==================== block 1
Figure 1. The metal 1 layer (block 1).
Supply wires on this layer in gray.
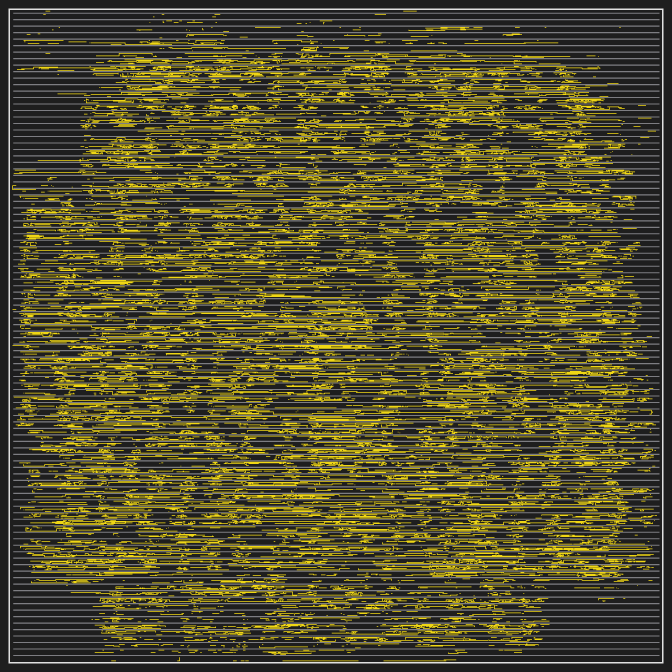

<file path="src/rtl/apb4_mem_slave_pkg.sv">
// apb4_pkg: definitions shared by the APB4 memory slave.
//   APB4_DATA_WIDTH   - width of the APB data buses and of each memory word
//   apb4_state_e      - transfer FSM states (IDLE, SETUP, ACCESS)
//   apb4_merge_bytes  - replaces only the byte lanes whose strobe bit is set
package apb4_pkg;

    localparam int APB4_DATA_WIDTH = 32;

    typedef enum logic [1:0] {
        IDLE   = 2'd0,
        SETUP  = 2'd1,
        ACCESS = 2'd2
    } apb4_state_e;

    function automatic logic [APB4_DATA_WIDTH-1:0] apb4_merge_bytes(
        input logic [APB4_DATA_WIDTH-1:0] old_word,
        input logic [APB4_DATA_WIDTH-1:0] new_word,
        input logic [3:0]                 strb
    );
        logic [APB4_DATA_WIDTH-1:0] merged;
        merged = old_word;
        for (int i = 0; i < 4; i++) begin
            if (strb[i]) begin
                merged[8*i +: 8] = new_word[8*i +: 8];
            end
        end
        return merged;
    endfunction

endpackage

</file>
<file path="src/rtl/apb4_mem_slave_if.sv">
// apb4_mem_slave_if: APB4 bus signals between one master and one slave.
//   paddr, pprot, psel, penable, pwrite, pwdata, pstrb : master -> slave
//   pready, prdata, pslverr                            : slave -> master
// Clock and reset are not part of the bundle; they stay plain module ports.
interface apb4_mem_slave_if;
    import apb4_pkg::*;

    logic [31:0]                paddr;
    logic [2:0]                 pprot;
    logic                       psel;
    logic                       penable;
    logic                       pwrite;
    logic [APB4_DATA_WIDTH-1:0] pwdata;
    logic [3:0]                 pstrb;
    logic                       pready;
    logic [APB4_DATA_WIDTH-1:0] prdata;
    logic                       pslverr;

    modport master (
        output paddr, pprot, psel, penable, pwrite, pwdata, pstrb,
        input  pready, prdata, pslverr
    );

    modport slave (
        input  paddr, pprot, psel, penable, pwrite, pwdata, pstrb,
        output pready, prdata, pslverr
    );

endinterface

</file>
<file path="src/rtl/apb4_mem_slave_wait_cnt.sv">
// apb4_wait_cnt: wait-state down-counter for the APB4 memory slave.
//   clk      - clock, rising edge
//   rst      - synchronous active-high reset, clears the count
//   load     - load load_val (takes priority over dec)
//   load_val - number of wait states for the new transfer
//   dec      - decrement by one while the count is non-zero
//   zero     - count is 0
//   expiring - count is 1, so the decrement at this edge reaches 0
module apb4_wait_cnt (
    input  logic       clk,
    input  logic       rst,
    input  logic       load,
    input  logic [3:0] load_val,
    input  logic       dec,
    output logic       zero,
    output logic       expiring
);

    logic [3:0] count;

    // Load wins over decrement; the count saturates at zero.
    always_ff @(posedge clk) begin
        if (rst) begin
            count <= 4'd0;
        end else if (load) begin
            count <= load_val;
        end else if (dec && (count != 4'd0)) begin
            count <= count - 4'd1;
        end
    end

    assign zero     = (count == 4'd0);
    assign expiring = (count == 4'd1);

endmodule

</file>
<file path="src/rtl/apb4_mem_slave.sv">
// apb4_mem_slave: APB4 slave backed by DEPTH 32-bit words with byte strobes
// and a fixed number of wait states per transfer.
//   pclk   - clock, rising edge
//   preset - synchronous active-high reset; clears FSM, outputs and memory
//   bus    - apb4_mem_slave_if.slave (paddr, pprot, psel, penable, pwrite,
//            pwdata, pstrb in; pready, prdata, pslverr out, all registered)
// Parameters: DEPTH (words, power of two, >= 2), WAIT_CYCLES (0..15).
// Build option: define APB4_MEM_SLAVE_SLVERR_EN to flag invalid addresses on
// pslverr; otherwise pslverr is tied low.
module apb4_mem_slave
    import apb4_pkg::*;
#(
    parameter int DEPTH       = 16,
    parameter int WAIT_CYCLES = 2
) (
    input  logic              pclk,
    input  logic              preset,
    apb4_mem_slave_if.slave   bus
);

    localparam int AW = $clog2(DEPTH);
    localparam int DW = APB4_DATA_WIDTH;

    apb4_state_e   state;
    logic [DW-1:0] mem [DEPTH];

    logic          cap_ok;
    logic          cap_write;
    logic [AW-1:0] cap_idx;
    logic [DW-1:0] cap_wdata;
    logic [3:0]    cap_strb;

    logic          live_ok;
    logic [AW-1:0] live_idx;
    logic          use_ok;
    logic          use_write;
    logic [AW-1:0] use_idx;
    logic [DW-1:0] use_wdata;
    logic [3:0]    use_strb;

    logic          start;
    logic          done;
    logic          cnt_zero;
    logic          cnt_expiring;

    apb4_wait_cnt u_wait_cnt (
        .clk      (pclk),
        .rst      (preset),
        .load     (start),
        .load_val (4'(WAIT_CYCLES)),
        .dec      ((state != IDLE) && bus.psel),
        .zero     (cnt_zero),
        .expiring (cnt_expiring)
    );

    // The setup phase is seen while still in IDLE, so with no wait states
    // the transfer completes at that same edge using the live bus values;
    // otherwise the values captured at setup are used.
    always_comb begin
        live_idx  = bus.paddr[AW+1:2];
        live_ok   = (bus.paddr[1:0] == 2'b00) && (bus.paddr[31:AW+2] == '0);
        start     = (state == IDLE) && bus.psel && !bus.penable;
        use_ok    = cap_ok;
        use_write = cap_write;
        use_idx   = cap_idx;
        use_wdata = cap_wdata;
        use_strb  = cap_strb;
        done      = 1'b0;
        if (state == IDLE) begin
            use_ok    = live_ok;
            use_write = bus.pwrite;
            use_idx   = live_idx;
            use_wdata = bus.pwdata;
            use_strb  = bus.pstrb;
            done      = start && (WAIT_CYCLES == 0);
        end else begin
            done      = bus.psel && (cnt_zero || cnt_expiring);
        end
    end

    // Transfer FSM, memory and registered outputs. Losing psel before
    // completion drops the transfer without touching memory.
    always_ff @(posedge pclk) begin
        if (preset) begin
            state     <= IDLE;
            bus.pready  <= 1'b0;
            bus.prdata  <= '0;
            bus.pslverr <= 1'b0;
            cap_ok    <= 1'b0;
            cap_write <= 1'b0;
            cap_idx   <= '0;
            cap_wdata <= '0;
            cap_strb  <= '0;
            for (int i = 0; i < DEPTH; i++) begin
                mem[i] <= '0;
            end
        end else begin
            case (state)
                IDLE: begin
                    if (start) begin
                        cap_ok    <= live_ok;
                        cap_write <= bus.pwrite;
                        cap_idx   <= live_idx;
                        cap_wdata <= bus.pwdata;
                        cap_strb  <= bus.pstrb;
                        if (WAIT_CYCLES != 0) begin
                            state <= SETUP;
                        end
                    end
                end
                SETUP, ACCESS: begin
                    if (!bus.psel || done) begin
                        state <= IDLE;
                    end else begin
                        state <= ACCESS;
                    end
                end
                default: state <= IDLE;
            endcase

            bus.pready <= done;
            bus.prdata <= (done && !use_write && use_ok) ? mem[use_idx] : '0;
            if (done && use_write && use_ok) begin
                mem[use_idx] <= apb4_merge_bytes(mem[use_idx], use_wdata, use_strb);
            end
`ifdef APB4_MEM_SLAVE_SLVERR_EN
            bus.pslverr <= done && !use_ok;
`else
            bus.pslverr <= 1'b0;
`endif
        end
    end

endmodule
</file>
<file path="src/flat_wrapper.sv">
// flat-port wrapper written by rule: the top's interface ports become plain ports
module apb4_mem_slave_flat import apb4_pkg::*;
#(
    parameter int DEPTH       = 16,
    parameter int WAIT_CYCLES = 2
)
  (pclk, preset, bus_paddr, bus_pprot, bus_psel, bus_penable, bus_pwrite, bus_pwdata, bus_pstrb, bus_pready, bus_prdata, bus_pslverr);
  apb4_mem_slave_if bus_i ();
  input  logic pclk;
  input  logic preset;
  input wire logic [$bits(bus_i.paddr)-1:0] bus_paddr;
  input wire logic [$bits(bus_i.pprot)-1:0] bus_pprot;
  input wire logic [$bits(bus_i.psel)-1:0] bus_psel;
  input wire logic [$bits(bus_i.penable)-1:0] bus_penable;
  input wire logic [$bits(bus_i.pwrite)-1:0] bus_pwrite;
  input wire logic [$bits(bus_i.pwdata)-1:0] bus_pwdata;
  input wire logic [$bits(bus_i.pstrb)-1:0] bus_pstrb;
  output wire logic [$bits(bus_i.pready)-1:0] bus_pready;
  output wire logic [$bits(bus_i.prdata)-1:0] bus_prdata;
  output wire logic [$bits(bus_i.pslverr)-1:0] bus_pslverr;
  assign bus_i.paddr = bus_paddr;
  assign bus_i.pprot = bus_pprot;
  assign bus_i.psel = bus_psel;
  assign bus_i.penable = bus_penable;
  assign bus_i.pwrite = bus_pwrite;
  assign bus_i.pwdata = bus_pwdata;
  assign bus_i.pstrb = bus_pstrb;
  assign bus_pready = bus_i.pready;
  assign bus_prdata = bus_i.prdata;
  assign bus_pslverr = bus_i.pslverr;
  apb4_mem_slave #(.DEPTH(DEPTH), .WAIT_CYCLES(WAIT_CYCLES)) u_core (.pclk(pclk), .preset(preset), .bus(bus_i));
endmodule
</file>
<file path="config.mk">
export PLATFORM = sky130hd
export DESIGN_NAME = apb4_mem_slave_flat
export DESIGN_NICKNAME = d
export VERILOG_FILES = /design/src/rtl/apb4_mem_slave_pkg.sv /design/src/rtl/apb4_mem_slave_if.sv /design/src/rtl/apb4_mem_slave_wait_cnt.sv /design/src/rtl/apb4_mem_slave.sv /design/src/flat_wrapper.sv
export SDC_FILE = /design/constraint.sdc
export NUM_CORES = 1
export LEC_CHECK = 0
export ABC_CLOCK_PERIOD_IN_PS = 4100
export CAP_MARGIN = 20
export CORE_UTILIZATION = 45
export CTS_CLUSTER_DIAMETER = 50
export DETAILED_ROUTE_END_ITERATION = 7
export GPL_ROUTABILITY_DRIVEN = 1
export PLACE_DENSITY_LB_ADDON = 0.12
export SYNTH_ARGS = -nofsm -noshare
export SYNTH_HDL_FRONTEND = slang
export SYNTH_SLANG_ARGS = --single-unit
</file>
<file path="constraint.sdc">
create_clock -name pclk -period 4.1 [get_ports pclk]
set_input_delay 0.615 -clock pclk [delete_from_list [all_inputs] [get_ports pclk]]
set_output_delay 0.615 -clock pclk [all_outputs]
set_load 0.01 [all_outputs]
</file>
==================== block 2
### src/rtl/led_7seg_reader.sv
// Monitors a multiplexed active-low 7-segment bus and recovers the hex value of each digit.
// Stable digit samples are collected into frames, and each changed frame is offered on a valid/ready handshake.
`timescale 1ns/1ps
module led_7seg_reader #(
    parameter int NUM_DIGITS    = 2,
    parameter int STABLE_CYCLES = 4
) (
    input  logic                    clk,
    input  logic                    reset,
    input  logic [6:0]              LED,
    input  logic [NUM_DIGITS-1:0]   dig_sel,
    output logic [4*NUM_DIGITS-1:0] val,
    output logic [NUM_DIGITS-1:0]   blank,
    output logic                    err,
    output logic                    valid,
    input  logic                    ready
);

    localparam int         FW      = 5*NUM_DIGITS + 1;
    localparam logic [7:0] RUN_MAX = 8'(STABLE_CYCLES - 1);

    typedef enum logic {COLLECT, OFFER} state_t;

    // Result layout is {illegal, blank, nibble}.
    function automatic logic [5:0] decode_seg(input logic [6:0] led);
        logic [6:0] lit;
        logic [5:0] res;
        lit = ~led;
        res = 6'b000000;
        if (led == 7'h7F) begin
            res[4] = 1'b1;
        end else begin
            case (lit)
                7'b0111111: res[3:0] = 4'h0;
                7'b0000110: res[3:0] = 4'h1;
                7'b1011011: res[3:0] = 4'h2;
                7'b1001111: res[3:0] = 4'h3;
                7'b1100110: res[3:0] = 4'h4;
                7'b1101101: res[3:0] = 4'h5;
                7'b1111101: res[3:0] = 4'h6;
                7'b0000111: res[3:0] = 4'h7;
                7'b1111111: res[3:0] = 4'h8;
                7'b1101111: res[3:0] = 4'h9;
                7'b1110111: res[3:0] = 4'hA;
                7'b1111100: res[3:0] = 4'hB;
                7'b0111001: res[3:0] = 4'hC;
                7'b1011110: res[3:0] = 4'hD;
                7'b1111001: res[3:0] = 4'hE;
                7'b1110001: res[3:0] = 4'hF;
                default:    res[5]   = 1'b1;
            endcase
        end
        return res;
    endfunction

    logic [6:0]              led_p0, led_p1;
    logic [NUM_DIGITS-1:0]   sel_p0, sel_p1;
    logic [7:0]              run_cnt;
    logic                    match, capture;
    logic [5:0]              dec;
    logic [NUM_DIGITS-1:0]   cap_mask;

    logic [4*NUM_DIGITS-1:0] slot_val;
    logic [NUM_DIGITS-1:0]   slot_blank, slot_ill;
    logic [NUM_DIGITS-1:0]   seen, seen_n;
    logic [FW-1:0]           work_frame, last_frame;
    logic                    frame_acc;

    state_t state, state_n;
    logic   load, accept, clear_seen;

    // Stage p0 holds the current bus sample and stage p1 holds the previous one.
    always_ff @(posedge clk) begin
        if (reset) begin
            led_p0  <= '0;
            led_p1  <= '0;
            sel_p0  <= '0;
            sel_p1  <= '0;
            run_cnt <= '0;
        end else begin
            led_p0 <= LED;
            sel_p0 <= dig_sel;
            led_p1 <= led_p0;
            sel_p1 <= sel_p0;
            if (!match)
                run_cnt <= '0;
            else if (run_cnt != RUN_MAX)
                run_cnt <= run_cnt + 8'd1;
        end
    end

    // run_cnt counts adjacent matching samples, so STABLE_CYCLES identical samples give STABLE_CYCLES-1 matches.
    assign match    = $onehot(sel_p0) && (led_p0 == led_p1) && (sel_p0 == sel_p1);
    assign capture  = match && (run_cnt == RUN_MAX - 8'd1);
    assign dec      = decode_seg(led_p0);
    assign cap_mask = capture ? sel_p0 : '0;

    always_ff @(posedge clk) begin
        for (int i = 0; i < NUM_DIGITS; i++) begin
            if (cap_mask[i]) begin
                slot_val[4*i +: 4] <= dec[3:0];
                slot_blank[i]      <= dec[4];
                slot_ill[i]        <= dec[5];
            end
        end
    end

    assign work_frame = {slot_val, slot_blank, |slot_ill};

    always_comb begin
        state_n    = state;
        load       = 1'b0;
        accept     = 1'b0;
        clear_seen = 1'b0;
        case (state)
            COLLECT: begin
                if (&seen) begin
                    clear_seen = 1'b1;
                    if (!frame_acc || (work_frame != last_frame)) begin
                        load    = 1'b1;
                        state_n = OFFER;
                    end
                end
            end
            OFFER: begin
                if (valid && ready) begin
                    accept  = 1'b1;
                    state_n = COLLECT;
                end
            end
            default: state_n = COLLECT;
        endcase
        // A capture landing on the same edge as a frame completion is kept.
        seen_n = clear_seen ? cap_mask : (seen | cap_mask);
    end

    always_ff @(posedge clk) begin
        if (reset) begin
            state     <= COLLECT;
            seen      <= '0;
            val       <= '0;
            blank     <= '0;
            err       <= 1'b0;
            valid     <= 1'b0;
            frame_acc <= 1'b0;
        end else begin
            state <= state_n;
            seen  <= seen_n;
            if (load) begin
                val   <= slot_val;
                blank <= slot_blank;
                err   <= |slot_ill;
                valid <= 1'b1;
            end
            if (accept) begin
                valid     <= 1'b0;
                frame_acc <= 1'b1;
            end
        end
    end

    always_ff @(posedge clk) begin
        if (accept)
            last_frame <= {val, blank, err};
    end

endmodule

### config.mk
export PLATFORM = sky130hd
export DESIGN_NAME = led_7seg_reader
export DESIGN_NICKNAME = d
export VERILOG_FILES = /design/src/rtl/led_7seg_reader.sv
export SDC_FILE = /design/constraint.sdc
export NUM_CORES = 1
export LEC_CHECK = 0
export CORE_ASPECT_RATIO = 1.75
export CORE_MARGIN = 1
export CORE_UTILIZATION = 40
export DETAILED_ROUTE_END_ITERATION = 7
export GPL_TIMING_DRIVEN = 0
export HOLD_SLACK_MARGIN = 0.08
export PLACE_DENSITY = 0.56
export SYNTH_ARGS = -nofsm -noshare
export SYNTH_HDL_FRONTEND = slang
export SYNTH_SLANG_ARGS = --single-unit
export TNS_END_PERCENT = 10
### constraint.sdc
create_clock -name clk -period 2.8 [get_ports clk]
set_input_delay 0.56 -clock clk [delete_from_list [all_inputs] [get_ports clk]]
set_output_delay 0.56 -clock clk [all_outputs]
set_load 0.03 [all_outputs]
==================== block 3
===== config.mk =====
export PLATFORM = sky130hd
export DESIGN_NAME = bp_update_scheduler
export DESIGN_NICKNAME = d
export VERILOG_FILES = /design/src/rtl/bp_update_scheduler_pkg.sv /design/src/rtl/bp_update_fifo.sv /design/src/rtl/bp_update_scheduler.sv
export SDC_FILE = /design/constraint.sdc
export NUM_CORES = 1
export LEC_CHECK = 0
export ABC_AREA = 1
export CAP_MARGIN = 10
export CELL_PAD_IN_SITES_DETAIL_PLACEMENT = 0
export CELL_PAD_IN_SITES_GLOBAL_PLACEMENT = 1
export CORE_ASPECT_RATIO = 1.1
export CORE_UTILIZATION = 35
export DETAILED_ROUTE_END_ITERATION = 16
export GPL_TIMING_DRIVEN = 0
export PLACE_DENSITY = 0.71
export SYNTH_ARGS = -nofsm -noshare
export SYNTH_HDL_FRONTEND = slang
export SYNTH_SLANG_ARGS = --single-unit

===== constraint.sdc =====
create_clock -name clk -period 7.1 [get_ports clk]
set_clock_uncertainty 0.15 [all_clocks]
set_input_delay 1.42 -clock clk [delete_from_list [all_inputs] [get_ports clk]]
set_output_delay 1.42 -clock clk [all_outputs]
set_load 0.01 [all_outputs]

===== src/rtl/bp_update_scheduler_pkg.sv =====
// Shared types for the branch-predictor update path: the buffered resolution
// record, the scheduler state encoding and the BTB-write qualification rule.
package bp_update_scheduler_pkg;

    localparam int RV_XLEN = 32;

    typedef struct packed {
        logic [RV_XLEN-1:0] pc;
        logic [RV_XLEN-1:0] target;
        logic               taken;
        logic               is_branch;
        logic               is_jump;
    } bp_update_t;

    typedef enum logic [1:0] {
        BPS_IDLE  = 2'd0,
        BPS_DRAIN = 2'd1,
        BPS_FORCE = 2'd2
    } bp_sched_state_e;

    // Only redirecting control flow is worth a BTB entry.
    function automatic logic needs_btb_write(input bp_update_t e);
        return e.is_jump || (e.is_branch && e.taken);
    endfunction

endpackage


===== src/rtl/bp_update_fifo.sv =====
// Synchronous FIFO of resolved-branch records; head is visible combinationally.
// Storage is not reset, only the pointers and occupancy are.
module bp_update_fifo
    import bp_update_scheduler_pkg::*;
#(
    parameter int DEPTH = 4
) (
    input  logic                   clk,
    input  logic                   reset,
    input  logic                   push_i,
    input  bp_update_t             wdata_i,
    input  logic                   pop_i,
    output bp_update_t             head_o,
    output logic                   full_o,
    output logic                   empty_o,
    output logic [$clog2(DEPTH):0] count_o
);

    localparam int PW = $clog2(DEPTH);
    localparam logic [PW:0] DEPTH_C = (PW+1)'(DEPTH);

    bp_update_t        mem_q [DEPTH];
    logic [PW-1:0]     rd_ptr_q, rd_ptr_d;
    logic [PW-1:0]     wr_ptr_q, wr_ptr_d;
    logic [PW:0]       count_q, count_d;
    logic              do_push;
    logic              do_pop;

    assign full_o  = (count_q == DEPTH_C);
    assign empty_o = (count_q == '0);
    assign count_o = count_q;
    assign head_o  = mem_q[rd_ptr_q];

    assign do_push = push_i && !full_o;
    assign do_pop  = pop_i && !empty_o;

    // Power-of-two depth lets the pointers wrap naturally.
    always_comb begin
        rd_ptr_d = rd_ptr_q;
        wr_ptr_d = wr_ptr_q;
        count_d  = count_q;
        if (do_push) begin
            wr_ptr_d = wr_ptr_q + PW'(1);
        end
        if (do_pop) begin
            rd_ptr_d = rd_ptr_q + PW'(1);
        end
        case ({do_push, do_pop})
            2'b10:   count_d = count_q + (PW+1)'(1);
            2'b01:   count_d = count_q - (PW+1)'(1);
            default: count_d = count_q;
        endcase
    end

    always_ff @(posedge clk or posedge reset) begin
        if (reset) begin
            rd_ptr_q <= '0;
            wr_ptr_q <= '0;
            count_q  <= '0;
        end else begin
            rd_ptr_q <= rd_ptr_d;
            wr_ptr_q <= wr_ptr_d;
            count_q  <= count_d;
        end
    end

    always_ff @(posedge clk) begin
        if (do_push) begin
            mem_q[wr_ptr_q] <= wdata_i;
        end
    end

endmodule


===== src/rtl/bp_update_scheduler.sv =====
// Buffers resolved branches/jumps and drains them in order to the predictor and
// BTB whenever IF leaves the BTB port idle; starvation forces a one-cycle IF stall.
module bp_update_scheduler
    import bp_update_scheduler_pkg::*;
#(
    parameter int XLEN         = RV_XLEN,
    parameter int FIFO_DEPTH   = 4,
    parameter int STARVE_LIMIT = 8
) (
    input  logic                        clk,
    input  logic                        reset,
    input  logic                        ex_valid,
    output logic                        ex_ready,
    input  logic [XLEN-1:0]             ex_pc,
    input  logic [XLEN-1:0]             ex_target,
    input  logic                        ex_taken,
    input  logic                        ex_is_branch,
    input  logic                        ex_is_jump,
    input  logic                        if_lookup_req,
    output logic                        if_stall,
    output logic                        bp_update_en,
    output logic [XLEN-1:0]             bp_update_pc,
    output logic                        bp_actual_taken,
    output logic [XLEN-1:0]             bp_actual_target,
    output logic                        bp_is_branch,
    output logic                        btb_we,
    output logic [XLEN-1:0]             btb_wpc,
    output logic [XLEN-1:0]             btb_wtarget,
    output logic [$clog2(FIFO_DEPTH):0] fifo_count
);

    localparam int CW = $clog2(FIFO_DEPTH) + 1;
    localparam int SW = $clog2(STARVE_LIMIT + 1);
    localparam logic [SW-1:0] STARVE_MAX = SW'(STARVE_LIMIT);

    bp_sched_state_e state_q, state_d;
    logic [SW-1:0]   starve_q, starve_d;

    bp_update_t      ex_entry;
    bp_update_t      head;
    logic            fifo_full;
    logic            fifo_empty;
    logic [CW-1:0]   count;
    logic [CW-1:0]   count_nxt;
    logic            push;
    logic            pop;
    logic            blocked;

    logic            bp_en_q;
    logic [XLEN-1:0] bp_pc_q;
    logic            bp_taken_q;
    logic [XLEN-1:0] bp_target_q;
    logic            bp_is_branch_q;
    logic            btb_we_q;
    logic [XLEN-1:0] btb_wpc_q;
    logic [XLEN-1:0] btb_wtarget_q;

    always_comb begin
        ex_entry           = '0;
        ex_entry.pc        = ex_pc;
        ex_entry.target    = ex_target;
        ex_entry.taken     = ex_taken;
        ex_entry.is_branch = ex_is_branch;
        ex_entry.is_jump   = ex_is_jump;
    end

    // Full means not ready, even if this cycle also pops.
    assign ex_ready  = !fifo_full;
    assign push      = ex_valid && ex_ready && (ex_is_branch || ex_is_jump);
    assign pop       = !fifo_empty && (!if_lookup_req || state_q == BPS_FORCE);
    assign blocked   = !fifo_empty && if_lookup_req && state_q != BPS_FORCE;
    assign count_nxt = count + CW'(push) - CW'(pop);

    bp_update_fifo #(
        .DEPTH (FIFO_DEPTH)
    ) u_fifo (
        .clk     (clk),
        .reset   (reset),
        .push_i  (push),
        .wdata_i (ex_entry),
        .pop_i   (pop),
        .head_o  (head),
        .full_o  (fifo_full),
        .empty_o (fifo_empty),
        .count_o (count)
    );

    always_comb begin
        state_d  = state_q;
        starve_d = starve_q;
        if (pop || fifo_empty) begin
            starve_d = '0;
        end else if (blocked && starve_q != STARVE_MAX) begin
            starve_d = starve_q + SW'(1);
        end
        case (state_q)
            BPS_IDLE: begin
                if (push) begin
                    state_d = BPS_DRAIN;
                end
            end
            BPS_DRAIN: begin
                if (starve_d == STARVE_MAX) begin
                    state_d = BPS_FORCE;
                end else if (count_nxt == '0) begin
                    state_d = BPS_IDLE;
                end
            end
            BPS_FORCE: begin
                state_d = (count_nxt != '0) ? BPS_DRAIN : BPS_IDLE;
            end
            default: state_d = BPS_IDLE;
        endcase
    end

    always_ff @(posedge clk or posedge reset) begin
        if (reset) begin
            state_q  <= BPS_IDLE;
            starve_q <= '0;
        end else begin
            state_q  <= state_d;
            starve_q <= starve_d;
        end
    end

    // The popped head becomes visible to the predictor and BTB one cycle later.
    always_ff @(posedge clk or posedge reset) begin
        if (reset) begin
            bp_en_q        <= 1'b0;
            bp_pc_q        <= '0;
            bp_taken_q     <= 1'b0;
            bp_target_q    <= '0;
            bp_is_branch_q <= 1'b0;
            btb_we_q       <= 1'b0;
            btb_wpc_q      <= '0;
            btb_wtarget_q  <= '0;
        end else begin
            bp_en_q  <= pop;
            btb_we_q <= pop && needs_btb_write(head);
            if (pop) begin
                bp_pc_q        <= head.pc;
                bp_taken_q     <= head.taken;
                bp_target_q    <= head.target;
                bp_is_branch_q <= head.is_branch;
                if (needs_btb_write(head)) begin
                    btb_wpc_q     <= head.pc;
                    btb_wtarget_q <= head.target;
                end
            end
        end
    end

    assign if_stall         = (state_q == BPS_FORCE);
    assign fifo_count       = count;
    assign bp_update_en     = bp_en_q;
    assign bp_update_pc     = bp_pc_q;
    assign bp_actual_taken  = bp_taken_q;
    assign bp_actual_target = bp_target_q;
    assign bp_is_branch     = bp_is_branch_q;
    assign btb_we           = btb_we_q;
    assign btb_wpc          = btb_wpc_q;
    assign btb_wtarget      = btb_wtarget_q;

endmodule


==================== block 4
$ cat src/rtl/projectile_scheduler.sv
`default_nettype none
// ============================================================================
// Module   : projectile_scheduler
// Brief    : Four-slot player projectile pool: fire-edge allocation with
//            cooldown, centred spawn, per-step upward motion, retirement.
// Revision : 1.0 - initial release
// ============================================================================
module projectile_scheduler #(
    parameter int PROJ_W       = 10,
    parameter int PROJ_H       = 10,
    parameter int PROJ_STEP    = 4,
    parameter int TOP_BOUNDARY = 35,
    parameter int COOLDOWN     = 8
) (
    input  logic        clk_master,
    input  logic        rst,
    input  logic        pulse_stepCycle,
    input  logic        fire,
    input  logic        gameActive,
    input  logic [9:0]  playerX,
    input  logic [8:0]  playerY,
    input  logic [9:0]  playerW,
    input  logic [3:0]  slotHit,
    output logic [3:0]  projActive,
    output logic [39:0] projX,
    output logic [35:0] projY,
    output logic        shotFired,
    output logic        cooldownBusy
);

    localparam logic [9:0] c_top_y         = 10'(TOP_BOUNDARY);
    localparam logic [9:0] c_retire_y      = 10'(TOP_BOUNDARY + PROJ_STEP);
    localparam logic [3:0] c_cooldown_load = 4'(COOLDOWN);

    logic [3:0]  r_proj_active_q, w_proj_active_d;
    logic [39:0] r_proj_x_q,      w_proj_x_d;
    logic [35:0] r_proj_y_q,      w_proj_y_d;
    logic        r_shot_fired_q,  w_shot_fired_d;
    logic [3:0]  r_cooldown_q,    w_cooldown_d;
    logic        r_fire_q,        w_fire_d;

    logic        w_fire_req;
    logic [3:0]  w_free;
    logic [3:0]  w_alloc_oh;
    logic [10:0] w_w_diff;
    logic [9:0]  w_spawn_x;
    logic [9:0]  w_spawn_y_full;
    logic        w_spawn_y_ok;
    logic        w_accept;

    assign w_fire_req = fire & ~r_fire_q;
    assign w_free     = ~r_proj_active_q;
    // Isolate the lowest set bit: lowest-index free slot as a one-hot.
    assign w_alloc_oh = w_free & (~w_free + 4'd1);

    assign w_w_diff       = 11'(playerW) - 11'(PROJ_W);
    assign w_spawn_x      = 10'(11'(playerX) + (w_w_diff >> 1));
    assign w_spawn_y_full = 10'(playerY) - 10'(PROJ_H);
    assign w_spawn_y_ok   = (w_spawn_y_full >= c_top_y);

    assign w_accept = w_fire_req & gameActive & (r_cooldown_q == 4'd0)
                    & (|w_free) & w_spawn_y_ok;

    always_comb begin
        w_proj_active_d = r_proj_active_q;
        w_proj_x_d      = r_proj_x_q;
        w_proj_y_d      = r_proj_y_q;
        w_shot_fired_d  = w_accept;
        w_fire_d        = fire;
        w_cooldown_d    = r_cooldown_q;

        if (!gameActive) begin
            w_cooldown_d = 4'd0;
        end else if (w_accept) begin
            w_cooldown_d = c_cooldown_load;
        end else if (pulse_stepCycle && (r_cooldown_q != 4'd0)) begin
            w_cooldown_d = r_cooldown_q - 4'd1;
        end

        // A freshly allocated slot was inactive before this edge, so the
        // spawn branch never competes with hit or step for the same slot.
        for (int i = 0; i < 4; i++) begin
            if (!gameActive) begin
                w_proj_active_d[i] = 1'b0;
            end else if (r_proj_active_q[i]) begin
                if (slotHit[i]) begin
                    w_proj_active_d[i] = 1'b0;
                end else if (pulse_stepCycle) begin
                    if ({1'b0, r_proj_y_q[i*9 +: 9]} < c_retire_y) begin
                        w_proj_active_d[i] = 1'b0;
                    end else begin
                        w_proj_y_d[i*9 +: 9] = r_proj_y_q[i*9 +: 9] - 9'(PROJ_STEP);
                    end
                end
            end else if (w_accept && w_alloc_oh[i]) begin
                w_proj_active_d[i]    = 1'b1;
                w_proj_x_d[i*10 +: 10] = w_spawn_x;
                w_proj_y_d[i*9 +: 9]   = w_spawn_y_full[8:0];
            end
        end
    end

    always_ff @(posedge clk_master) begin
        if (rst) begin
            r_proj_active_q <= 4'd0;
            r_proj_x_q      <= 40'd0;
            r_proj_y_q      <= 36'd0;
            r_shot_fired_q  <= 1'b0;
            r_cooldown_q    <= 4'd0;
            r_fire_q        <= 1'b0;
        end else begin
            r_proj_active_q <= w_proj_active_d;
            r_proj_x_q      <= w_proj_x_d;
            r_proj_y_q      <= w_proj_y_d;
            r_shot_fired_q  <= w_shot_fired_d;
            r_cooldown_q    <= w_cooldown_d;
            r_fire_q        <= w_fire_d;
        end
    end

    assign projActive   = r_proj_active_q;
    assign projX        = r_proj_x_q;
    assign projY        = r_proj_y_q;
    assign shotFired    = r_shot_fired_q;
    assign cooldownBusy = (r_cooldown_q != 4'd0);

endmodule

`default_nettype wire

$ cat config.mk
export PLATFORM = sky130hd
export DESIGN_NAME = projectile_scheduler
export DESIGN_NICKNAME = d
export VERILOG_FILES = /design/src/rtl/projectile_scheduler.sv
export SDC_FILE = /design/constraint.sdc
export NUM_CORES = 1
export LEC_CHECK = 0
export ABC_AREA = 1
export CAP_MARGIN = 30
export CORE_UTILIZATION = 38
export DETAILED_ROUTE_END_ITERATION = 12
export GPL_ROUTABILITY_DRIVEN = 0
export PLACE_DENSITY = 0.67
export SYNTH_ARGS = -nofsm -noshare
export SYNTH_HDL_FRONTEND = slang
export SYNTH_SLANG_ARGS = --single-unit
$ cat constraint.sdc
create_clock -name clk_master -period 2.6 [get_ports clk_master]
set_input_delay 0.52 -clock clk_master [delete_from_list [all_inputs] [get_ports clk_master]]
set_output_delay 0.52 -clock clk_master [all_outputs]
set_load 0.05 [all_outputs]

## Gallery

Placed cells, one color a class.
panel A
The bar under the picture is 20 um long. Fill, decap, tap and diode cells in gray.
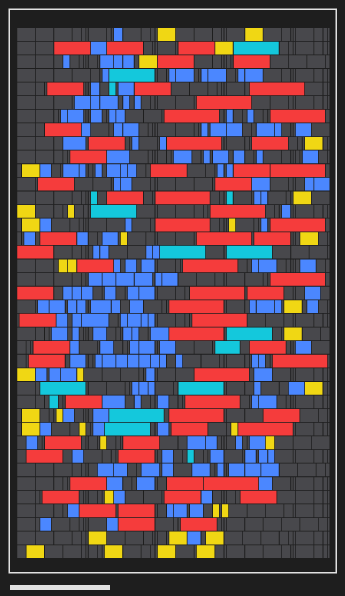
panel B
The bar under the picture is 100 um long. Fill, decap, tap and diode cells in gray.
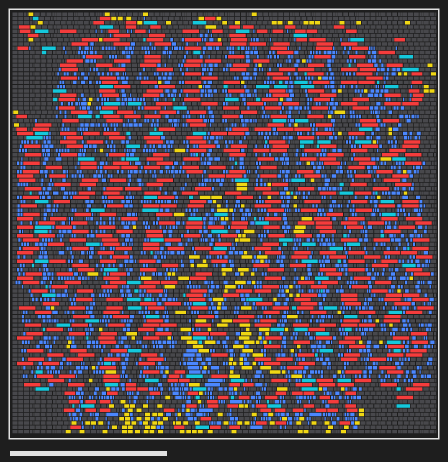
panel C
The bar under the picture is 50 um long. Fill, decap, tap and diode cells in gray.
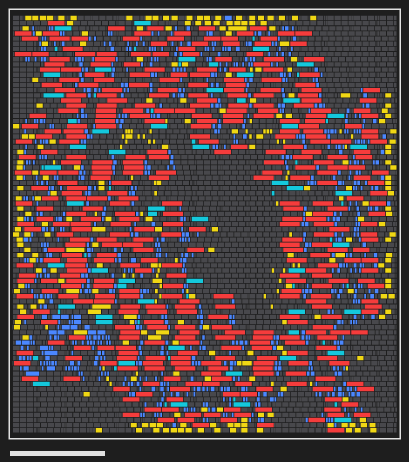
panel D
The bar under the picture is 20 um long. Fill, decap, tap and diode cells in gray.
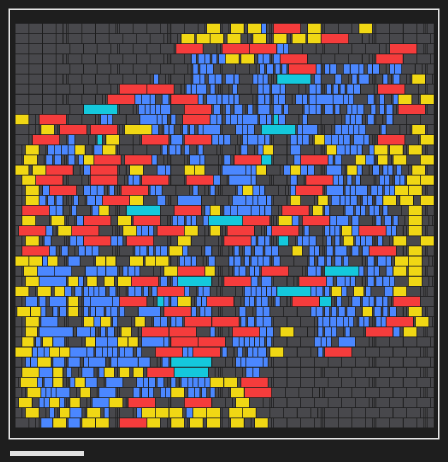
block 4 -> panel D
block 2 -> panel A
block 1 -> panel B
block 3 -> panel C
The one with the most sequential cells is panel B.
The one with the most cells is panel B.

Key to panel A:
registers -> red  # cells 65
clock drivers and dummy loads -> cyan  # cells 16
remaining buffers and delay cells -> yellow  # cells 37
remaining logic cells -> blue  # cells 185

Figure 2. The metal 4 layer (block 3).
The bar under the picture is 50 um long. Supply wires on this layer in gray.
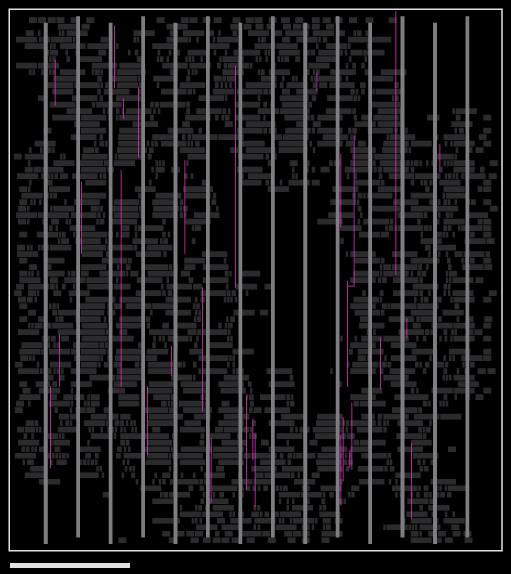
share of all routed wire = 2.4%
longest straight run = 110 um
main direction = vertical
nets with wire on the layer = 16

Figure 3. Congestion heat map (block 3).
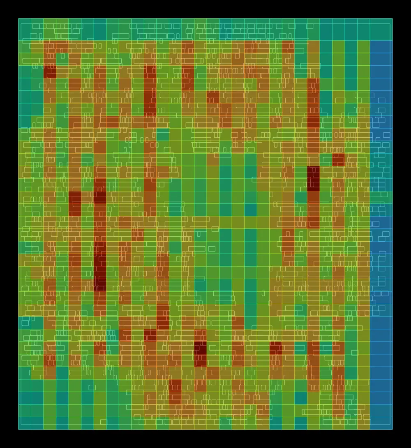
M2 GR Usage: 0.307
final core occ: 0.457
Overall Global Routing Usage: 0.185
Most Crowded Layer GR: met2
GRT met1 Usage: 0.243

==> flow_summary_export.csv, block 3 <==
group,metric,value,unit
floorplan,fp.coreArea,44700,um^2
setup_path,cpMostUsedCell,"nand2_1",
global_route,met3_usage,0.0326,
pwr,power_frac_clock,0.235,
pwr,p_leak,8.01,nW
job,cap_violations,0,
status,status,"finished, final reports clean",
synthesis,ys.flop_type,"edfxtp_1",
finish,final_area,20400,um^2
synthesis,top_cell,"nand2_1",
final_timing,timing.fmax,248,MHz
synthesis,synth_area,16000,um^2
synthesis,topCellsByArea,"edfxtp_1, dfrtp_1, nand2_1, o21ai_0, nor2_1",
synthesis,ys_ff,413,
finish,n_fill_cell,4133,
finish,final_common_cell,"nand2_1",
global_route,grt_max_degree,86,
setup_path,path_max_fanout,12,
floorplan,fp_util,0.357,
place,io_buffers,207,
final_timing,hold_viol_final,0,
finish,synthToLayoutAreaGrowth,27.9,%
job,warnings,30,
synthesis,ys.warnings.count,0,
finish,finalNetCount,1669,
drt,drc,0,
drt,drt-total-wl,42400,um
synthesis,syn_inst,1324,
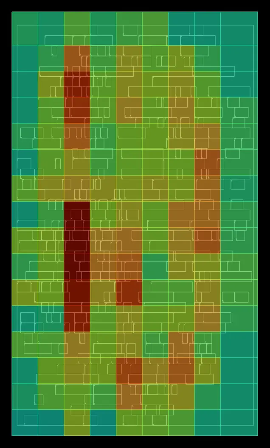
Figure 4: block 2, congestion heat map.
M2 GR Usage: 0.299
Overall Global Routing Usage: 0.172

==> flow_summary_export.csv, block 2 <==
group,metric,value,unit
status,status,"finished, final reports clean",
synthesis,ys.warnings.count,0,
clock_network,cts_tree,"yes",
finish,combAreaFraction,0.347,
clock_network,ctsResizeCount,0,
setup_path,r2r-start,"led_p0[4]$_SDFF_PP0_",
drt,drt_iter0_drc,94,
final_timing,drv_slew,0,
floorplan,die_x,65.1,um
synthesis,ys_ff,65,
finish,largest_register_ffs,11,
final_timing,tightestPinTransition,0.612,ns
global_route,grt_overflow_total,0,
final_timing,rsz0062_at_grt,"no",
clock_network,cts_max_level,3,
pwr,comb_power_share,0.048,
synthesis,synth_seq_share,0.550,
finish,largest-register,"last_frame",
drt,wirelength_met1,2160,um
synthesis,top_cell,"dfxtp_1",
global_route,grt_pass1_wl,9320,um
Figure 5. Congestion heat map (block 1).
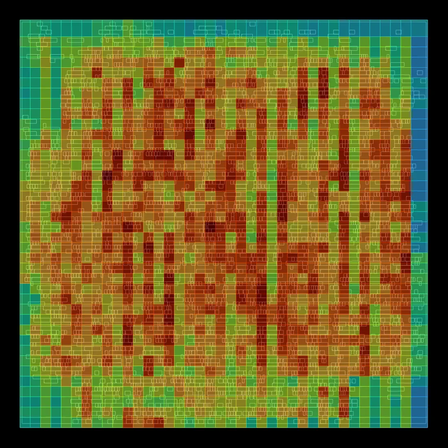
final core occ: 0.527
GRT met1 Usage: 0.354
M2 GR Usage: 0.526
Global Route met3 Usage: 0.0480

About Figure 1:
main direction = horizontal
share of all routed wire = 37%

==> flow_summary_export.csv, block 1 <==
group,metric,value,unit
synthesis,ys_cells,3562,
floorplan,die_area,74700,um^2
worst_hold_path,hold_end,"u_core.cap_idx[1]$_SDFFE_PP0P_",
drt,route.met3.wl,9360,um
status,status,"finished, final reports clean",
final_timing,tightestPinTransition,1.07,ns
worst_hold_path,hold_class,"in -> reg",
synthesis,ys_ff,593,
worst_hold_path,hold_path.startpoint,"bus_paddr[3]",
finish,reg_top3,"u_core.mem: 512 flops, u_core.bus.prdata: 32 flops, u_core.cap_wdata: 32 flops",
setup_path,path_max_fanout,32,
final_timing,finClkSkew,0.0214,ns
clock_network,postCtsSetupBuffers,0,
finish,nClkBuffers,105,
synthesis,synthTopCellsByCount,"a21oi_1, edfxtp_1, nand3_1",
finish,buf_share,0.0774,
setup_path,arrival,3.90,ns
synthesis,synth_area,33100,um^2
synthesis,fp_nets,3642,
pwr,comb_power_share,0.147,
final_timing,hold_ws,0.385,ns
synthesis,syn_inst,3562,
synthesis,simple_gate_share,0.159,
synthesis,ys_types,44,
setup_path,cp.depth,8,
synthesis,aoi_share,0.251,
finish,finalNetCount,3521,
clock_network,clock-sinks,593,
setup_path,r2r-end,"u_core.mem[9][21]$_SDFFCE_PN0P_",
Figure 6. Local utilization (block 4).
The die is cut into 12 by 12 equal tiles; white is low, dark blue is high, 0 to 100% covered.
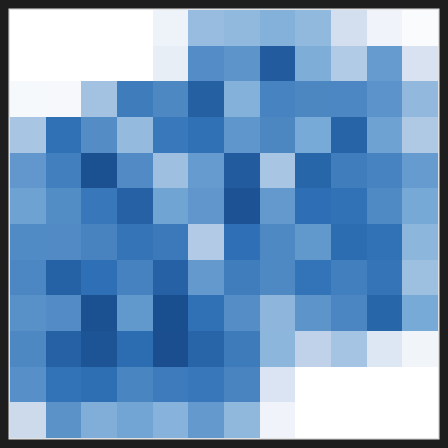
tiles over 75% full = 13%
fullest tile = 88%
mean over tiles = 51%
nearly empty tiles = 11%

==> flow_summary_export.csv, block 4 <==
group,metric,value,unit
floorplan,rows,40,
synthesis,ys_ff,86,
pwr,seq_power,1.37,mW
pwr,ir_drop,0.322,mV
status,status,"finished, final reports clean",
finish,nMultiInputCombCells,519,
drt,drc,0,
pwr,p_seq_frac,0.394,
setup_path,path_delay_family,"simple AND/OR/NAND/NOR gates",
drt,routed_via_density,5.11,
drt,dr_wl_met2,7130,um
synthesis,top_logic_kind,"simple AND/OR/NAND/NOR gates",
global_route,grt_pass1_vias,5158,
worst_hold_path,holdPathStages,2,
finish,combAreaFraction,0.396,
pwr,p_int,2.43,mW
worst_hold_path,hold_class,"reg -> reg",
synthesis,simple_gate_share,0.272,
setup_path,cp.depth,16,
global_route,grt_overflow_total,0,
synthesis,ys.flop_type,"dfxtp_1",
worst_hold_path,hold_path.startpoint,"projX[14]$_SDFFE_PP0P_",
synthesis,synth_area,4860,um^2
setup_path,arrival,2.73,ns

==================== block 5
Figure 7. Placed cells, one color a class (block 5).
The bar under the picture is 20 um long. Fill, decap, tap and diode cells in gray.
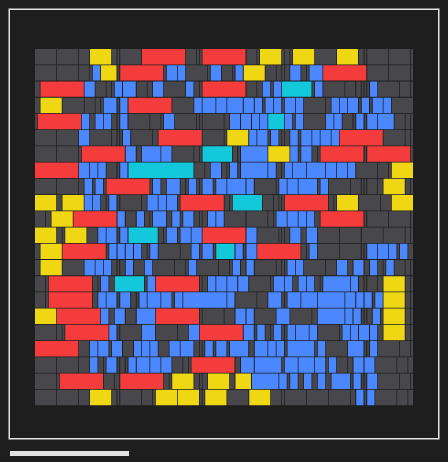

[config.mk]
export PLATFORM = sky130hd
export DESIGN_NAME = dma_addr_word_gen
export DESIGN_NICKNAME = d
export VERILOG_FILES = /design/src/rtl/dma_addr_word_gen.sv
export SDC_FILE = /design/constraint.sdc
export NUM_CORES = 1
export LEC_CHECK = 0
export ABC_AREA = 1
export CORE_MARGIN = 4
export CORE_UTILIZATION = 48
export DETAILED_ROUTE_END_ITERATION = 16
export HOLD_SLACK_MARGIN = 0.05
export PLACE_DENSITY = 0.71
export RECOVER_POWER = 100
export SKIP_LAST_GASP = 1
export SLEW_MARGIN = 30
export SYNTH_ARGS = -nofsm -noshare
export SYNTH_HDL_FRONTEND = slang
export SYNTH_SLANG_ARGS = --single-unit
export TNS_END_PERCENT = 1
[constraint.sdc]
create_clock -name clk -period 3.8 [get_ports clk]
set_input_delay 0.76 -clock clk [delete_from_list [all_inputs] [get_ports clk]]
set_output_delay 0.76 -clock clk [all_outputs]
set_load 0.05 [all_outputs]
[src/rtl/dma_addr_word_gen.sv]
// DMA address / word-count generator.
// An address counter and a word counter, each with a reload copy loaded
// alongside it. The counters step together once per enabled cycle until the
// word count runs out. Parallel loads override reinit, and reinit overrides
// stepping, but only for the counter that the higher-priority action touches.
module dma_addr_word_gen #(
  parameter int WIDTH = 8
) (
  input  logic             clk,
  input  logic             rst,
  input  logic [WIDTH-1:0] di,
  input  logic             plwr_addr,
  input  logic             plwr_wc,
  input  logic             reinit,
  input  logic             cnt_en,
  input  logic             dir,
  output logic [WIDTH-1:0] addr_o,
  output logic [WIDTH-1:0] wc_o,
  output logic             aco,
  output logic             done
);

  localparam logic [WIDTH-1:0] ALL_ONES = {WIDTH{1'b1}};
  localparam logic [WIDTH-1:0] ONE      = {{(WIDTH-1){1'b0}}, 1'b1};

  logic [WIDTH-1:0] addr_reg_q, addr_reg_d;
  logic [WIDTH-1:0] addr_cnt_q, addr_cnt_d;
  logic [WIDTH-1:0] wc_reg_q,   wc_reg_d;
  logic [WIDTH-1:0] wc_cnt_q,   wc_cnt_d;
  logic             done_q,     done_d;

  logic addr_load, wc_load;
  logic addr_step, wc_step;

  // Each path has its own step eligibility, so loading one path does not
  // stall the other.
  assign addr_load = ~plwr_addr;
  assign wc_load   = ~plwr_wc;
  assign addr_step = cnt_en & ~done_q & ~addr_load & ~reinit;
  assign wc_step   = cnt_en & ~done_q & ~wc_load   & ~reinit;

  // Next-state logic for both paths and the done flag.
  // NOTE: every variable gets a default first so no path can infer a latch.
  always_comb begin
    addr_reg_d = addr_reg_q;
    addr_cnt_d = addr_cnt_q;
    wc_reg_d   = wc_reg_q;
    wc_cnt_d   = wc_cnt_q;
    done_d     = done_q;

    if (addr_load) begin
      addr_reg_d = di;
      addr_cnt_d = di;
    end else if (reinit) begin
      addr_cnt_d = addr_reg_q;
    end else if (addr_step) begin
      addr_cnt_d = dir ? addr_cnt_q - ONE : addr_cnt_q + ONE;
    end

    if (wc_load) begin
      wc_reg_d = di;
      wc_cnt_d = di;
      done_d   = 1'b0;
    end else if (reinit) begin
      wc_cnt_d = wc_reg_q;
      done_d   = 1'b0;
    end else if (wc_step) begin
      wc_cnt_d = wc_cnt_q - ONE;
      // A count of zero means a full 2^WIDTH transfer, so only 1 -> 0 ends it.
      if (wc_cnt_q == ONE) done_d = 1'b1;
    end
  end

  // State register with synchronous reset.
  // NOTE: sequential state uses non-blocking assignments only.
  always_ff @(posedge clk) begin
    if (rst) begin
      addr_reg_q <= '0;
      addr_cnt_q <= '0;
      wc_reg_q   <= '0;
      wc_cnt_q   <= '0;
      done_q     <= 1'b0;
    end else begin
      addr_reg_q <= addr_reg_d;
      addr_cnt_q <= addr_cnt_d;
      wc_reg_q   <= wc_reg_d;
      wc_cnt_q   <= wc_cnt_d;
      done_q     <= done_d;
    end
  end

  // Carry out warns of the address wrap that the coming edge will produce.
  assign aco = addr_step & (dir ? (addr_cnt_q == '0) : (addr_cnt_q == ALL_ONES));

  assign addr_o = addr_cnt_q;
  assign wc_o   = wc_cnt_q;
  assign done   = done_q;

endmodule

==================== block 6
## config.mk

```make
export PLATFORM = sky130hd
export DESIGN_NAME = mmio_arbiter
export DESIGN_NICKNAME = d
export VERILOG_FILES = /design/src/rtl/mmio_pkg.sv /design/src/rtl/mmio_rr_pick.sv /design/src/rtl/mmio_arbiter.sv
export SDC_FILE = /design/constraint.sdc
export NUM_CORES = 1
export LEC_CHECK = 0
export CAP_MARGIN = 0
export CORE_AREA = 2 2 100 102
export CTS_CLUSTER_DIAMETER = 150
export DETAILED_ROUTE_END_ITERATION = 12
export DIE_AREA = 0 0 102 104
export GPL_TIMING_DRIVEN = 0
export PLACE_DENSITY = 0.63
export REMOVE_ABC_BUFFERS = 1
export SLEW_MARGIN = 20
export SYNTH_ARGS = -nofsm -noshare
export SYNTH_HDL_FRONTEND = slang
export SYNTH_SLANG_ARGS = --single-unit
```

## constraint.sdc

```tcl
create_clock -name clock -period 3.15 [get_ports clock]
set_clock_uncertainty 0.1 [all_clocks]
set_input_delay 0.7875 -clock clock [delete_from_list [all_inputs] [get_ports clock]]
set_output_delay 0.7875 -clock clock [all_outputs]
set_load 0.005 [all_outputs]
```

## src/rtl/mmio_pkg.sv

```systemverilog
// Shared widths, owner/state encodings and helpers for the two-master MMIO arbiter.
package mmio_pkg;

  localparam int MMIO_ADDR_W = 14;
  localparam int MMIO_DATA_W = 32;
  localparam int MMIO_BE_W   = 4;

  typedef enum logic {
    OWN_M0 = 1'b0,
    OWN_M1 = 1'b1
  } owner_t;

  typedef enum logic [1:0] {
    ARB_IDLE = 2'd0,
    ARB_OWN0 = 2'd1,
    ARB_OWN1 = 2'd2
  } arb_state_t;

  // One-hot grant mask for a given owner: bit 0 = M0, bit 1 = M1.
  function automatic logic [1:0] owner_mask(owner_t o);
    return (o == OWN_M1) ? 2'b10 : 2'b01;
  endfunction

endpackage

```

## src/rtl/mmio_rr_pick.sv

```systemverilog
// Combinational round-robin pick with burst limit; owner is the master granted last cycle.
module mmio_rr_pick
  import mmio_pkg::*;
(
  input  logic [1:0] req,
  input  owner_t     last_owner,
  input  logic       burst_full,
  input  logic       owner_valid,
  output logic [1:0] grant
);

  logic [1:0] own_mask;
  logic [1:0] oth_mask;
  logic       own_req;
  logic       oth_req;

  // NOTE: every combinational output gets a default first so no path infers a latch.
  always_comb begin
    grant    = 2'b00;
    own_mask = owner_mask(last_owner);
    oth_mask = ~own_mask;
    own_req  = |(req & own_mask);
    oth_req  = |(req & oth_mask);

    if (!owner_valid) begin
      // From idle a tie goes to whoever did not win last.
      grant = (req == 2'b11) ? oth_mask : req;
    end else if (own_req && (!oth_req || !burst_full)) begin
      grant = own_mask;
    end else if (oth_req) begin
      grant = oth_mask;
    end
  end

endmodule

```

## src/rtl/mmio_arbiter.sv

```systemverilog
// Two-master round-robin arbiter for the MMIO slave port with bounded bursts and 1-cycle read return.
module mmio_arbiter
  import mmio_pkg::*;
#(
  parameter int BURST_MAX = 4
) (
  input  logic                   clock,
  input  logic                   reset_n,
  input  logic                   m0_req,
  input  logic [MMIO_ADDR_W-1:0] m0_address,
  input  logic [MMIO_BE_W-1:0]   m0_byteena,
  input  logic [MMIO_DATA_W-1:0] m0_data,
  input  logic                   m0_wren,
  output logic                   m0_gnt,
  output logic                   m0_rvalid,
  output logic [MMIO_DATA_W-1:0] m0_q,
  input  logic                   m1_req,
  input  logic [MMIO_ADDR_W-1:0] m1_address,
  input  logic [MMIO_BE_W-1:0]   m1_byteena,
  input  logic [MMIO_DATA_W-1:0] m1_data,
  input  logic                   m1_wren,
  output logic                   m1_gnt,
  output logic                   m1_rvalid,
  output logic [MMIO_DATA_W-1:0] m1_q,
  output logic [MMIO_ADDR_W-1:0] s_address,
  output logic [MMIO_BE_W-1:0]   s_byteena,
  output logic [MMIO_DATA_W-1:0] s_data,
  output logic                   s_wren,
  output logic                   s_clken,
  input  logic [MMIO_DATA_W-1:0] s_q
);

  localparam int              CNT_W   = $clog2(BURST_MAX + 1);
  localparam logic [CNT_W-1:0] CNT_MAX = CNT_W'(BURST_MAX);
  localparam logic [CNT_W-1:0] CNT_ONE = CNT_W'(1);

  arb_state_t       state_q, state_d;
  owner_t           last_owner_q, last_owner_d;
  logic [CNT_W-1:0] burst_cnt_q, burst_cnt_d;
  logic             resp_valid_q, resp_valid_d;
  owner_t           resp_owner_q, resp_owner_d;

  logic [1:0] pick_grant;
  logic [1:0] grant;
  owner_t     gnt_owner;
  logic       owner_valid;
  logic       burst_full;

  assign owner_valid = (state_q != ARB_IDLE);
  assign burst_full  = (burst_cnt_q == CNT_MAX);

  mmio_rr_pick u_pick (
    .req        ({m1_req, m0_req}),
    .last_owner (last_owner_q),
    .burst_full (burst_full),
    .owner_valid(owner_valid),
    .grant      (pick_grant)
  );

  // Grant is combinational from req, so it is masked while reset is asserted.
  assign grant = pick_grant & {2{reset_n}};

  always_comb begin
    state_d      = ARB_IDLE;
    burst_cnt_d  = '0;
    last_owner_d = last_owner_q;
    resp_valid_d = 1'b0;
    resp_owner_d = resp_owner_q;
    gnt_owner    = pick_grant[1] ? OWN_M1 : OWN_M0;

    if (pick_grant != 2'b00) begin
      state_d      = (gnt_owner == OWN_M1) ? ARB_OWN1 : ARB_OWN0;
      last_owner_d = gnt_owner;
      resp_valid_d = (gnt_owner == OWN_M1) ? ~m1_wren : ~m0_wren;
      resp_owner_d = gnt_owner;
      if (owner_valid && (gnt_owner == last_owner_q)) begin
        burst_cnt_d = burst_full ? burst_cnt_q : burst_cnt_q + CNT_ONE;
      end else begin
        burst_cnt_d = CNT_ONE;
      end
    end
  end

  // NOTE: state registers use non-blocking assignments so all flops update together on the edge.
  always_ff @(posedge clock or negedge reset_n) begin
    if (!reset_n) begin
      state_q      <= ARB_IDLE;
      last_owner_q <= OWN_M1;
      burst_cnt_q  <= '0;
      resp_valid_q <= 1'b0;
      resp_owner_q <= OWN_M0;
    end else begin
      state_q      <= state_d;
      last_owner_q <= last_owner_d;
      burst_cnt_q  <= burst_cnt_d;
      resp_valid_q <= resp_valid_d;
      resp_owner_q <= resp_owner_d;
    end
  end

  always_comb begin
    m0_gnt    = grant[0];
    m1_gnt    = grant[1];
    s_clken   = |grant;
    s_address = '0;
    s_byteena = '0;
    s_data    = '0;
    s_wren    = 1'b0;
    if (grant[0]) begin
      s_address = m0_address;
      s_byteena = m0_byteena;
      s_data    = m0_data;
      s_wren    = m0_wren;
    end else if (grant[1]) begin
      s_address = m1_address;
      s_byteena = m1_byteena;
      s_data    = m1_data;
      s_wren    = m1_wren;
    end

    m0_rvalid = resp_valid_q && (resp_owner_q == OWN_M0);
    m1_rvalid = resp_valid_q && (resp_owner_q == OWN_M1);
    m0_q      = m0_rvalid ? s_q : '0;
    m1_q      = m1_rvalid ? s_q : '0;
  end

endmodule

```

Figure 8. Placed cells, one color a class (block 6).
The bar under the picture is 20 um long. Fill, decap, tap and diode cells in gray.
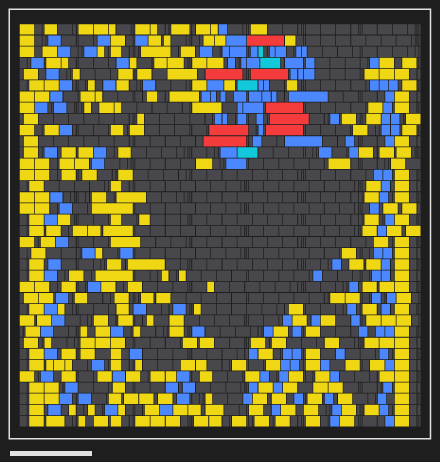
clock drivers and dummy loads -> cyan  # cells 4
remaining logic cells -> blue  # cells 156
registers -> red  # cells 8
remaining buffers and delay cells -> yellow  # cells 286

Figure 9. The metal 4 layer (block 6).
The bar under the picture is 20 um long. Supply wires on this layer in gray.
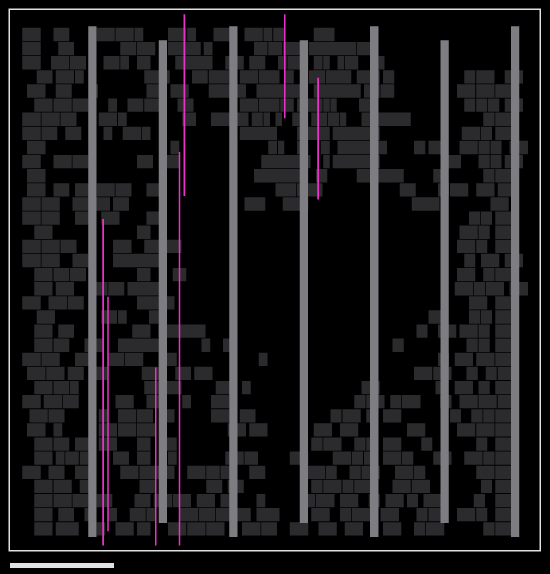
share of all routed wire = 3.0%
nets with wire on the layer = 7

==> flow_summary_export.csv, block 6 <==
group,metric,value,unit
setup_path,cpMostUsedCell,"buf_4",
finish,buffers_excl_clock,286,
status,status,"finished, final reports clean",
finish,nClkBuffers,4,
setup_path,path_max_fanout,10,
job,warnings,28,
drt,drtPass1Iterations,4,
clock_network,cts_buffer_depth,2,
setup_path,cpPeakStageDelay,0.21,ns
pwr,seq_power,0.159,mW
final_timing,hold_viol_final,0,
synthesis,ys.flop_type,"dfrtp_1",
clock_network,cts_max_level,1,
finish,final-seq-area,206,um^2
synthesis,ys_sh_xor,0,
pwr,power_frac_clock,0.134,
setup_path,arrival,2.23,ns
pwr,p_seq_frac,0.160,
finish,sh_seq_area,0.0474,
Figure 10. Congestion heat map (block 5).
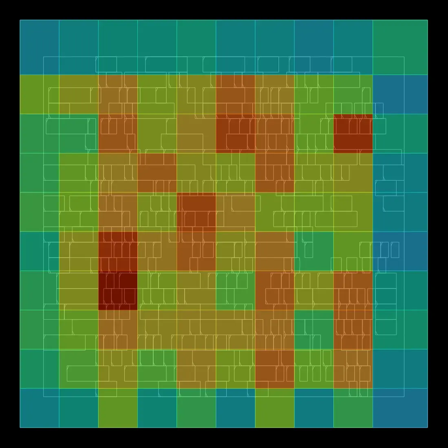
Most Crowded Layer GR: met1
GRT met1 Usage: 0.315
Overall Global Routing Usage: 0.207
mean routed wirelength per cell: 13.8 um

About Figure 7:
remaining logic cells -> blue  # cells 241
remaining buffers and delay cells -> yellow  # cells 33
registers -> red  # cells 33
clock drivers and dummy loads -> cyan  # cells 8

==> flow_summary_export.csv, block 5 <==
group,metric,value,unit
synthesis,ys_sh_xor,0.00898,
pwr,p_int,0.659,mW
synthesis,ys_cells,283,
pwr,p_comb,0.265,mW
finish,num_antenna_cells,0,
setup_path,cp.depth,6,
finish,largest_cell_class,"logic gates",
status,status,"finished, final reports clean",
drt,drc,0,
finish,buf_share,0.139,
place,place_ws,0.875,ns
final_timing,slew_headroom,0.612,
pwr,ir_drop,0.303,mV
floorplan,io_pins,33,
global_route,grt_max_degree,19,
finish,final_area,2340,um^2
synthesis,mux_share,0,
setup_path,r2r-start,"addr_o[0]$_SDFFE_PP0P_",
final_timing,timing.fmax,312,MHz
synthesis,ys_types,34,

==> layout pictures side by side <==
The metal 1 layer.
Supply wires on this layer in gray.
image #1
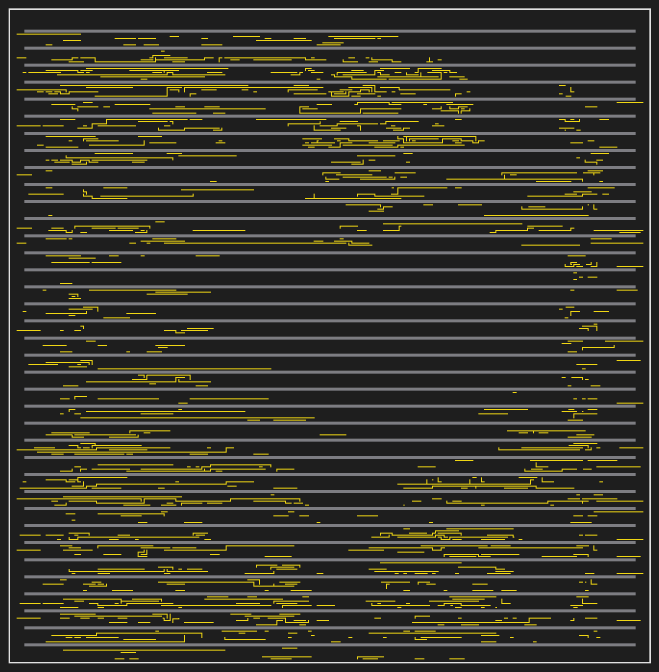
image #2
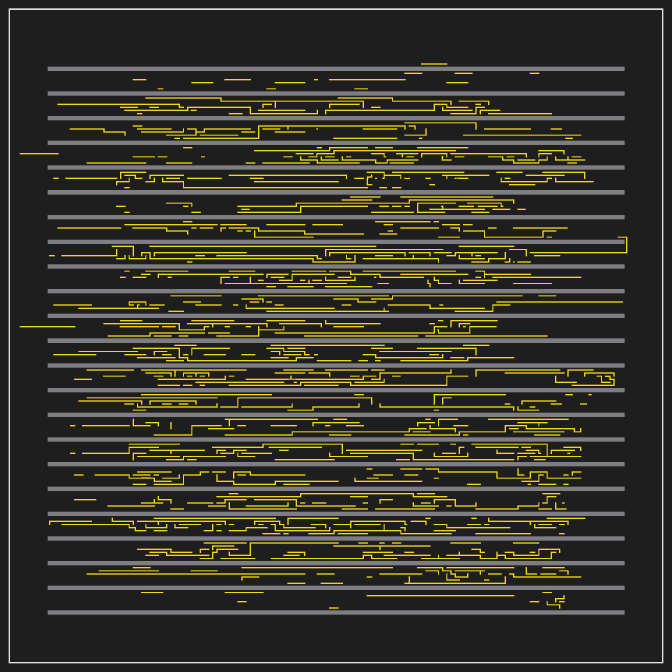
block 5 -> image #2
block 6 -> image #1

Key to image #2:
wire length on this layer = 2630 um
main direction = horizontal
share of all routed wire = 53%
longest straight run = 24.8 um
nets with wire on the layer = 308


==================== block 7
Figure 11. Placed cells, one color a class (block 7).
The bar under the picture is 50 um long. Fill, decap, tap and diode cells in gray.
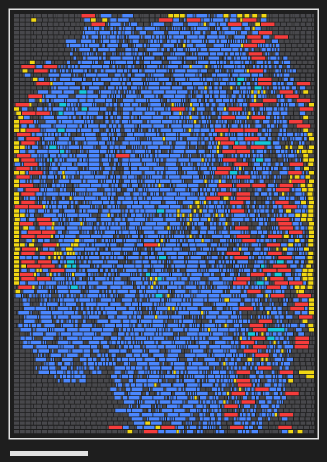

### config.mk
export PLATFORM = sky130hd
export DESIGN_NAME = obj_affine_walker_flat
export DESIGN_NICKNAME = d
export VERILOG_FILES = /design/src/rtl/obj_affine_walker_pkg.sv /design/src/rtl/obj_affine_walker_if.sv /design/src/rtl/obj_affine_walker_setup.sv /design/src/rtl/obj_affine_walker.sv /design/src/flat_wrapper.sv
export SDC_FILE = /design/constraint.sdc
export NUM_CORES = 2
export LEC_CHECK = 0
export CORE_ASPECT_RATIO = 1.4
export CORE_MARGIN = 2
export CORE_UTILIZATION = 65
export CTS_BUF_LIST = sky130_fd_sc_hd__clkbuf_4 sky130_fd_sc_hd__clkbuf_8
export CTS_CLUSTER_SIZE = 12
export DETAILED_ROUTE_END_ITERATION = 8
export GPL_TIMING_DRIVEN = 0
export PLACE_DENSITY = 0.84
export SYNTH_ARGS = -nofsm -noshare
export SYNTH_HDL_FRONTEND = slang
export SYNTH_SLANG_ARGS = --single-unit
### constraint.sdc
create_clock -name clock -period 13.8 [get_ports clock]
set_input_delay 4.14 -clock clock [delete_from_list [all_inputs] [get_ports clock]]
set_output_delay 4.14 -clock clock [all_outputs]
set_load 0.005 [all_outputs]
### src/rtl/obj_affine_walker_pkg.sv
// Shared types and default constants for the affine OBJ walker and its setup unit.
package obj_affine_walker_pkg;

  localparam int DEF_PARAM_W  = 16;
  localparam int DEF_FRAC     = 8;
  localparam int DEF_TEX_LOG2 = 6;
  localparam int SCREEN_W     = 240;

  typedef logic signed [DEF_PARAM_W-1:0] affine_param_t;

  typedef enum logic [1:0] {
    IDLE,
    SETUP,
    WALK
  } obj_affine_state_t;

endpackage

### src/rtl/obj_affine_walker_if.sv
// Output beat bus from the affine walker to the tile/palette fetch stage.
interface obj_affine_walker_if #(
  parameter int TEX_LOG2 = 6
);

  logic                out_valid;
  logic                out_ready;
  logic [8:0]          out_col;
  logic [TEX_LOG2-1:0] out_x;
  logic [TEX_LOG2-1:0] out_y;
  logic                out_transp;
  logic                out_last;

  modport master (
    output out_valid, out_col, out_x, out_y, out_transp, out_last,
    input  out_ready
  );

  modport slave (
    input  out_valid, out_col, out_x, out_y, out_transp, out_last,
    output out_ready
  );

endinterface

### src/rtl/obj_affine_walker_setup.sv
// Initial texture coordinate for the leftmost box pixel: pa*dx0 + pb*dy + centre bias (and pc/pd for y).
module obj_affine_walker_setup
  import obj_affine_walker_pkg::*;
#(
  parameter int PARAM_W  = DEF_PARAM_W,
  parameter int FRAC     = DEF_FRAC,
  parameter int TEX_LOG2 = DEF_TEX_LOG2,
  parameter int ACC_W    = PARAM_W + TEX_LOG2 + 4,
  parameter int OFF_W    = 10
) (
  input  logic signed [PARAM_W-1:0] pa,
  input  logic signed [PARAM_W-1:0] pb,
  input  logic signed [PARAM_W-1:0] pc,
  input  logic signed [PARAM_W-1:0] pd,
  input  logic signed [OFF_W-1:0]   dx0,
  input  logic signed [OFF_W-1:0]   dy,
  input  logic [TEX_LOG2:0]         hsize,
  input  logic [TEX_LOG2:0]         vsize,
  output logic signed [ACC_W-1:0]   tx0,
  output logic signed [ACC_W-1:0]   ty0
);

  logic signed [ACC_W-1:0] pa_e, pb_e, pc_e, pd_e;
  logic signed [ACC_W-1:0] dx_e, dy_e;
  logic signed [ACC_W-1:0] bias_x, bias_y;

  // Everything is widened to the accumulator first so the products cannot overflow.
  always_comb begin
    pa_e   = {{(ACC_W-PARAM_W){pa[PARAM_W-1]}}, pa};
    pb_e   = {{(ACC_W-PARAM_W){pb[PARAM_W-1]}}, pb};
    pc_e   = {{(ACC_W-PARAM_W){pc[PARAM_W-1]}}, pc};
    pd_e   = {{(ACC_W-PARAM_W){pd[PARAM_W-1]}}, pd};
    dx_e   = {{(ACC_W-OFF_W){dx0[OFF_W-1]}}, dx0};
    dy_e   = {{(ACC_W-OFF_W){dy[OFF_W-1]}}, dy};
    bias_x = {{(ACC_W-TEX_LOG2-1){1'b0}}, hsize} << (FRAC-1);
    bias_y = {{(ACC_W-TEX_LOG2-1){1'b0}}, vsize} << (FRAC-1);
    tx0    = pa_e * dx_e + pb_e * dy_e + bias_x;
    ty0    = pc_e * dx_e + pd_e * dy_e + bias_y;
  end

endmodule

### src/rtl/obj_affine_walker.sv
// Walks one affine sprite's box across a scanline, emitting one texel coordinate per accepted beat.
module obj_affine_walker
  import obj_affine_walker_pkg::*;
#(
  parameter int PARAM_W  = DEF_PARAM_W,
  parameter int FRAC     = DEF_FRAC,
  parameter int TEX_LOG2 = DEF_TEX_LOG2,
  parameter int ACC_W    = PARAM_W + TEX_LOG2 + 4
) (
  input  logic                      clock,
  input  logic                      reset_L,
  input  logic                      start,
  output logic                      start_ready,
  input  logic                      abort,
  input  logic [7:0]                row,
  input  logic [8:0]                objx,
  input  logic [7:0]                objy,
  input  logic [TEX_LOG2:0]         hsize,
  input  logic [TEX_LOG2:0]         vsize,
  input  logic                      dblsize,
  input  logic signed [PARAM_W-1:0] pa,
  input  logic signed [PARAM_W-1:0] pb,
  input  logic signed [PARAM_W-1:0] pc,
  input  logic signed [PARAM_W-1:0] pd,
  obj_affine_walker_if.master       bus
);

  localparam int OFF_W = (TEX_LOG2 + 4 > 10) ? TEX_LOG2 + 4 : 10;
  localparam int CNT_W = TEX_LOG2 + 2;

  obj_affine_state_t state_q, state_d;

  logic [7:0]                row_q, objy_q;
  logic [8:0]                objx_q;
  logic [TEX_LOG2:0]         hsize_q, vsize_q;
  logic                      dblsize_q;
  logic signed [PARAM_W-1:0] pa_q, pb_q, pc_q, pd_q;

  logic signed [ACC_W-1:0]   tx_q, ty_q, tx0, ty0, pa_step, pc_step;
  logic [CNT_W-1:0]          i_q, bw, hbw, hbh;
  logic [7:0]                rel_y;
  logic signed [OFF_W-1:0]   dx0, dy;
  logic [ACC_W-FRAC-1:0]     tx_int, ty_int;
  logic                      start_fire, beat_fire, last_beat;

  assign start_fire = (state_q == IDLE) && start && !abort;
  assign beat_fire  = (state_q == WALK) && bus.out_ready && !abort;

  // Box geometry and the pixel offsets of the box's left edge relative to its centre.
  always_comb begin
    bw        = dblsize_q ? {hsize_q, 1'b0} : {1'b0, hsize_q};
    hbw       = dblsize_q ? {1'b0, hsize_q} : {2'b00, hsize_q[TEX_LOG2:1]};
    hbh       = dblsize_q ? {1'b0, vsize_q} : {2'b00, vsize_q[TEX_LOG2:1]};
    rel_y     = row_q - objy_q;
    dx0       = -$signed({{(OFF_W-CNT_W){1'b0}}, hbw});
    dy        = $signed({{(OFF_W-8){1'b0}}, rel_y}) - $signed({{(OFF_W-CNT_W){1'b0}}, hbh});
    pa_step   = {{(ACC_W-PARAM_W){pa_q[PARAM_W-1]}}, pa_q};
    pc_step   = {{(ACC_W-PARAM_W){pc_q[PARAM_W-1]}}, pc_q};
    last_beat = (i_q == bw - CNT_W'(1));
    tx_int    = tx_q[ACC_W-1:FRAC];
    ty_int    = ty_q[ACC_W-1:FRAC];
  end

  obj_affine_walker_setup #(
    .PARAM_W  (PARAM_W),
    .FRAC     (FRAC),
    .TEX_LOG2 (TEX_LOG2),
    .ACC_W    (ACC_W),
    .OFF_W    (OFF_W)
  ) u_setup (
    .pa    (pa_q),
    .pb    (pb_q),
    .pc    (pc_q),
    .pd    (pd_q),
    .dx0   (dx0),
    .dy    (dy),
    .hsize (hsize_q),
    .vsize (vsize_q),
    .tx0   (tx0),
    .ty0   (ty0)
  );

  always_ff @(posedge clock or negedge reset_L) begin
    if (!reset_L) state_q <= IDLE;
    else          state_q <= state_d;
  end

  always_comb begin
    state_d = state_q;
    if (abort) begin
      state_d = IDLE;
    end else begin
      case (state_q)
        IDLE:    if (start) state_d = SETUP;
        SETUP:   state_d = WALK;
        WALK:    if (bus.out_ready && last_beat) state_d = IDLE;
        default: state_d = IDLE;
      endcase
    end
  end

  // Sprite parameters are captured once on start so upstream may move on immediately.
  always_ff @(posedge clock or negedge reset_L) begin
    if (!reset_L) begin
      row_q     <= '0;
      objx_q    <= '0;
      objy_q    <= '0;
      hsize_q   <= '0;
      vsize_q   <= '0;
      dblsize_q <= 1'b0;
      pa_q      <= '0;
      pb_q      <= '0;
      pc_q      <= '0;
      pd_q      <= '0;
    end else if (start_fire) begin
      row_q     <= row;
      objx_q    <= objx;
      objy_q    <= objy;
      hsize_q   <= hsize;
      vsize_q   <= vsize;
      dblsize_q <= dblsize;
      pa_q      <= pa;
      pb_q      <= pb;
      pc_q      <= pc;
      pd_q      <= pd;
    end
  end

  always_ff @(posedge clock or negedge reset_L) begin
    if (!reset_L) begin
      tx_q <= '0;
      ty_q <= '0;
      i_q  <= '0;
    end else if (state_q == SETUP) begin
      tx_q <= tx0;
      ty_q <= ty0;
      i_q  <= '0;
    end else if (beat_fire) begin
      tx_q <= tx_q + pa_step;
      ty_q <= ty_q + pc_step;
      i_q  <= i_q + CNT_W'(1);
    end
  end

  // Beat fields are forced to their idle values outside WALK so a stale accumulator never leaks.
  always_comb begin
    start_ready    = (state_q == IDLE);
    bus.out_valid  = 1'b0;
    bus.out_col    = '0;
    bus.out_x      = '0;
    bus.out_y      = '0;
    bus.out_transp = 1'b1;
    bus.out_last   = 1'b0;
    if (state_q == WALK) begin
      bus.out_valid  = 1'b1;
      bus.out_col    = objx_q + 9'(i_q);
      bus.out_x      = tx_q[FRAC +: TEX_LOG2];
      bus.out_y      = ty_q[FRAC +: TEX_LOG2];
      bus.out_transp = tx_q[ACC_W-1] | ty_q[ACC_W-1]
                     | (tx_int >= (ACC_W-FRAC)'(hsize_q))
                     | (ty_int >= (ACC_W-FRAC)'(vsize_q));
      bus.out_last   = last_beat;
    end
  end

endmodule

### src/flat_wrapper.sv
// flat-port wrapper written by rule: the top's interface ports become plain ports
module obj_affine_walker_flat import obj_affine_walker_pkg::*;
#(
  parameter int PARAM_W  = DEF_PARAM_W,
  parameter int FRAC     = DEF_FRAC,
  parameter int TEX_LOG2 = DEF_TEX_LOG2,
  parameter int ACC_W    = PARAM_W + TEX_LOG2 + 4
)
  (clock, reset_L, start, start_ready, abort, row, objx, objy, hsize, vsize, dblsize, pa, pb, pc, pd, bus_out_valid, bus_out_col, bus_out_x, bus_out_y, bus_out_transp, bus_out_last, bus_out_ready);
  obj_affine_walker_if #(.TEX_LOG2(TEX_LOG2)) bus_i ();
  input  logic clock;
  input  logic reset_L;
  input  logic start;
  output logic start_ready;
  input  logic abort;
  input  logic [7:0] row;
  input  logic [8:0] objx;
  input  logic [7:0] objy;
  input  logic [TEX_LOG2:0] hsize;
  input  logic [TEX_LOG2:0] vsize;
  input  logic dblsize;
  input  logic signed [PARAM_W-1:0] pa;
  input  logic signed [PARAM_W-1:0] pb;
  input  logic signed [PARAM_W-1:0] pc;
  input  logic signed [PARAM_W-1:0] pd;
  output wire logic [$bits(bus_i.out_valid)-1:0] bus_out_valid;
  output wire logic [$bits(bus_i.out_col)-1:0] bus_out_col;
  output wire logic [$bits(bus_i.out_x)-1:0] bus_out_x;
  output wire logic [$bits(bus_i.out_y)-1:0] bus_out_y;
  output wire logic [$bits(bus_i.out_transp)-1:0] bus_out_transp;
  output wire logic [$bits(bus_i.out_last)-1:0] bus_out_last;
  input wire logic [$bits(bus_i.out_ready)-1:0] bus_out_ready;
  assign bus_out_valid = bus_i.out_valid;
  assign bus_out_col = bus_i.out_col;
  assign bus_out_x = bus_i.out_x;
  assign bus_out_y = bus_i.out_y;
  assign bus_out_transp = bus_i.out_transp;
  assign bus_out_last = bus_i.out_last;
  assign bus_i.out_ready = bus_out_ready;
  obj_affine_walker #(.PARAM_W(PARAM_W), .FRAC(FRAC), .TEX_LOG2(TEX_LOG2), .ACC_W(ACC_W)) u_core (.clock(clock), .reset_L(reset_L), .start(start), .start_ready(start_ready), .abort(abort), .row(row), .objx(objx), .objy(objy), .hsize(hsize), .vsize(vsize), .dblsize(dblsize), .pa(pa), .pb(pb), .pc(pc), .pd(pd), .bus(bus_i));
endmodule
==================== block 8
File: src/rtl/nco_pkg.sv
// Shared definitions for the NCO phase path: state encoding, shift-field width
// and default loop thresholds used by the loop controller and the NCO phase block top.
package nco_pkg;

  localparam int SHIFT_W = 4;
  localparam int CNT_W   = 16;

  typedef enum logic [1:0] {
    ST_IDLE  = 2'd0,
    ST_ACQ   = 2'd1,
    ST_PULL  = 2'd2,
    ST_TRACK = 2'd3
  } state_e;

  localparam int DEF_WIDTH       = 16;
  localparam int DEF_LOCK_THRESH = 1024;
  localparam int DEF_DWELL       = 256;
  localparam int DEF_UNLOCK_CNT  = 64;

  localparam logic [SHIFT_W-1:0] DEF_SHIFT_ACQ = 4'd2;
  localparam logic [SHIFT_W-1:0] DEF_SHIFT_TRK = 4'd6;

endpackage

File: src/rtl/nco_loop_ctrl_err_mag.sv
// Combinational error magnitude with saturation of the most negative code,
// compared against the lock threshold to give a single "good" flag.
module err_mag
  import nco_pkg::*;
#(
  parameter int               WIDTH  = DEF_WIDTH,
  parameter logic [WIDTH-1:0] THRESH = WIDTH'(DEF_LOCK_THRESH)
) (
  input  logic signed [WIDTH-1:0] data,
  output logic                    good
);

  localparam logic [WIDTH-1:0] MAX_POS  = {1'b0, {(WIDTH-1){1'b1}}};
  localparam logic [WIDTH-1:0] MOST_NEG = {1'b1, {(WIDTH-1){1'b0}}};

  logic [WIDTH-1:0] raw;
  logic [WIDTH-1:0] mag;

  assign raw = data;

  always_comb begin
    // -MOST_NEG does not fit, so it is clamped to the largest positive value.
    if (raw == MOST_NEG) begin
      mag = MAX_POS;
    end else if (raw[WIDTH-1]) begin
      mag = -raw;
    end else begin
      mag = raw;
    end
    good = (mag < THRESH);
  end

endmodule

File: src/rtl/nco_loop_ctrl.sv
// Gear-shift and lock controller driving FEEDBACK_SHIFT of the NCO phase block.
// Optional lock-loss statistics counter enabled by defining NCO_LOOP_CTRL_STATS_EN.
module nco_loop_ctrl
  import nco_pkg::*;
#(
  parameter int                 WIDTH       = DEF_WIDTH,
  parameter logic [SHIFT_W-1:0] SHIFT_ACQ   = DEF_SHIFT_ACQ,
  parameter logic [SHIFT_W-1:0] SHIFT_TRK   = DEF_SHIFT_TRK,
  parameter int                 LOCK_THRESH = DEF_LOCK_THRESH,
  parameter int                 DWELL       = DEF_DWELL,
  parameter int                 UNLOCK_CNT  = DEF_UNLOCK_CNT
) (
  input  logic                     clk,
  input  logic                     rst_n,
  input  logic                     enable,
  input  logic signed [WIDTH-1:0]  feedback_tdata,
  input  logic                     feedback_tvalid,
  output logic [SHIFT_W-1:0]       FEEDBACK_SHIFT,
  output logic                     nco_rst,
  output logic                     lock,
  output logic [1:0]               state
`ifdef NCO_LOOP_CTRL_STATS_EN
  ,
  output logic [CNT_W-1:0]         lock_loss_cnt
`endif
);

  localparam logic [CNT_W-1:0] DWELL_C  = CNT_W'(DWELL);
  localparam logic [CNT_W-1:0] UNLOCK_C = CNT_W'(UNLOCK_CNT);

  logic good;

  err_mag #(
    .WIDTH  (WIDTH),
    .THRESH (WIDTH'(LOCK_THRESH))
  ) u_err_mag (
    .data (feedback_tdata),
    .good (good)
  );

  state_e             state_q, state_d;
  logic [SHIFT_W-1:0] shift_q, shift_d;
  logic               nco_rst_q, nco_rst_d;
  logic               lock_q, lock_d;
  logic [CNT_W-1:0]   run_cnt_q, run_cnt_d;
  logic [CNT_W-1:0]   bad_cnt_q, bad_cnt_d;
  logic               run_hit, bad_hit;

`ifdef NCO_LOOP_CTRL_STATS_EN
  logic [CNT_W-1:0]   loss_q, loss_d;
`endif

  assign run_hit = (run_cnt_q + CNT_W'(1)) == DWELL_C;
  assign bad_hit = (bad_cnt_q + CNT_W'(1)) == UNLOCK_C;

  always_comb begin
    // NOTE: every signal written here gets a default first, so no path can infer a latch.
    state_d   = state_q;
    shift_d   = shift_q;
    nco_rst_d = 1'b0;
    run_cnt_d = run_cnt_q;
    bad_cnt_d = bad_cnt_q;
`ifdef NCO_LOOP_CTRL_STATS_EN
    loss_d    = loss_q;
`endif

    if (!enable) begin
      // Disable has priority over any dwell or unlock event in the same cycle.
      state_d   = ST_IDLE;
      shift_d   = SHIFT_ACQ;
      run_cnt_d = '0;
      bad_cnt_d = '0;
    end else begin
      case (state_q)
        ST_IDLE: begin
          state_d   = ST_ACQ;
          shift_d   = SHIFT_ACQ;
          nco_rst_d = 1'b1;
          run_cnt_d = '0;
          bad_cnt_d = '0;
        end

        ST_ACQ, ST_PULL: begin
          if (feedback_tvalid) begin
            if (!good) begin
              run_cnt_d = '0;
            end else if (!run_hit) begin
              run_cnt_d = run_cnt_q + CNT_W'(1);
            end else begin
              run_cnt_d = '0;
              if (state_q == ST_ACQ) begin
                state_d = (SHIFT_TRK == SHIFT_ACQ) ? ST_TRACK : ST_PULL;
              end else begin
                shift_d = shift_q + SHIFT_W'(1);
                if (shift_d >= SHIFT_TRK) state_d = ST_TRACK;
              end
            end
          end
        end

        ST_TRACK: begin
          if (feedback_tvalid) begin
            if (good) begin
              bad_cnt_d = '0;
            end else if (!bad_hit) begin
              bad_cnt_d = bad_cnt_q + CNT_W'(1);
            end else begin
              state_d   = ST_ACQ;
              shift_d   = SHIFT_ACQ;
              nco_rst_d = 1'b1;
              run_cnt_d = '0;
              bad_cnt_d = '0;
`ifdef NCO_LOOP_CTRL_STATS_EN
              if (loss_q != '1) loss_d = loss_q + CNT_W'(1);
`endif
            end
          end
        end

        default: state_d = ST_IDLE;
      endcase
    end

    lock_d = (state_d == ST_TRACK);
  end

  // NOTE: sequential state uses non-blocking assignments so all flops update together.
  always_ff @(posedge clk or negedge rst_n) begin
    if (!rst_n) begin
      state_q   <= ST_IDLE;
      shift_q   <= SHIFT_ACQ;
      nco_rst_q <= 1'b0;
      lock_q    <= 1'b0;
      run_cnt_q <= '0;
      bad_cnt_q <= '0;
    end else begin
      state_q   <= state_d;
      shift_q   <= shift_d;
      nco_rst_q <= nco_rst_d;
      lock_q    <= lock_d;
      run_cnt_q <= run_cnt_d;
      bad_cnt_q <= bad_cnt_d;
    end
  end

`ifdef NCO_LOOP_CTRL_STATS_EN
  always_ff @(posedge clk or negedge rst_n) begin
    if (!rst_n) loss_q <= '0;
    else        loss_q <= loss_d;
  end

  assign lock_loss_cnt = loss_q;
`endif

  assign FEEDBACK_SHIFT = shift_q;
  assign nco_rst        = nco_rst_q;
  assign lock           = lock_q;
  assign state          = state_q;

endmodule

File: config.mk
export PLATFORM = sky130hd
export DESIGN_NAME = nco_loop_ctrl
export DESIGN_NICKNAME = d
export VERILOG_FILES = /design/src/rtl/nco_pkg.sv /design/src/rtl/nco_loop_ctrl_err_mag.sv /design/src/rtl/nco_loop_ctrl.sv
export SDC_FILE = /design/constraint.sdc
export NUM_CORES = 1
export LEC_CHECK = 0
export ABC_AREA = 1
export CAP_MARGIN = 20
export CORE_ASPECT_RATIO = 0.7
export CORE_UTILIZATION = 40
export DETAILED_ROUTE_END_ITERATION = 10
export MAX_ROUTING_LAYER = met4
export PLACE_DENSITY = 0.66
export SETUP_SLACK_MARGIN = 0.4
export SYNTH_ARGS = -nofsm -noshare
export SYNTH_HDL_FRONTEND = slang
export SYNTH_HIERARCHICAL = 1
export SYNTH_SLANG_ARGS = --single-unit
File: constraint.sdc
create_clock -name clk -period 4.1 [get_ports clk]
set_clock_uncertainty 0.15 [all_clocks]
set_input_delay 0.82 -clock clk [delete_from_list [all_inputs] [get_ports clk]]
set_output_delay 0.82 -clock clk [all_outputs]
set_load 0.01 [all_outputs]

==> gallery <==
Local utilization.
(a)
The die is cut into 20 by 27 equal tiles; white is low, dark blue is high, 0 to 100% covered.
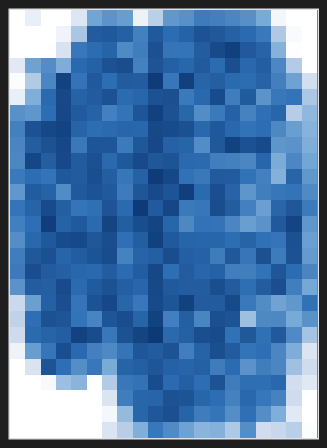
(b)
The die is cut into 10 by 7 equal tiles; white is low, dark blue is high, 0 to 100% covered.
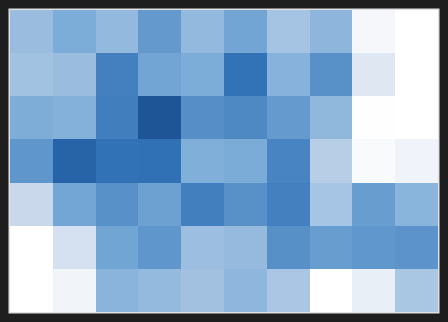
- highest utilization: (a)
| picture | from |
|---|---|
| (b) | block 8 |
| (a) | block 7 |

Figure 12. Congestion heat map (block 8).
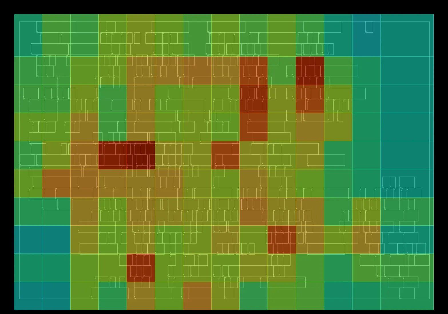
Most Crowded Layer GR: met1
GRT met1 Usage: 0.284

==> flow_summary_export.csv, block 8 <==
group,metric,value,unit
drt,wirelength_met1,3490,um
finish,final_cell_mix,"nand2_1, inv_1, nor2_1, dfrtp_1, nand3_1",
job,warnings,29,
floorplan,fp.coreArea,6820,um^2
place,io_buffers,27,
clock_network,postCtsSetupBuffers,0,
drt,vias,2705,
global_route,grt_pass1_vias,2400,
setup_path,cpMostUsedCell,"nand2_1",
global_route,grt_max_degree,41,
floorplan,die_x,103,um
setup_path,cp.required,4.17,ns
synthesis,synth_area,2840,um^2
finish,utilization,0.482,
status,status,"finished, final reports clean",
synthesis,fa_ha_area_frac,0.0309,
setup_path,path_cells,"clkdlybuf4s50_1, nor2_2, inv_2, nor2_4, nand3_1, nand2_1, nand2_1, nand2_1, inv_1, inv_1, nand4_1, a21o_1, mux2i_1",
clock_network,ctsHoldBuffers,0,
finish,largest_cell_class,"logic gates",
floorplan,die_y,72.5,um
synthesis,syn_area_per_cell,6.76,um^2
place,dp_hpwl,4830,um
clock_network,numCtsBuffers,5,
Figure 13. The metal 4 layer (block 7).
The bar under the picture is 50 um long. Supply wires on this layer in gray.
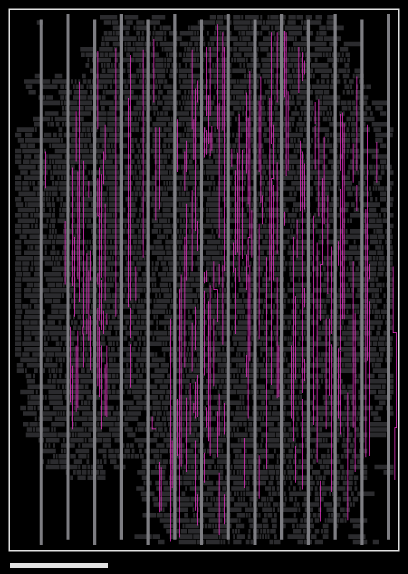
main direction = vertical
nets with wire on the layer = 142
longest straight run = 136 um
wire length on this layer = 7780 um
share of all routed wire = 8.2%

## Picture notes: Figure 11
remaining buffers and delay cells -> yellow  # cells 275
clock drivers and dummy loads -> cyan  # cells 31
remaining logic cells -> blue  # cells 3306
registers -> red  # cells 166

==> flow_summary_export.csv, block 7 <==
group,metric,value,unit
global_route,antenna_found_initial,2,
clock_network,postCtsSetupBuffers,0,
clock_network,numCtsBuffers,17,
place,place_ws,0.798,ns
finish,num_antenna_cells,2,
global_route,grt_pass1_vias,27900,
finish,drive_gt1_frac,0.0397,
drt,drc,1,
setup_path,crit_slowest_cell,"clkbuf_1",
setup_path,critical_path_buf_inv_count,6,
setup_path,ff2ff_path_depth,43,
worst_hold_path,hold_end,"u_core.objx_q[6]$_DFFE_PN0P_",
status,status,"finished, violations left",
drt,route.met3.wl,8570,um
clock_network,path_clk_slew,0.12,ns
final_timing,tightestPinTransition,1.34,ns
final_timing,hold_ws,0.524,ns
synthesis,synth-edff-count,0,
floorplan,rows,99,
final_timing,rsz0062_at_grt,"no",
finish,synthToLayoutAreaGrowth,7.65,%
finish,stdcell_count,4436,
place,dp_hpwl,79100,um
synthesis,aoi_share,0.0853,
synthesis,async_flop_share,1.00,
final_timing,finalSetupViolCount,0,
clock_network,cts_tree,"yes",
status,violations,"design-rule violations",
floorplan,fp_util,0.654,
drt,highest_layer,"met4",
finish,comb_area,27100,um^2

==================== block 9
Figure 14. Placed cells, one color a class (block 9).
The bar under the picture is 20 um long. Fill, decap, tap and diode cells in gray.
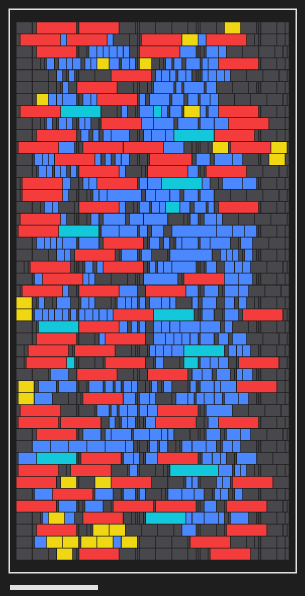

<file path="src/rtl/rx_phase_sync_ctrl.sv">
`default_nettype none
`timescale 1ns/1ps
// +----------------------------------------------------------------------------+
// | rx_phase_sync_ctrl                                                         |
// | Resolves QPSK phase ambiguity by stepping iq_rot, frames on a sync word,   |
// | and emits payload bytes on a valid/ready stream with flywheel lock.        |
// | Revision: 1.0                                                              |
// +----------------------------------------------------------------------------+
module rx_phase_sync_ctrl #(
  parameter logic [63:0] SYNC_WORD      = 64'h1ACFFC1D,
  parameter int          SYNC_LEN       = 16,
  parameter int          SEARCH_TIMEOUT = 4096,
  parameter int          RST_CYCLES     = 64,
  parameter int          FRAME_BYTES    = 64,
  parameter int          MISS_MAX       = 3
) (
  input  logic       clk,
  input  logic       rst,
  input  logic       sym_valid,
  input  logic [1:0] sym_data,
  output logic [1:0] iq_rot,
  output logic       rx_rst,
  output logic [7:0] out_data,
  output logic       out_valid,
  input  logic       out_ready,
  output logic       out_sof,
  output logic       locked,
  output logic       search_wrap,
  output logic       overflow
);

  localparam int SRW     = 2 * SYNC_LEN;
  localparam int CNT_MAX = (SEARCH_TIMEOUT > SYNC_LEN) ? SEARCH_TIMEOUT : SYNC_LEN;
  localparam int SCW     = $clog2(CNT_MAX + 1);
  localparam int RCW     = (RST_CYCLES > 1) ? $clog2(RST_CYCLES) : 1;
  localparam int BCW     = (FRAME_BYTES > 1) ? $clog2(FRAME_BYTES) : 1;
  localparam int MCW     = $clog2(MISS_MAX + 1);

  localparam logic [SRW-1:0] c_sync_pat   = SYNC_WORD[SRW-1:0];
  localparam logic [SCW-1:0] c_sync_len   = SCW'(SYNC_LEN);
  localparam logic [SCW-1:0] c_timeout    = SCW'(SEARCH_TIMEOUT);
  localparam logic [RCW-1:0] c_rst_last   = RCW'(RST_CYCLES - 1);
  localparam logic [BCW-1:0] c_frame_last = BCW'(FRAME_BYTES - 1);
  localparam logic [MCW-1:0] c_miss_max   = MCW'(MISS_MAX);

  typedef enum logic [1:0] {
    ST_RESTART = 2'd0,
    ST_HUNT    = 2'd1,
    ST_LOCKED  = 2'd2,
    ST_CHECK   = 2'd3
  } state_t;

  state_t         state_q, state_d;
  logic [1:0]     iq_rot_q, iq_rot_d;
  logic           rx_rst_q, rx_rst_d;
  logic [RCW-1:0] rst_cnt_q, rst_cnt_d;
  logic [SCW-1:0] sym_cnt_q, sym_cnt_d;
  logic [MCW-1:0] miss_q, miss_d;
  logic [SRW-1:0] sr_q, sr_d;
  logic [5:0]     pack_q, pack_d;
  logic [1:0]     sub_q, sub_d;
  logic [BCW-1:0] byte_cnt_q, byte_cnt_d;
  logic [7:0]     out_data_q, out_data_d;
  logic           out_valid_q, out_valid_d;
  logic           out_sof_q, out_sof_d;
  logic           locked_q, locked_d;
  logic           wrap_q, wrap_d;
  logic           ovf_q, ovf_d;

  logic           w_acc;
  logic [SRW-1:0] w_sr_shift;
  logic           w_match;
  logic [SCW-1:0] w_cnt_inc;
  logic [MCW-1:0] w_miss_inc;
  logic           w_new_byte;
  logic           w_byte_sof;

  // Symbols arriving while the RX path is being restarted are stale.
  assign w_acc      = sym_valid && (state_q != ST_RESTART) && !rx_rst_q;
  assign w_sr_shift = {sr_q[SRW-3:0], sym_data};
  assign w_match    = (w_sr_shift == c_sync_pat);
  assign w_cnt_inc  = sym_cnt_q + SCW'(1);
  assign w_miss_inc = miss_q + MCW'(1);

  always_comb begin
    state_d     = state_q;
    iq_rot_d    = iq_rot_q;
    rst_cnt_d   = rst_cnt_q;
    sym_cnt_d   = sym_cnt_q;
    miss_d      = miss_q;
    sr_d        = sr_q;
    pack_d      = pack_q;
    sub_d       = sub_q;
    byte_cnt_d  = byte_cnt_q;
    out_data_d  = out_data_q;
    out_valid_d = out_valid_q;
    out_sof_d   = out_sof_q;
    ovf_d       = ovf_q;
    wrap_d      = 1'b0;
    w_new_byte  = 1'b0;
    w_byte_sof  = 1'b0;

    if (w_acc) sr_d = w_sr_shift;

    case (state_q)
      ST_RESTART: begin
        sr_d       = '0;
        sym_cnt_d  = '0;
        miss_d     = '0;
        sub_d      = '0;
        byte_cnt_d = '0;
        if (rst_cnt_q == c_rst_last) begin
          rst_cnt_d = '0;
          state_d   = ST_HUNT;
        end else begin
          rst_cnt_d = rst_cnt_q + RCW'(1);
        end
      end
      ST_HUNT: begin
        if (w_acc) begin
          sym_cnt_d = w_cnt_inc;
          // A match takes priority over a coincident timeout.
          if (w_match && (w_cnt_inc >= c_sync_len)) begin
            state_d    = ST_LOCKED;
            sym_cnt_d  = '0;
            miss_d     = '0;
            sub_d      = '0;
            byte_cnt_d = '0;
          end else if (w_cnt_inc == c_timeout) begin
            iq_rot_d = iq_rot_q + 2'd1;
            wrap_d   = (iq_rot_q == 2'd3);
            state_d  = ST_RESTART;
          end
        end
      end
      ST_LOCKED: begin
        if (w_acc) begin
          pack_d = {pack_q[3:0], sym_data};
          sub_d  = sub_q + 2'd1;
          if (sub_q == 2'd3) begin
            w_new_byte = 1'b1;
            w_byte_sof = (byte_cnt_q == '0);
            if (byte_cnt_q == c_frame_last) begin
              byte_cnt_d = '0;
              sym_cnt_d  = '0;
              state_d    = ST_CHECK;
            end else begin
              byte_cnt_d = byte_cnt_q + BCW'(1);
            end
          end
        end
      end
      ST_CHECK: begin
        if (w_acc) begin
          sym_cnt_d = w_cnt_inc;
          if (w_cnt_inc == c_sync_len) begin
            sym_cnt_d = '0;
            sub_d     = '0;
            if (w_match) begin
              miss_d  = '0;
              state_d = ST_LOCKED;
            end else if (w_miss_inc >= c_miss_max) begin
              miss_d  = '0;
              sr_d    = '0;
              state_d = ST_HUNT;
            end else begin
              miss_d  = w_miss_inc;
              state_d = ST_LOCKED;
            end
          end
        end
      end
      default: state_d = ST_RESTART;
    endcase

    // Output holding register: a byte that cannot drain is replaced, never stalled.
    if (w_new_byte) begin
      out_data_d  = {pack_q, sym_data};
      out_sof_d   = w_byte_sof;
      out_valid_d = 1'b1;
      if (out_valid_q && !out_ready) ovf_d = 1'b1;
    end else if (out_valid_q && out_ready) begin
      out_valid_d = 1'b0;
    end

    rx_rst_d = (state_d == ST_RESTART);
    locked_d = (state_d == ST_LOCKED) || (state_d == ST_CHECK);
  end

  always_ff @(posedge clk or posedge rst) begin
    if (rst) begin
      state_q     <= ST_RESTART;
      iq_rot_q    <= 2'd0;
      rx_rst_q    <= 1'b1;
      rst_cnt_q   <= '0;
      sym_cnt_q   <= '0;
      miss_q      <= '0;
      sr_q        <= '0;
      pack_q      <= '0;
      sub_q       <= '0;
      byte_cnt_q  <= '0;
      out_data_q  <= '0;
      out_valid_q <= 1'b0;
      out_sof_q   <= 1'b0;
      locked_q    <= 1'b0;
      wrap_q      <= 1'b0;
      ovf_q       <= 1'b0;
    end else begin
      state_q     <= state_d;
      iq_rot_q    <= iq_rot_d;
      rx_rst_q    <= rx_rst_d;
      rst_cnt_q   <= rst_cnt_d;
      sym_cnt_q   <= sym_cnt_d;
      miss_q      <= miss_d;
      sr_q        <= sr_d;
      pack_q      <= pack_d;
      sub_q       <= sub_d;
      byte_cnt_q  <= byte_cnt_d;
      out_data_q  <= out_data_d;
      out_valid_q <= out_valid_d;
      out_sof_q   <= out_sof_d;
      locked_q    <= locked_d;
      wrap_q      <= wrap_d;
      ovf_q       <= ovf_d;
    end
  end

  assign iq_rot      = iq_rot_q;
  assign rx_rst      = rx_rst_q;
  assign out_data    = out_data_q;
  assign out_valid   = out_valid_q;
  assign out_sof     = out_sof_q;
  assign locked      = locked_q;
  assign search_wrap = wrap_q;
  assign overflow    = ovf_q;

endmodule
`default_nettype wire

</file>
<file path="config.mk">
export PLATFORM = sky130hd
export DESIGN_NAME = rx_phase_sync_ctrl
export DESIGN_NICKNAME = d
export VERILOG_FILES = /design/src/rtl/rx_phase_sync_ctrl.sv
export SDC_FILE = /design/constraint.sdc
export NUM_CORES = 1
export LEC_CHECK = 0
export CORE_ASPECT_RATIO = 2
export CORE_UTILIZATION = 55
export DETAILED_ROUTE_END_ITERATION = 8
export PLACE_DENSITY = 0.81
export SYNTH_ARGS = -nofsm -noshare
export SYNTH_HDL_FRONTEND = slang
export SYNTH_SLANG_ARGS = --single-unit
</file>
<file path="constraint.sdc">
create_clock -name clk -period 4.95 [get_ports clk]
set_clock_uncertainty 0.1 [all_clocks]
set_input_delay 0.495 -clock clk [delete_from_list [all_inputs] [get_ports clk]]
set_output_delay 0.495 -clock clk [all_outputs]
set_load 0.02 [all_outputs]
</file>
==================== block 10
`config.mk`:
```
export PLATFORM = sky130hd
export DESIGN_NAME = irig_frame_decoder
export DESIGN_NICKNAME = d
export VERILOG_FILES = /design/src/rtl/irig_frame_decoder.sv
export SDC_FILE = /design/constraint.sdc
export NUM_CORES = 1
export LEC_CHECK = 0
export CAP_MARGIN = 5
export CORE_UTILIZATION = 55
export DETAILED_ROUTE_END_ITERATION = 8
export PLACE_DENSITY_LB_ADDON = 0.1
export SYNTH_ARGS = -nofsm -noshare
export SYNTH_HDL_FRONTEND = slang
export SYNTH_SLANG_ARGS = --single-unit
```
`constraint.sdc`:
```
create_clock -name clk -period 4.2 [get_ports clk]
set_input_delay 0.63 -clock clk [delete_from_list [all_inputs] [get_ports clk]]
set_output_delay 0.63 -clock clk [all_outputs]
set_load 0.005 [all_outputs]
```
`src/rtl/irig_frame_decoder.sv`:
```
// IRIG pulse-width time-code frame decoder with pin-referred frame timestamp and AXI4-Stream output.
// Define IRIG_GLITCH_FILTER_EN to insert a GLITCH_CYCLES-deep input filter after the synchroniser.
module irig_frame_decoder #(
  parameter int CLK_FREQ_HZ   = 50_000_000,
  parameter int BIT_RATE_HZ   = 100,
  parameter int FRAME_BITS    = 100,
  parameter int COUNTER_WIDTH = 64,
  parameter int GLITCH_CYCLES = 4
) (
  input  logic                                clk,
  input  logic                                reset,
  input  logic [COUNTER_WIDTH-1:0]            counter_in,
  input  logic                                irig_in,
  output logic [FRAME_BITS+COUNTER_WIDTH-1:0] m_axis_tdata,
  output logic                                m_axis_tvalid,
  input  logic                                m_axis_tready,
  output logic                                m_axis_tlast,
  output logic                                locked,
  output logic [15:0]                         err_count,
  output logic [15:0]                         drop_count
);

  localparam int BIT_CYCLES = CLK_FREQ_HZ / BIT_RATE_HZ;
  localparam int WMAX       = 2 * BIT_CYCLES;
  localparam int CW         = $clog2(WMAX + 1);
  localparam int IDXW       = (FRAME_BITS > 1) ? $clog2(FRAME_BITS) : 1;

  localparam logic [CW-1:0] WMAX_C   = CW'(WMAX);
  localparam logic [CW-1:0] T2_C     = CW'(BIT_CYCLES * 2 / 20);
  localparam logic [CW-1:0] T7_C     = CW'(BIT_CYCLES * 7 / 20);
  localparam logic [CW-1:0] T13_C    = CW'(BIT_CYCLES * 13 / 20);
  localparam logic [CW-1:0] T18_C    = CW'(BIT_CYCLES * 18 / 20);
  localparam logic [CW-1:0] PER_LO_C = CW'(BIT_CYCLES - BIT_CYCLES / 16);
  localparam logic [CW-1:0] PER_HI_C = CW'(BIT_CYCLES + BIT_CYCLES / 16);
  localparam logic [IDXW-1:0] LAST_IDX = IDXW'(FRAME_BITS - 1);

  typedef enum logic [1:0] {SYM_ZERO, SYM_ONE, SYM_MARK, SYM_BAD} sym_t;
  typedef enum logic [1:0] {HUNT, HUNT_P, LOCKED} state_t;

  // Front end: synchroniser and optional filter
  logic sync1_q, sync2_q, lvl, lvl_prev_q;

  always_ff @(posedge clk) begin
    if (reset) begin
      sync1_q    <= 1'b0;
      sync2_q    <= 1'b0;
      lvl_prev_q <= 1'b0;
    end else begin
      sync1_q    <= irig_in;
      sync2_q    <= sync1_q;
      lvl_prev_q <= lvl;
    end
  end

`ifdef IRIG_GLITCH_FILTER_EN
  localparam int LAT = 2 + GLITCH_CYCLES;
  localparam int GCW = $clog2(GLITCH_CYCLES + 1);

  logic           filt_q;
  logic [GCW-1:0] filt_cnt_q;

  always_ff @(posedge clk) begin
    if (reset) begin
      filt_q     <= 1'b0;
      filt_cnt_q <= '0;
    end else if (sync2_q != filt_q) begin
      if (filt_cnt_q == GCW'(GLITCH_CYCLES - 1)) begin
        filt_q     <= sync2_q;
        filt_cnt_q <= '0;
      end else begin
        filt_cnt_q <= filt_cnt_q + GCW'(1);
      end
    end else begin
      filt_cnt_q <= '0;
    end
  end

  assign lvl = filt_q;
`else
  // GLITCH_CYCLES has no effect without the filter.
  localparam int LAT = 2 + 0 * GLITCH_CYCLES;

  assign lvl = sync2_q;
`endif

  logic rise, fall;
  assign rise = lvl & ~lvl_prev_q;
  assign fall = ~lvl & lvl_prev_q;

  // Width, period and loss-of-signal measurement
  logic [CW-1:0]            width_q, period_q;
  logic                     los_q;
  logic [COUNTER_WIDTH-1:0] cand_ts_q;

  always_ff @(posedge clk) begin
    if (reset) begin
      width_q   <= '0;
      period_q  <= '0;
      los_q     <= 1'b0;
      cand_ts_q <= '0;
    end else begin
      if (rise) begin
        width_q   <= CW'(1);
        period_q  <= CW'(1);
        los_q     <= 1'b0;
        cand_ts_q <= counter_in - COUNTER_WIDTH'(LAT);
      end else begin
        if (lvl && width_q != WMAX_C) width_q <= width_q + CW'(1);
        if (period_q != WMAX_C) period_q <= period_q + CW'(1);
        if (period_q == WMAX_C) los_q <= 1'b1;
      end
    end
  end

  sym_t sym;
  always_comb begin
    sym = SYM_BAD;
    if (width_q < T2_C)       sym = SYM_BAD;
    else if (width_q < T7_C)  sym = SYM_ZERO;
    else if (width_q < T13_C) sym = SYM_ONE;
    else if (width_q < T18_C) sym = SYM_MARK;
    else                      sym = SYM_BAD;
  end

  logic [FRAME_BITS-1:0] marker_mask;
  for (genvar gi = 0; gi < FRAME_BITS; gi++) begin : g_marker
    assign marker_mask[gi] = ((gi + 1) % 10 == 0);
  end

  state_t                   state_q;
  logic [IDXW-1:0]          idx_q;
  logic [FRAME_BITS-1:0]    frame_q;
  logic [COUNTER_WIDTH-1:0] frame_ts_q;

  logic los_ev, period_err, mark_violation, sym_err, err_any, new_frame;
  logic [FRAME_BITS-1:0] frame_full;

  assign los_ev         = (period_q == WMAX_C) && !los_q;
  assign period_err     = rise && ((period_q < PER_LO_C) || (period_q > PER_HI_C));
  // Index 0 is the reference marker; elsewhere markers sit only at every tenth position.
  assign mark_violation = (idx_q == '0) ? (sym != SYM_MARK)
                                        : ((sym == SYM_MARK) != marker_mask[idx_q]);
  assign sym_err        = fall && ((sym == SYM_BAD) || ((state_q == LOCKED) && mark_violation));
  assign err_any        = (state_q != HUNT) && (sym_err || period_err || los_ev);
  assign new_frame      = (state_q == LOCKED) && fall && !err_any && (idx_q == LAST_IDX);
  assign frame_full     = frame_q | ({{(FRAME_BITS-1){1'b0}}, (sym == SYM_ONE)} << idx_q);

  logic [FRAME_BITS+COUNTER_WIDTH-1:0] tdata_q;
  logic                                tvalid_q, locked_q;
  logic [15:0]                         err_count_q, drop_count_q;

  always_ff @(posedge clk) begin
    if (reset) begin
      state_q      <= HUNT;
      idx_q        <= '0;
      frame_q      <= '0;
      frame_ts_q   <= '0;
      locked_q     <= 1'b0;
      err_count_q  <= '0;
      drop_count_q <= '0;
      tdata_q      <= '0;
      tvalid_q     <= 1'b0;
    end else begin
      case (state_q)
        HUNT: begin
          if (fall && sym == SYM_MARK) state_q <= HUNT_P;
        end
        HUNT_P: begin
          if (err_any) begin
            state_q <= HUNT;
            if (err_count_q != 16'hFFFF) err_count_q <= err_count_q + 16'd1;
          end else if (fall) begin
            if (sym == SYM_MARK) begin
              frame_ts_q <= cand_ts_q;
              frame_q    <= '0;
              idx_q      <= IDXW'(1);
              state_q    <= LOCKED;
              locked_q   <= 1'b1;
            end else begin
              state_q <= HUNT;
            end
          end
        end
        LOCKED: begin
          if (err_any) begin
            state_q  <= HUNT;
            locked_q <= 1'b0;
            idx_q    <= '0;
            if (err_count_q != 16'hFFFF) err_count_q <= err_count_q + 16'd1;
          end else if (fall) begin
            if (idx_q == '0) begin
              frame_ts_q <= cand_ts_q;
              frame_q    <= '0;
              idx_q      <= IDXW'(1);
            end else begin
              frame_q <= frame_full;
              idx_q   <= (idx_q == LAST_IDX) ? '0 : idx_q + IDXW'(1);
            end
          end
        end
        default: begin
          state_q  <= HUNT;
          locked_q <= 1'b0;
        end
      endcase

      // A held beat is never overwritten; a frame arriving behind a stalled beat is counted as dropped.
      if (new_frame) begin
        if (!tvalid_q || m_axis_tready) begin
          tdata_q  <= {frame_ts_q, frame_full};
          tvalid_q <= 1'b1;
        end else if (drop_count_q != 16'hFFFF) begin
          drop_count_q <= drop_count_q + 16'd1;
        end
      end else if (tvalid_q && m_axis_tready) begin
        tvalid_q <= 1'b0;
      end
    end
  end

  assign m_axis_tdata  = tdata_q;
  assign m_axis_tvalid = tvalid_q;
  assign m_axis_tlast  = tvalid_q;
  assign locked        = locked_q;
  assign err_count     = err_count_q;
  assign drop_count    = drop_count_q;

endmodule

```
==================== block 11
**src/rtl/bit_population_generator.sv**
```systemverilog
// rtl/bit_population_generator.sv - enumerates all WIDTH-bit words with k bits set, ascending.
// Optional abort input enabled by defining BIT_POP_GEN_ABORT_EN.
module bit_population_generator #(
  parameter int WIDTH = 16
) (
  input  logic                   clk_i,
  input  logic                   srst_i,
  input  logic [$clog2(WIDTH):0] cnt_i,
  input  logic                   cnt_val_i,
  output logic                   cnt_ready_o,
  output logic [WIDTH-1:0]       data_o,
  output logic                   data_val_o,
  output logic                   data_last_o,
  input  logic                   data_ready_i
`ifdef BIT_POP_GEN_ABORT_EN
  ,
  input  logic                   abort_i
`endif
);

  localparam int CW = $clog2(WIDTH) + 1;
  localparam int SW = $clog2(WIDTH + 1);
  localparam logic [WIDTH:0] ONE = {{WIDTH{1'b0}}, 1'b1};

  typedef enum logic {IDLE, RUN} state_t;

  state_t           state;
  logic [WIDTH-1:0] last_word;

  logic [CW-1:0]    k;
  logic [WIDTH-1:0] first_word;
  logic [WIDTH-1:0] final_word;

  always_comb begin
    k          = (cnt_i > CW'(WIDTH)) ? CW'(WIDTH) : cnt_i;
    first_word = WIDTH'((ONE << k) - ONE);
    final_word = first_word << (CW'(WIDTH) - k);
  end

  // Gosper's hack carried out one bit wider so t+1 cannot wrap at the MSB
  logic [WIDTH:0]   v;
  logic [WIDTH:0]   t;
  logic [WIDTH:0]   t_inc;
  logic [WIDTH:0]   low;
  logic [SW-1:0]    tz;
  logic [SW-1:0]    sh;
  logic [WIDTH-1:0] next_word;

  always_comb begin
    v     = {1'b0, data_o};
    t     = v | (v - ONE);
    t_inc = t + ONE;
    low   = (~t & t_inc) - ONE;
    tz    = '0;
    for (int i = WIDTH - 1; i >= 0; i--) begin
      if (data_o[i]) tz = SW'(i);
    end
    sh        = tz + SW'(1);
    next_word = WIDTH'(t_inc | (low >> sh));
  end

  always_ff @(posedge clk_i or posedge srst_i) begin
    if (srst_i) begin
      state       <= IDLE;
      cnt_ready_o <= 1'b1;
      data_val_o  <= 1'b0;
      data_last_o <= 1'b0;
      data_o      <= '0;
      last_word   <= '0;
    end else begin
      case (state)
        IDLE: begin
          if (cnt_val_i) begin
            state       <= RUN;
            cnt_ready_o <= 1'b0;
            data_val_o  <= 1'b1;
            data_o      <= first_word;
            last_word   <= final_word;
            data_last_o <= (first_word == final_word);
          end
        end
        RUN: begin
`ifdef BIT_POP_GEN_ABORT_EN
          if (abort_i) begin
            state       <= IDLE;
            cnt_ready_o <= 1'b1;
            data_val_o  <= 1'b0;
            data_last_o <= 1'b0;
          end else
`endif
          if (data_val_o && data_ready_i) begin
            if (data_last_o) begin
              state       <= IDLE;
              cnt_ready_o <= 1'b1;
              data_val_o  <= 1'b0;
              data_last_o <= 1'b0;
            end else begin
              data_o      <= next_word;
              data_last_o <= (next_word == last_word);
            end
          end
        end
        default: state <= IDLE;
      endcase
    end
  end

endmodule

```
**config.mk**
```make
export PLATFORM = sky130hd
export DESIGN_NAME = bit_population_generator
export DESIGN_NICKNAME = d
export VERILOG_FILES = /design/src/rtl/bit_population_generator.sv
export SDC_FILE = /design/constraint.sdc
export NUM_CORES = 1
export LEC_CHECK = 0
export CELL_PAD_IN_SITES_DETAIL_PLACEMENT = 0
export CELL_PAD_IN_SITES_GLOBAL_PLACEMENT = 1
export CORE_MARGIN = 10
export CORE_UTILIZATION = 35
export CTS_CLUSTER_DIAMETER = 60
export CTS_CLUSTER_SIZE = 28
export DETAILED_ROUTE_END_ITERATION = 10
export PLACE_DENSITY = 0.62
export SLEW_MARGIN = 10
export SYNTH_ARGS = -nofsm -noshare
export SYNTH_HDL_FRONTEND = slang
export SYNTH_SLANG_ARGS = --single-unit
```
**constraint.sdc**
```tcl
create_clock -name clk_i -period 5.85 [get_ports clk_i]
set_input_delay 0.585 -clock clk_i [delete_from_list [all_inputs] [get_ports clk_i]]
set_output_delay 0.585 -clock clk_i [all_outputs]
set_load 0.1 [all_outputs]
```
Figure 15. Congestion heat map (block 10).
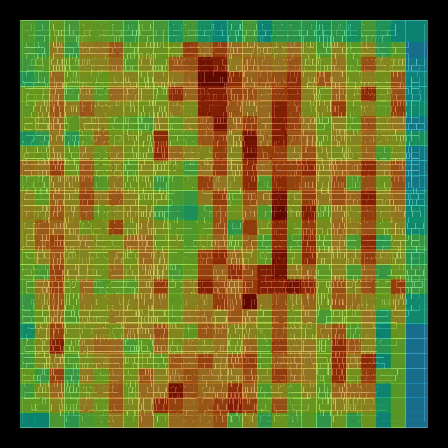
mean routed wirelength per cell: 16.1 um
M2 GR Usage: 0.447

==> flow_summary_export.csv, block 10 <==
group,metric,value,unit
synthesis,ys_cells,2350,
synthesis,top_logic_kind,"simple AND/OR/NAND/NOR gates",
final_timing,finalSetupViolCount,0,
place,dp_hpwl,32600,um
final_timing,fin_crit,3.80,ns
synthesis,ys.flop_type,"dfxtp_1",
finish,drive_gt1_frac,0.0621,
global_route,grt-busiest-layer,"met2",
final_timing,post-route-period-util,0.906,
final_timing,tightestPinTransition,1.07,ns
clock_network,cts_tree,"yes",
drt,vias,17100,
finish,final-seq-area,9610,um^2
global_route,met1_usage,0.338,
floorplan,die_x,189,um
job,warnings,37,
drt,highest_layer,"met4",
place,gp_congestion,0.923,
status,status,"finished, final reports clean",
setup_path,cp-end-kind,"register",
final_timing,hold_viol_final,0,
clock_network,path_clk_slew,0.06,ns
finish,stdcell_count,3032,
drt,wirelength_met1,21200,um
pwr,p_comb,0.282,mW
place,io_buffers,266,
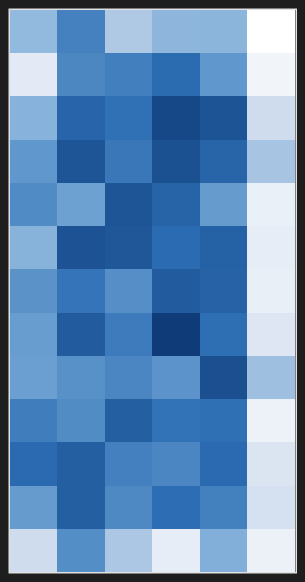
Figure 16: block 9, local utilization.
The die is cut into 6 by 13 equal tiles; white is low, dark blue is high, 0 to 100% covered.
densest ninth of the die = center
fullest tile = 95%
mean over tiles = 57%
tiles over 75% full = 31%

Figure 17. The metal 4 layer (block 9).
The bar under the picture is 20 um long. Supply wires on this layer in gray.
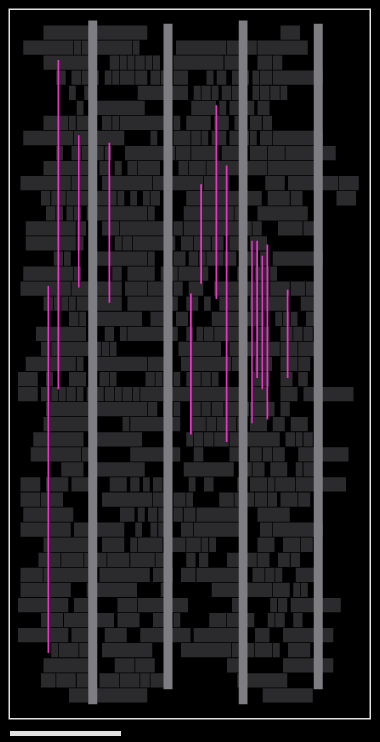
wire length on this layer = 436 um
longest straight run = 66.0 um
main direction = vertical
nets with wire on the layer = 11
share of all routed wire = 4.4%

Notes on Figure 14 above:
clock drivers and dummy loads -> cyan  # cells 14
remaining logic cells -> blue  # cells 342
registers -> red  # cells 82
remaining buffers and delay cells -> yellow  # cells 24

==> flow_summary_export.csv, block 9 <==
group,metric,value,unit
status,status,"finished, final reports clean",
final_timing,timing.fmax,302,MHz
final_timing,post-route-period-util,0.669,
drt,highest_layer,"met4",
synthesis,ys_cells,451,
pwr,p_int,1.33,mW
floorplan,rows,45,
final_timing,tightestPinTransition,0.770,ns
global_route,grt_use_total,0.263,
setup_path,cpPeakStageDelay,0.72,ns
floorplan,die_x,64.9,um
finish,comb_area,2150,um^2
setup_path,crit_slowest_cell,"nor3b_2",
finish,combAreaFraction,0.440,
floorplan,fp_util,0.573,
place,place_ws,1.69,ns
drt,drt_iter0_drc,151,
synthesis,synth_area,4350,um^2
floorplan,die_y,128,um
synthesis,syn_area_per_cell,9.65,um^2
finish,final_cell_mix,"nand2_1, dfrtp_1, a21oi_1, o21ai_0, clkdlybuf4s50_1",
finish,buffers_excl_clock,24,
final_timing,drv_slew,0,
synthesis,largest_area_cell,"dfrtp_1",
pwr,switching_power,0.505,mW
place,dp_hpwl,6980,um
drt,drtPass1Iterations,4,
synthesis,yosys_area,4350,um^2
pwr,comb_power_share,0.184,
setup_path,cpMostUsedCell,"o21ai_0",
finish,final_common_cell,"nand2_1",
synthesis,ys.flop_type,"dfrtp_1",
Figure 18. Placed cells, one color a class (block 11).
The bar under the picture is 50 um long. Fill, decap, tap and diode cells in gray.
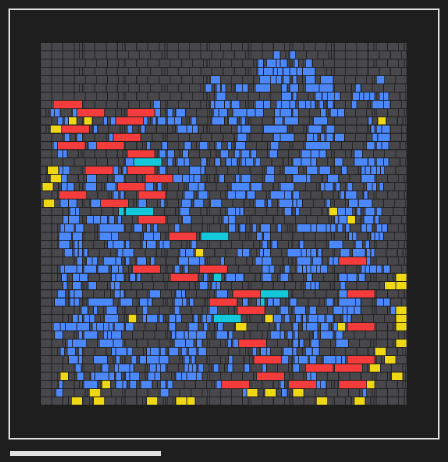
remaining buffers and delay cells -> yellow  # cells 40
registers -> red  # cells 36
remaining logic cells -> blue  # cells 632
clock drivers and dummy loads -> cyan  # cells 8

==> flow_summary_export.csv, block 11 <==
group,metric,value,unit
synthesis,syn_inst,718,
finish,drive_gt1_frac,0.0796,
setup_path,cp.required,6.06,ns
drt,highest_layer,"met4",
synthesis,top_cell_area_share,0.170,
synthesis,ys_cells,718,
synthesis,synth_seq_share,0.175,
synthesis,ys_sh_xor,0.0255,
setup_path,cp-start-kind,"register",
finish,final_common_cell,"nor2_1",
clock_network,ctsHoldBuffers,0,
clock_network,clk_latency,0.29,ns
drt,drc,0,
clock_network,postCtsSetupBuffers,0,
finish,final-seq-area,902,um^2
setup_path,r2r-start,"data_o[2]$_DFFE_PP0P_",
pwr,clk-power,0.265,mW
drt,dr_wl_met2,9290,um
synthesis,synth-edff-count,0,
drt,vias,5655,
finish,finalNetCount,746,
finish,ff_count,36,
final_timing,setup_tns,0,ns
final_timing,slew_headroom,0.325,
clock_network,ctsResizeCount,0,
synthesis,ys_ff,36,
synthesis,synthTopCellsByCount,"nor2_1, nand2_1, o21ai_0",
global_route,grtUsageMet2,0.320,
place,place_area,5510,um^2
setup_path,arrival,5.56,ns
setup_path,setup.worst_path.class,"reg -> reg",
status,status,"finished, final reports clean",
synthesis,yosys_area,5150,um^2
floorplan,tap_cells,184,
final_timing,timing.fmax,187,MHz
place,post-place-cells,892,
synthesis,aoi_share,0.316,

==> layout pictures side by side <==
The metal 1 layer.
Supply wires on this layer in gray.
picture 1
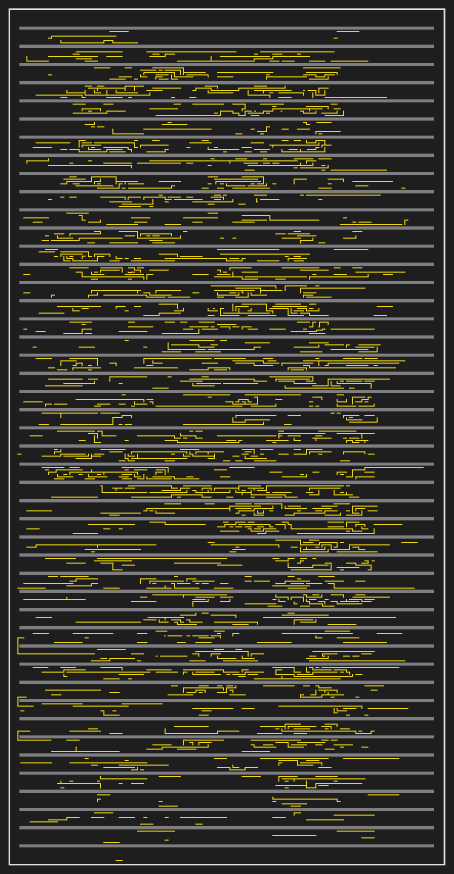
picture 2
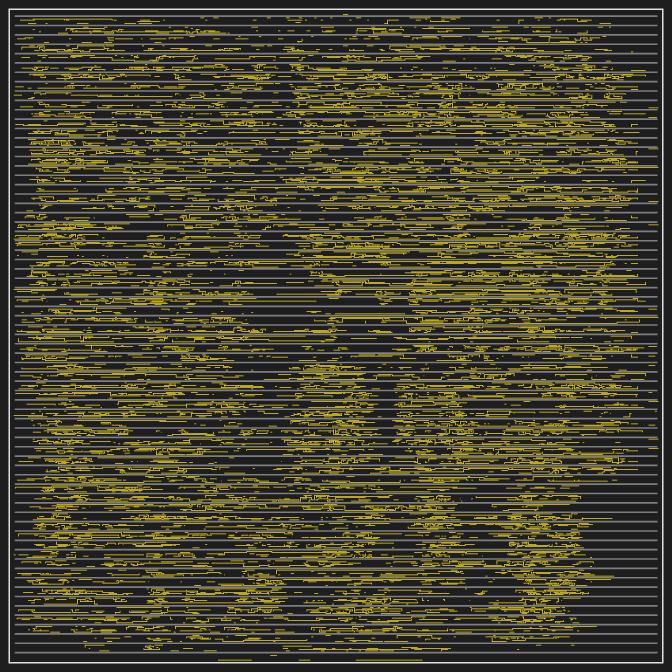
picture 3
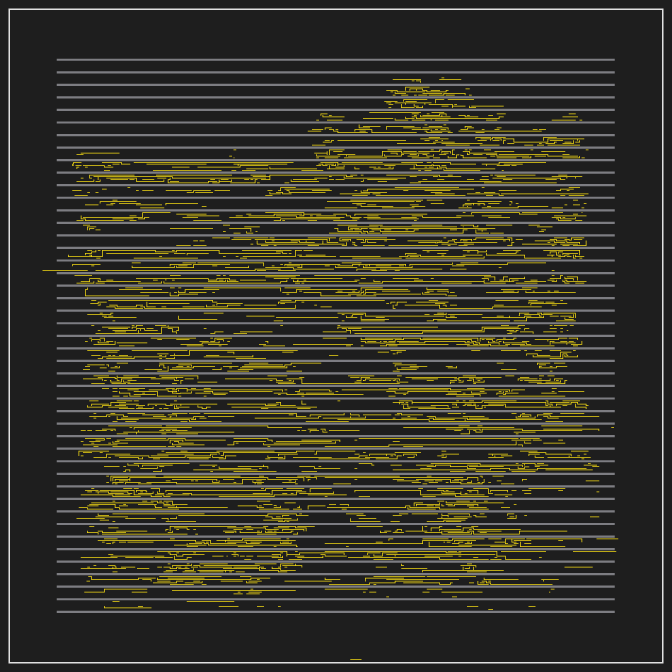
Picture 3 comes from block 11.
Picture 2 comes from block 10.
Picture 1 comes from block 9.



==> screenshots <==
The metal 1 layer.
Supply wires on this layer in gray.
shot_01.png
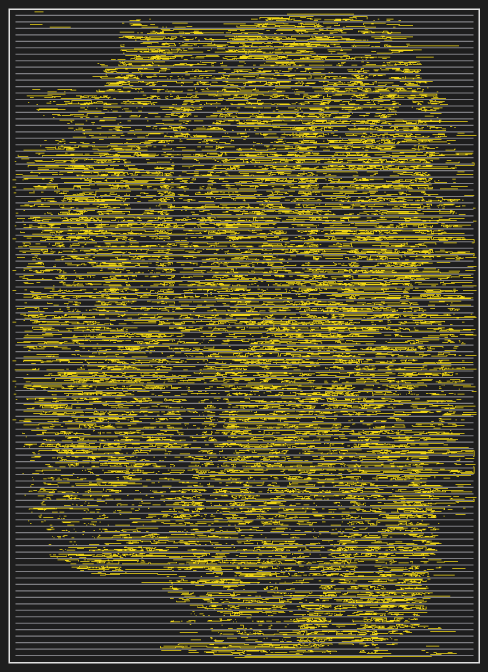
shot_02.png
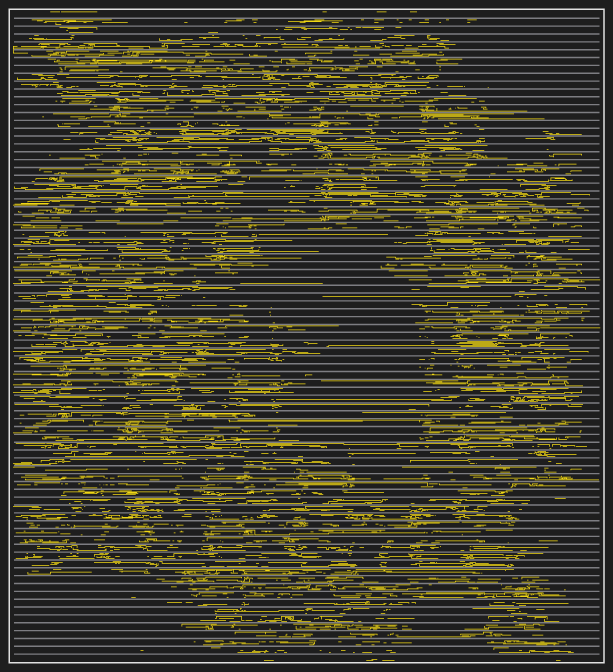
shot_03.png
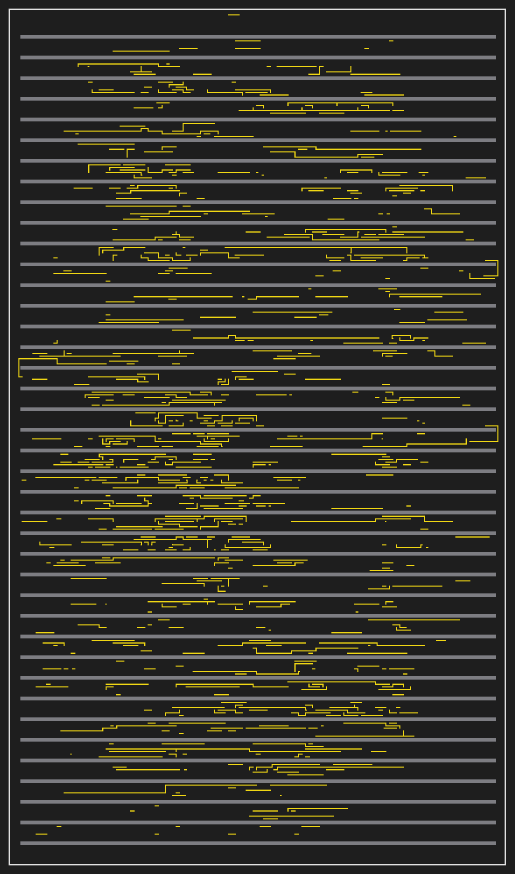
shot_04.png
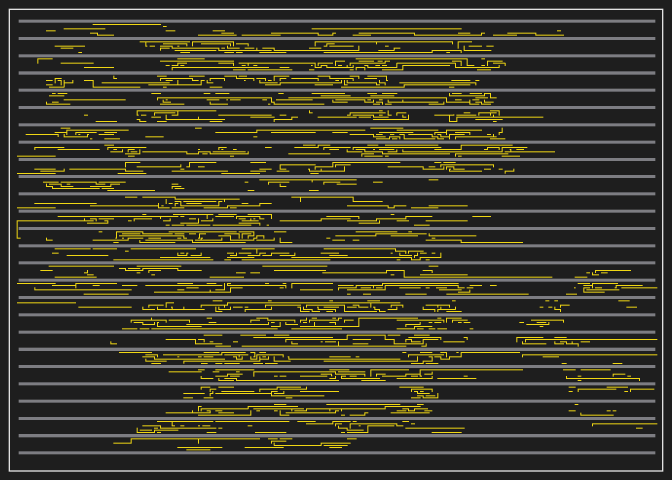
shot_05.png
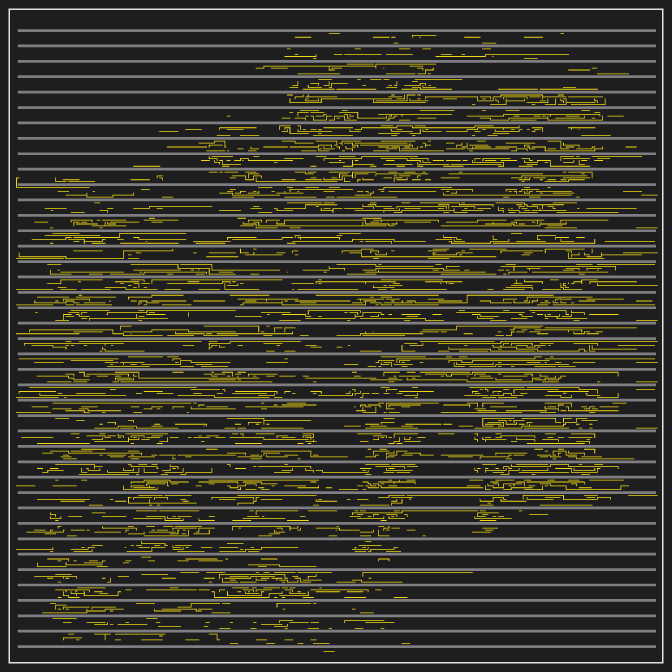
Block 7 is shot_01.png.
Block 8 is shot_04.png.
Block 2 is shot_03.png.
Block 3 is shot_02.png.
Block 4 is shot_05.png.

Key to shot_04.png:
main direction = horizontal
share of all routed wire = 54%


## Gallery

Congestion heat map.
Plate I
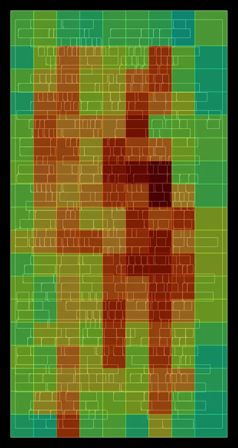
Plate II
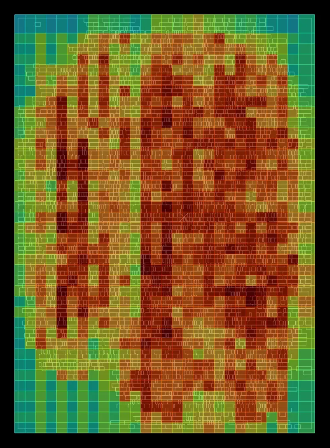
Plate III
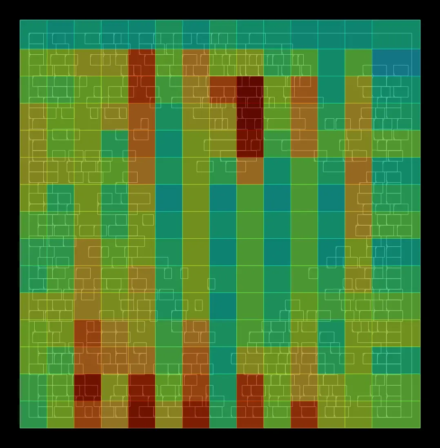
Plate IV
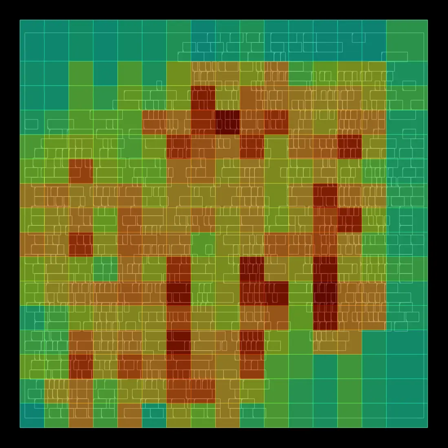
Of these, highest track usage: Plate II
Plate II comes from block 7.
Plate III comes from block 6.
Plate I comes from block 9.
Plate IV comes from block 4.

Power and IR drop assume default switching activity.
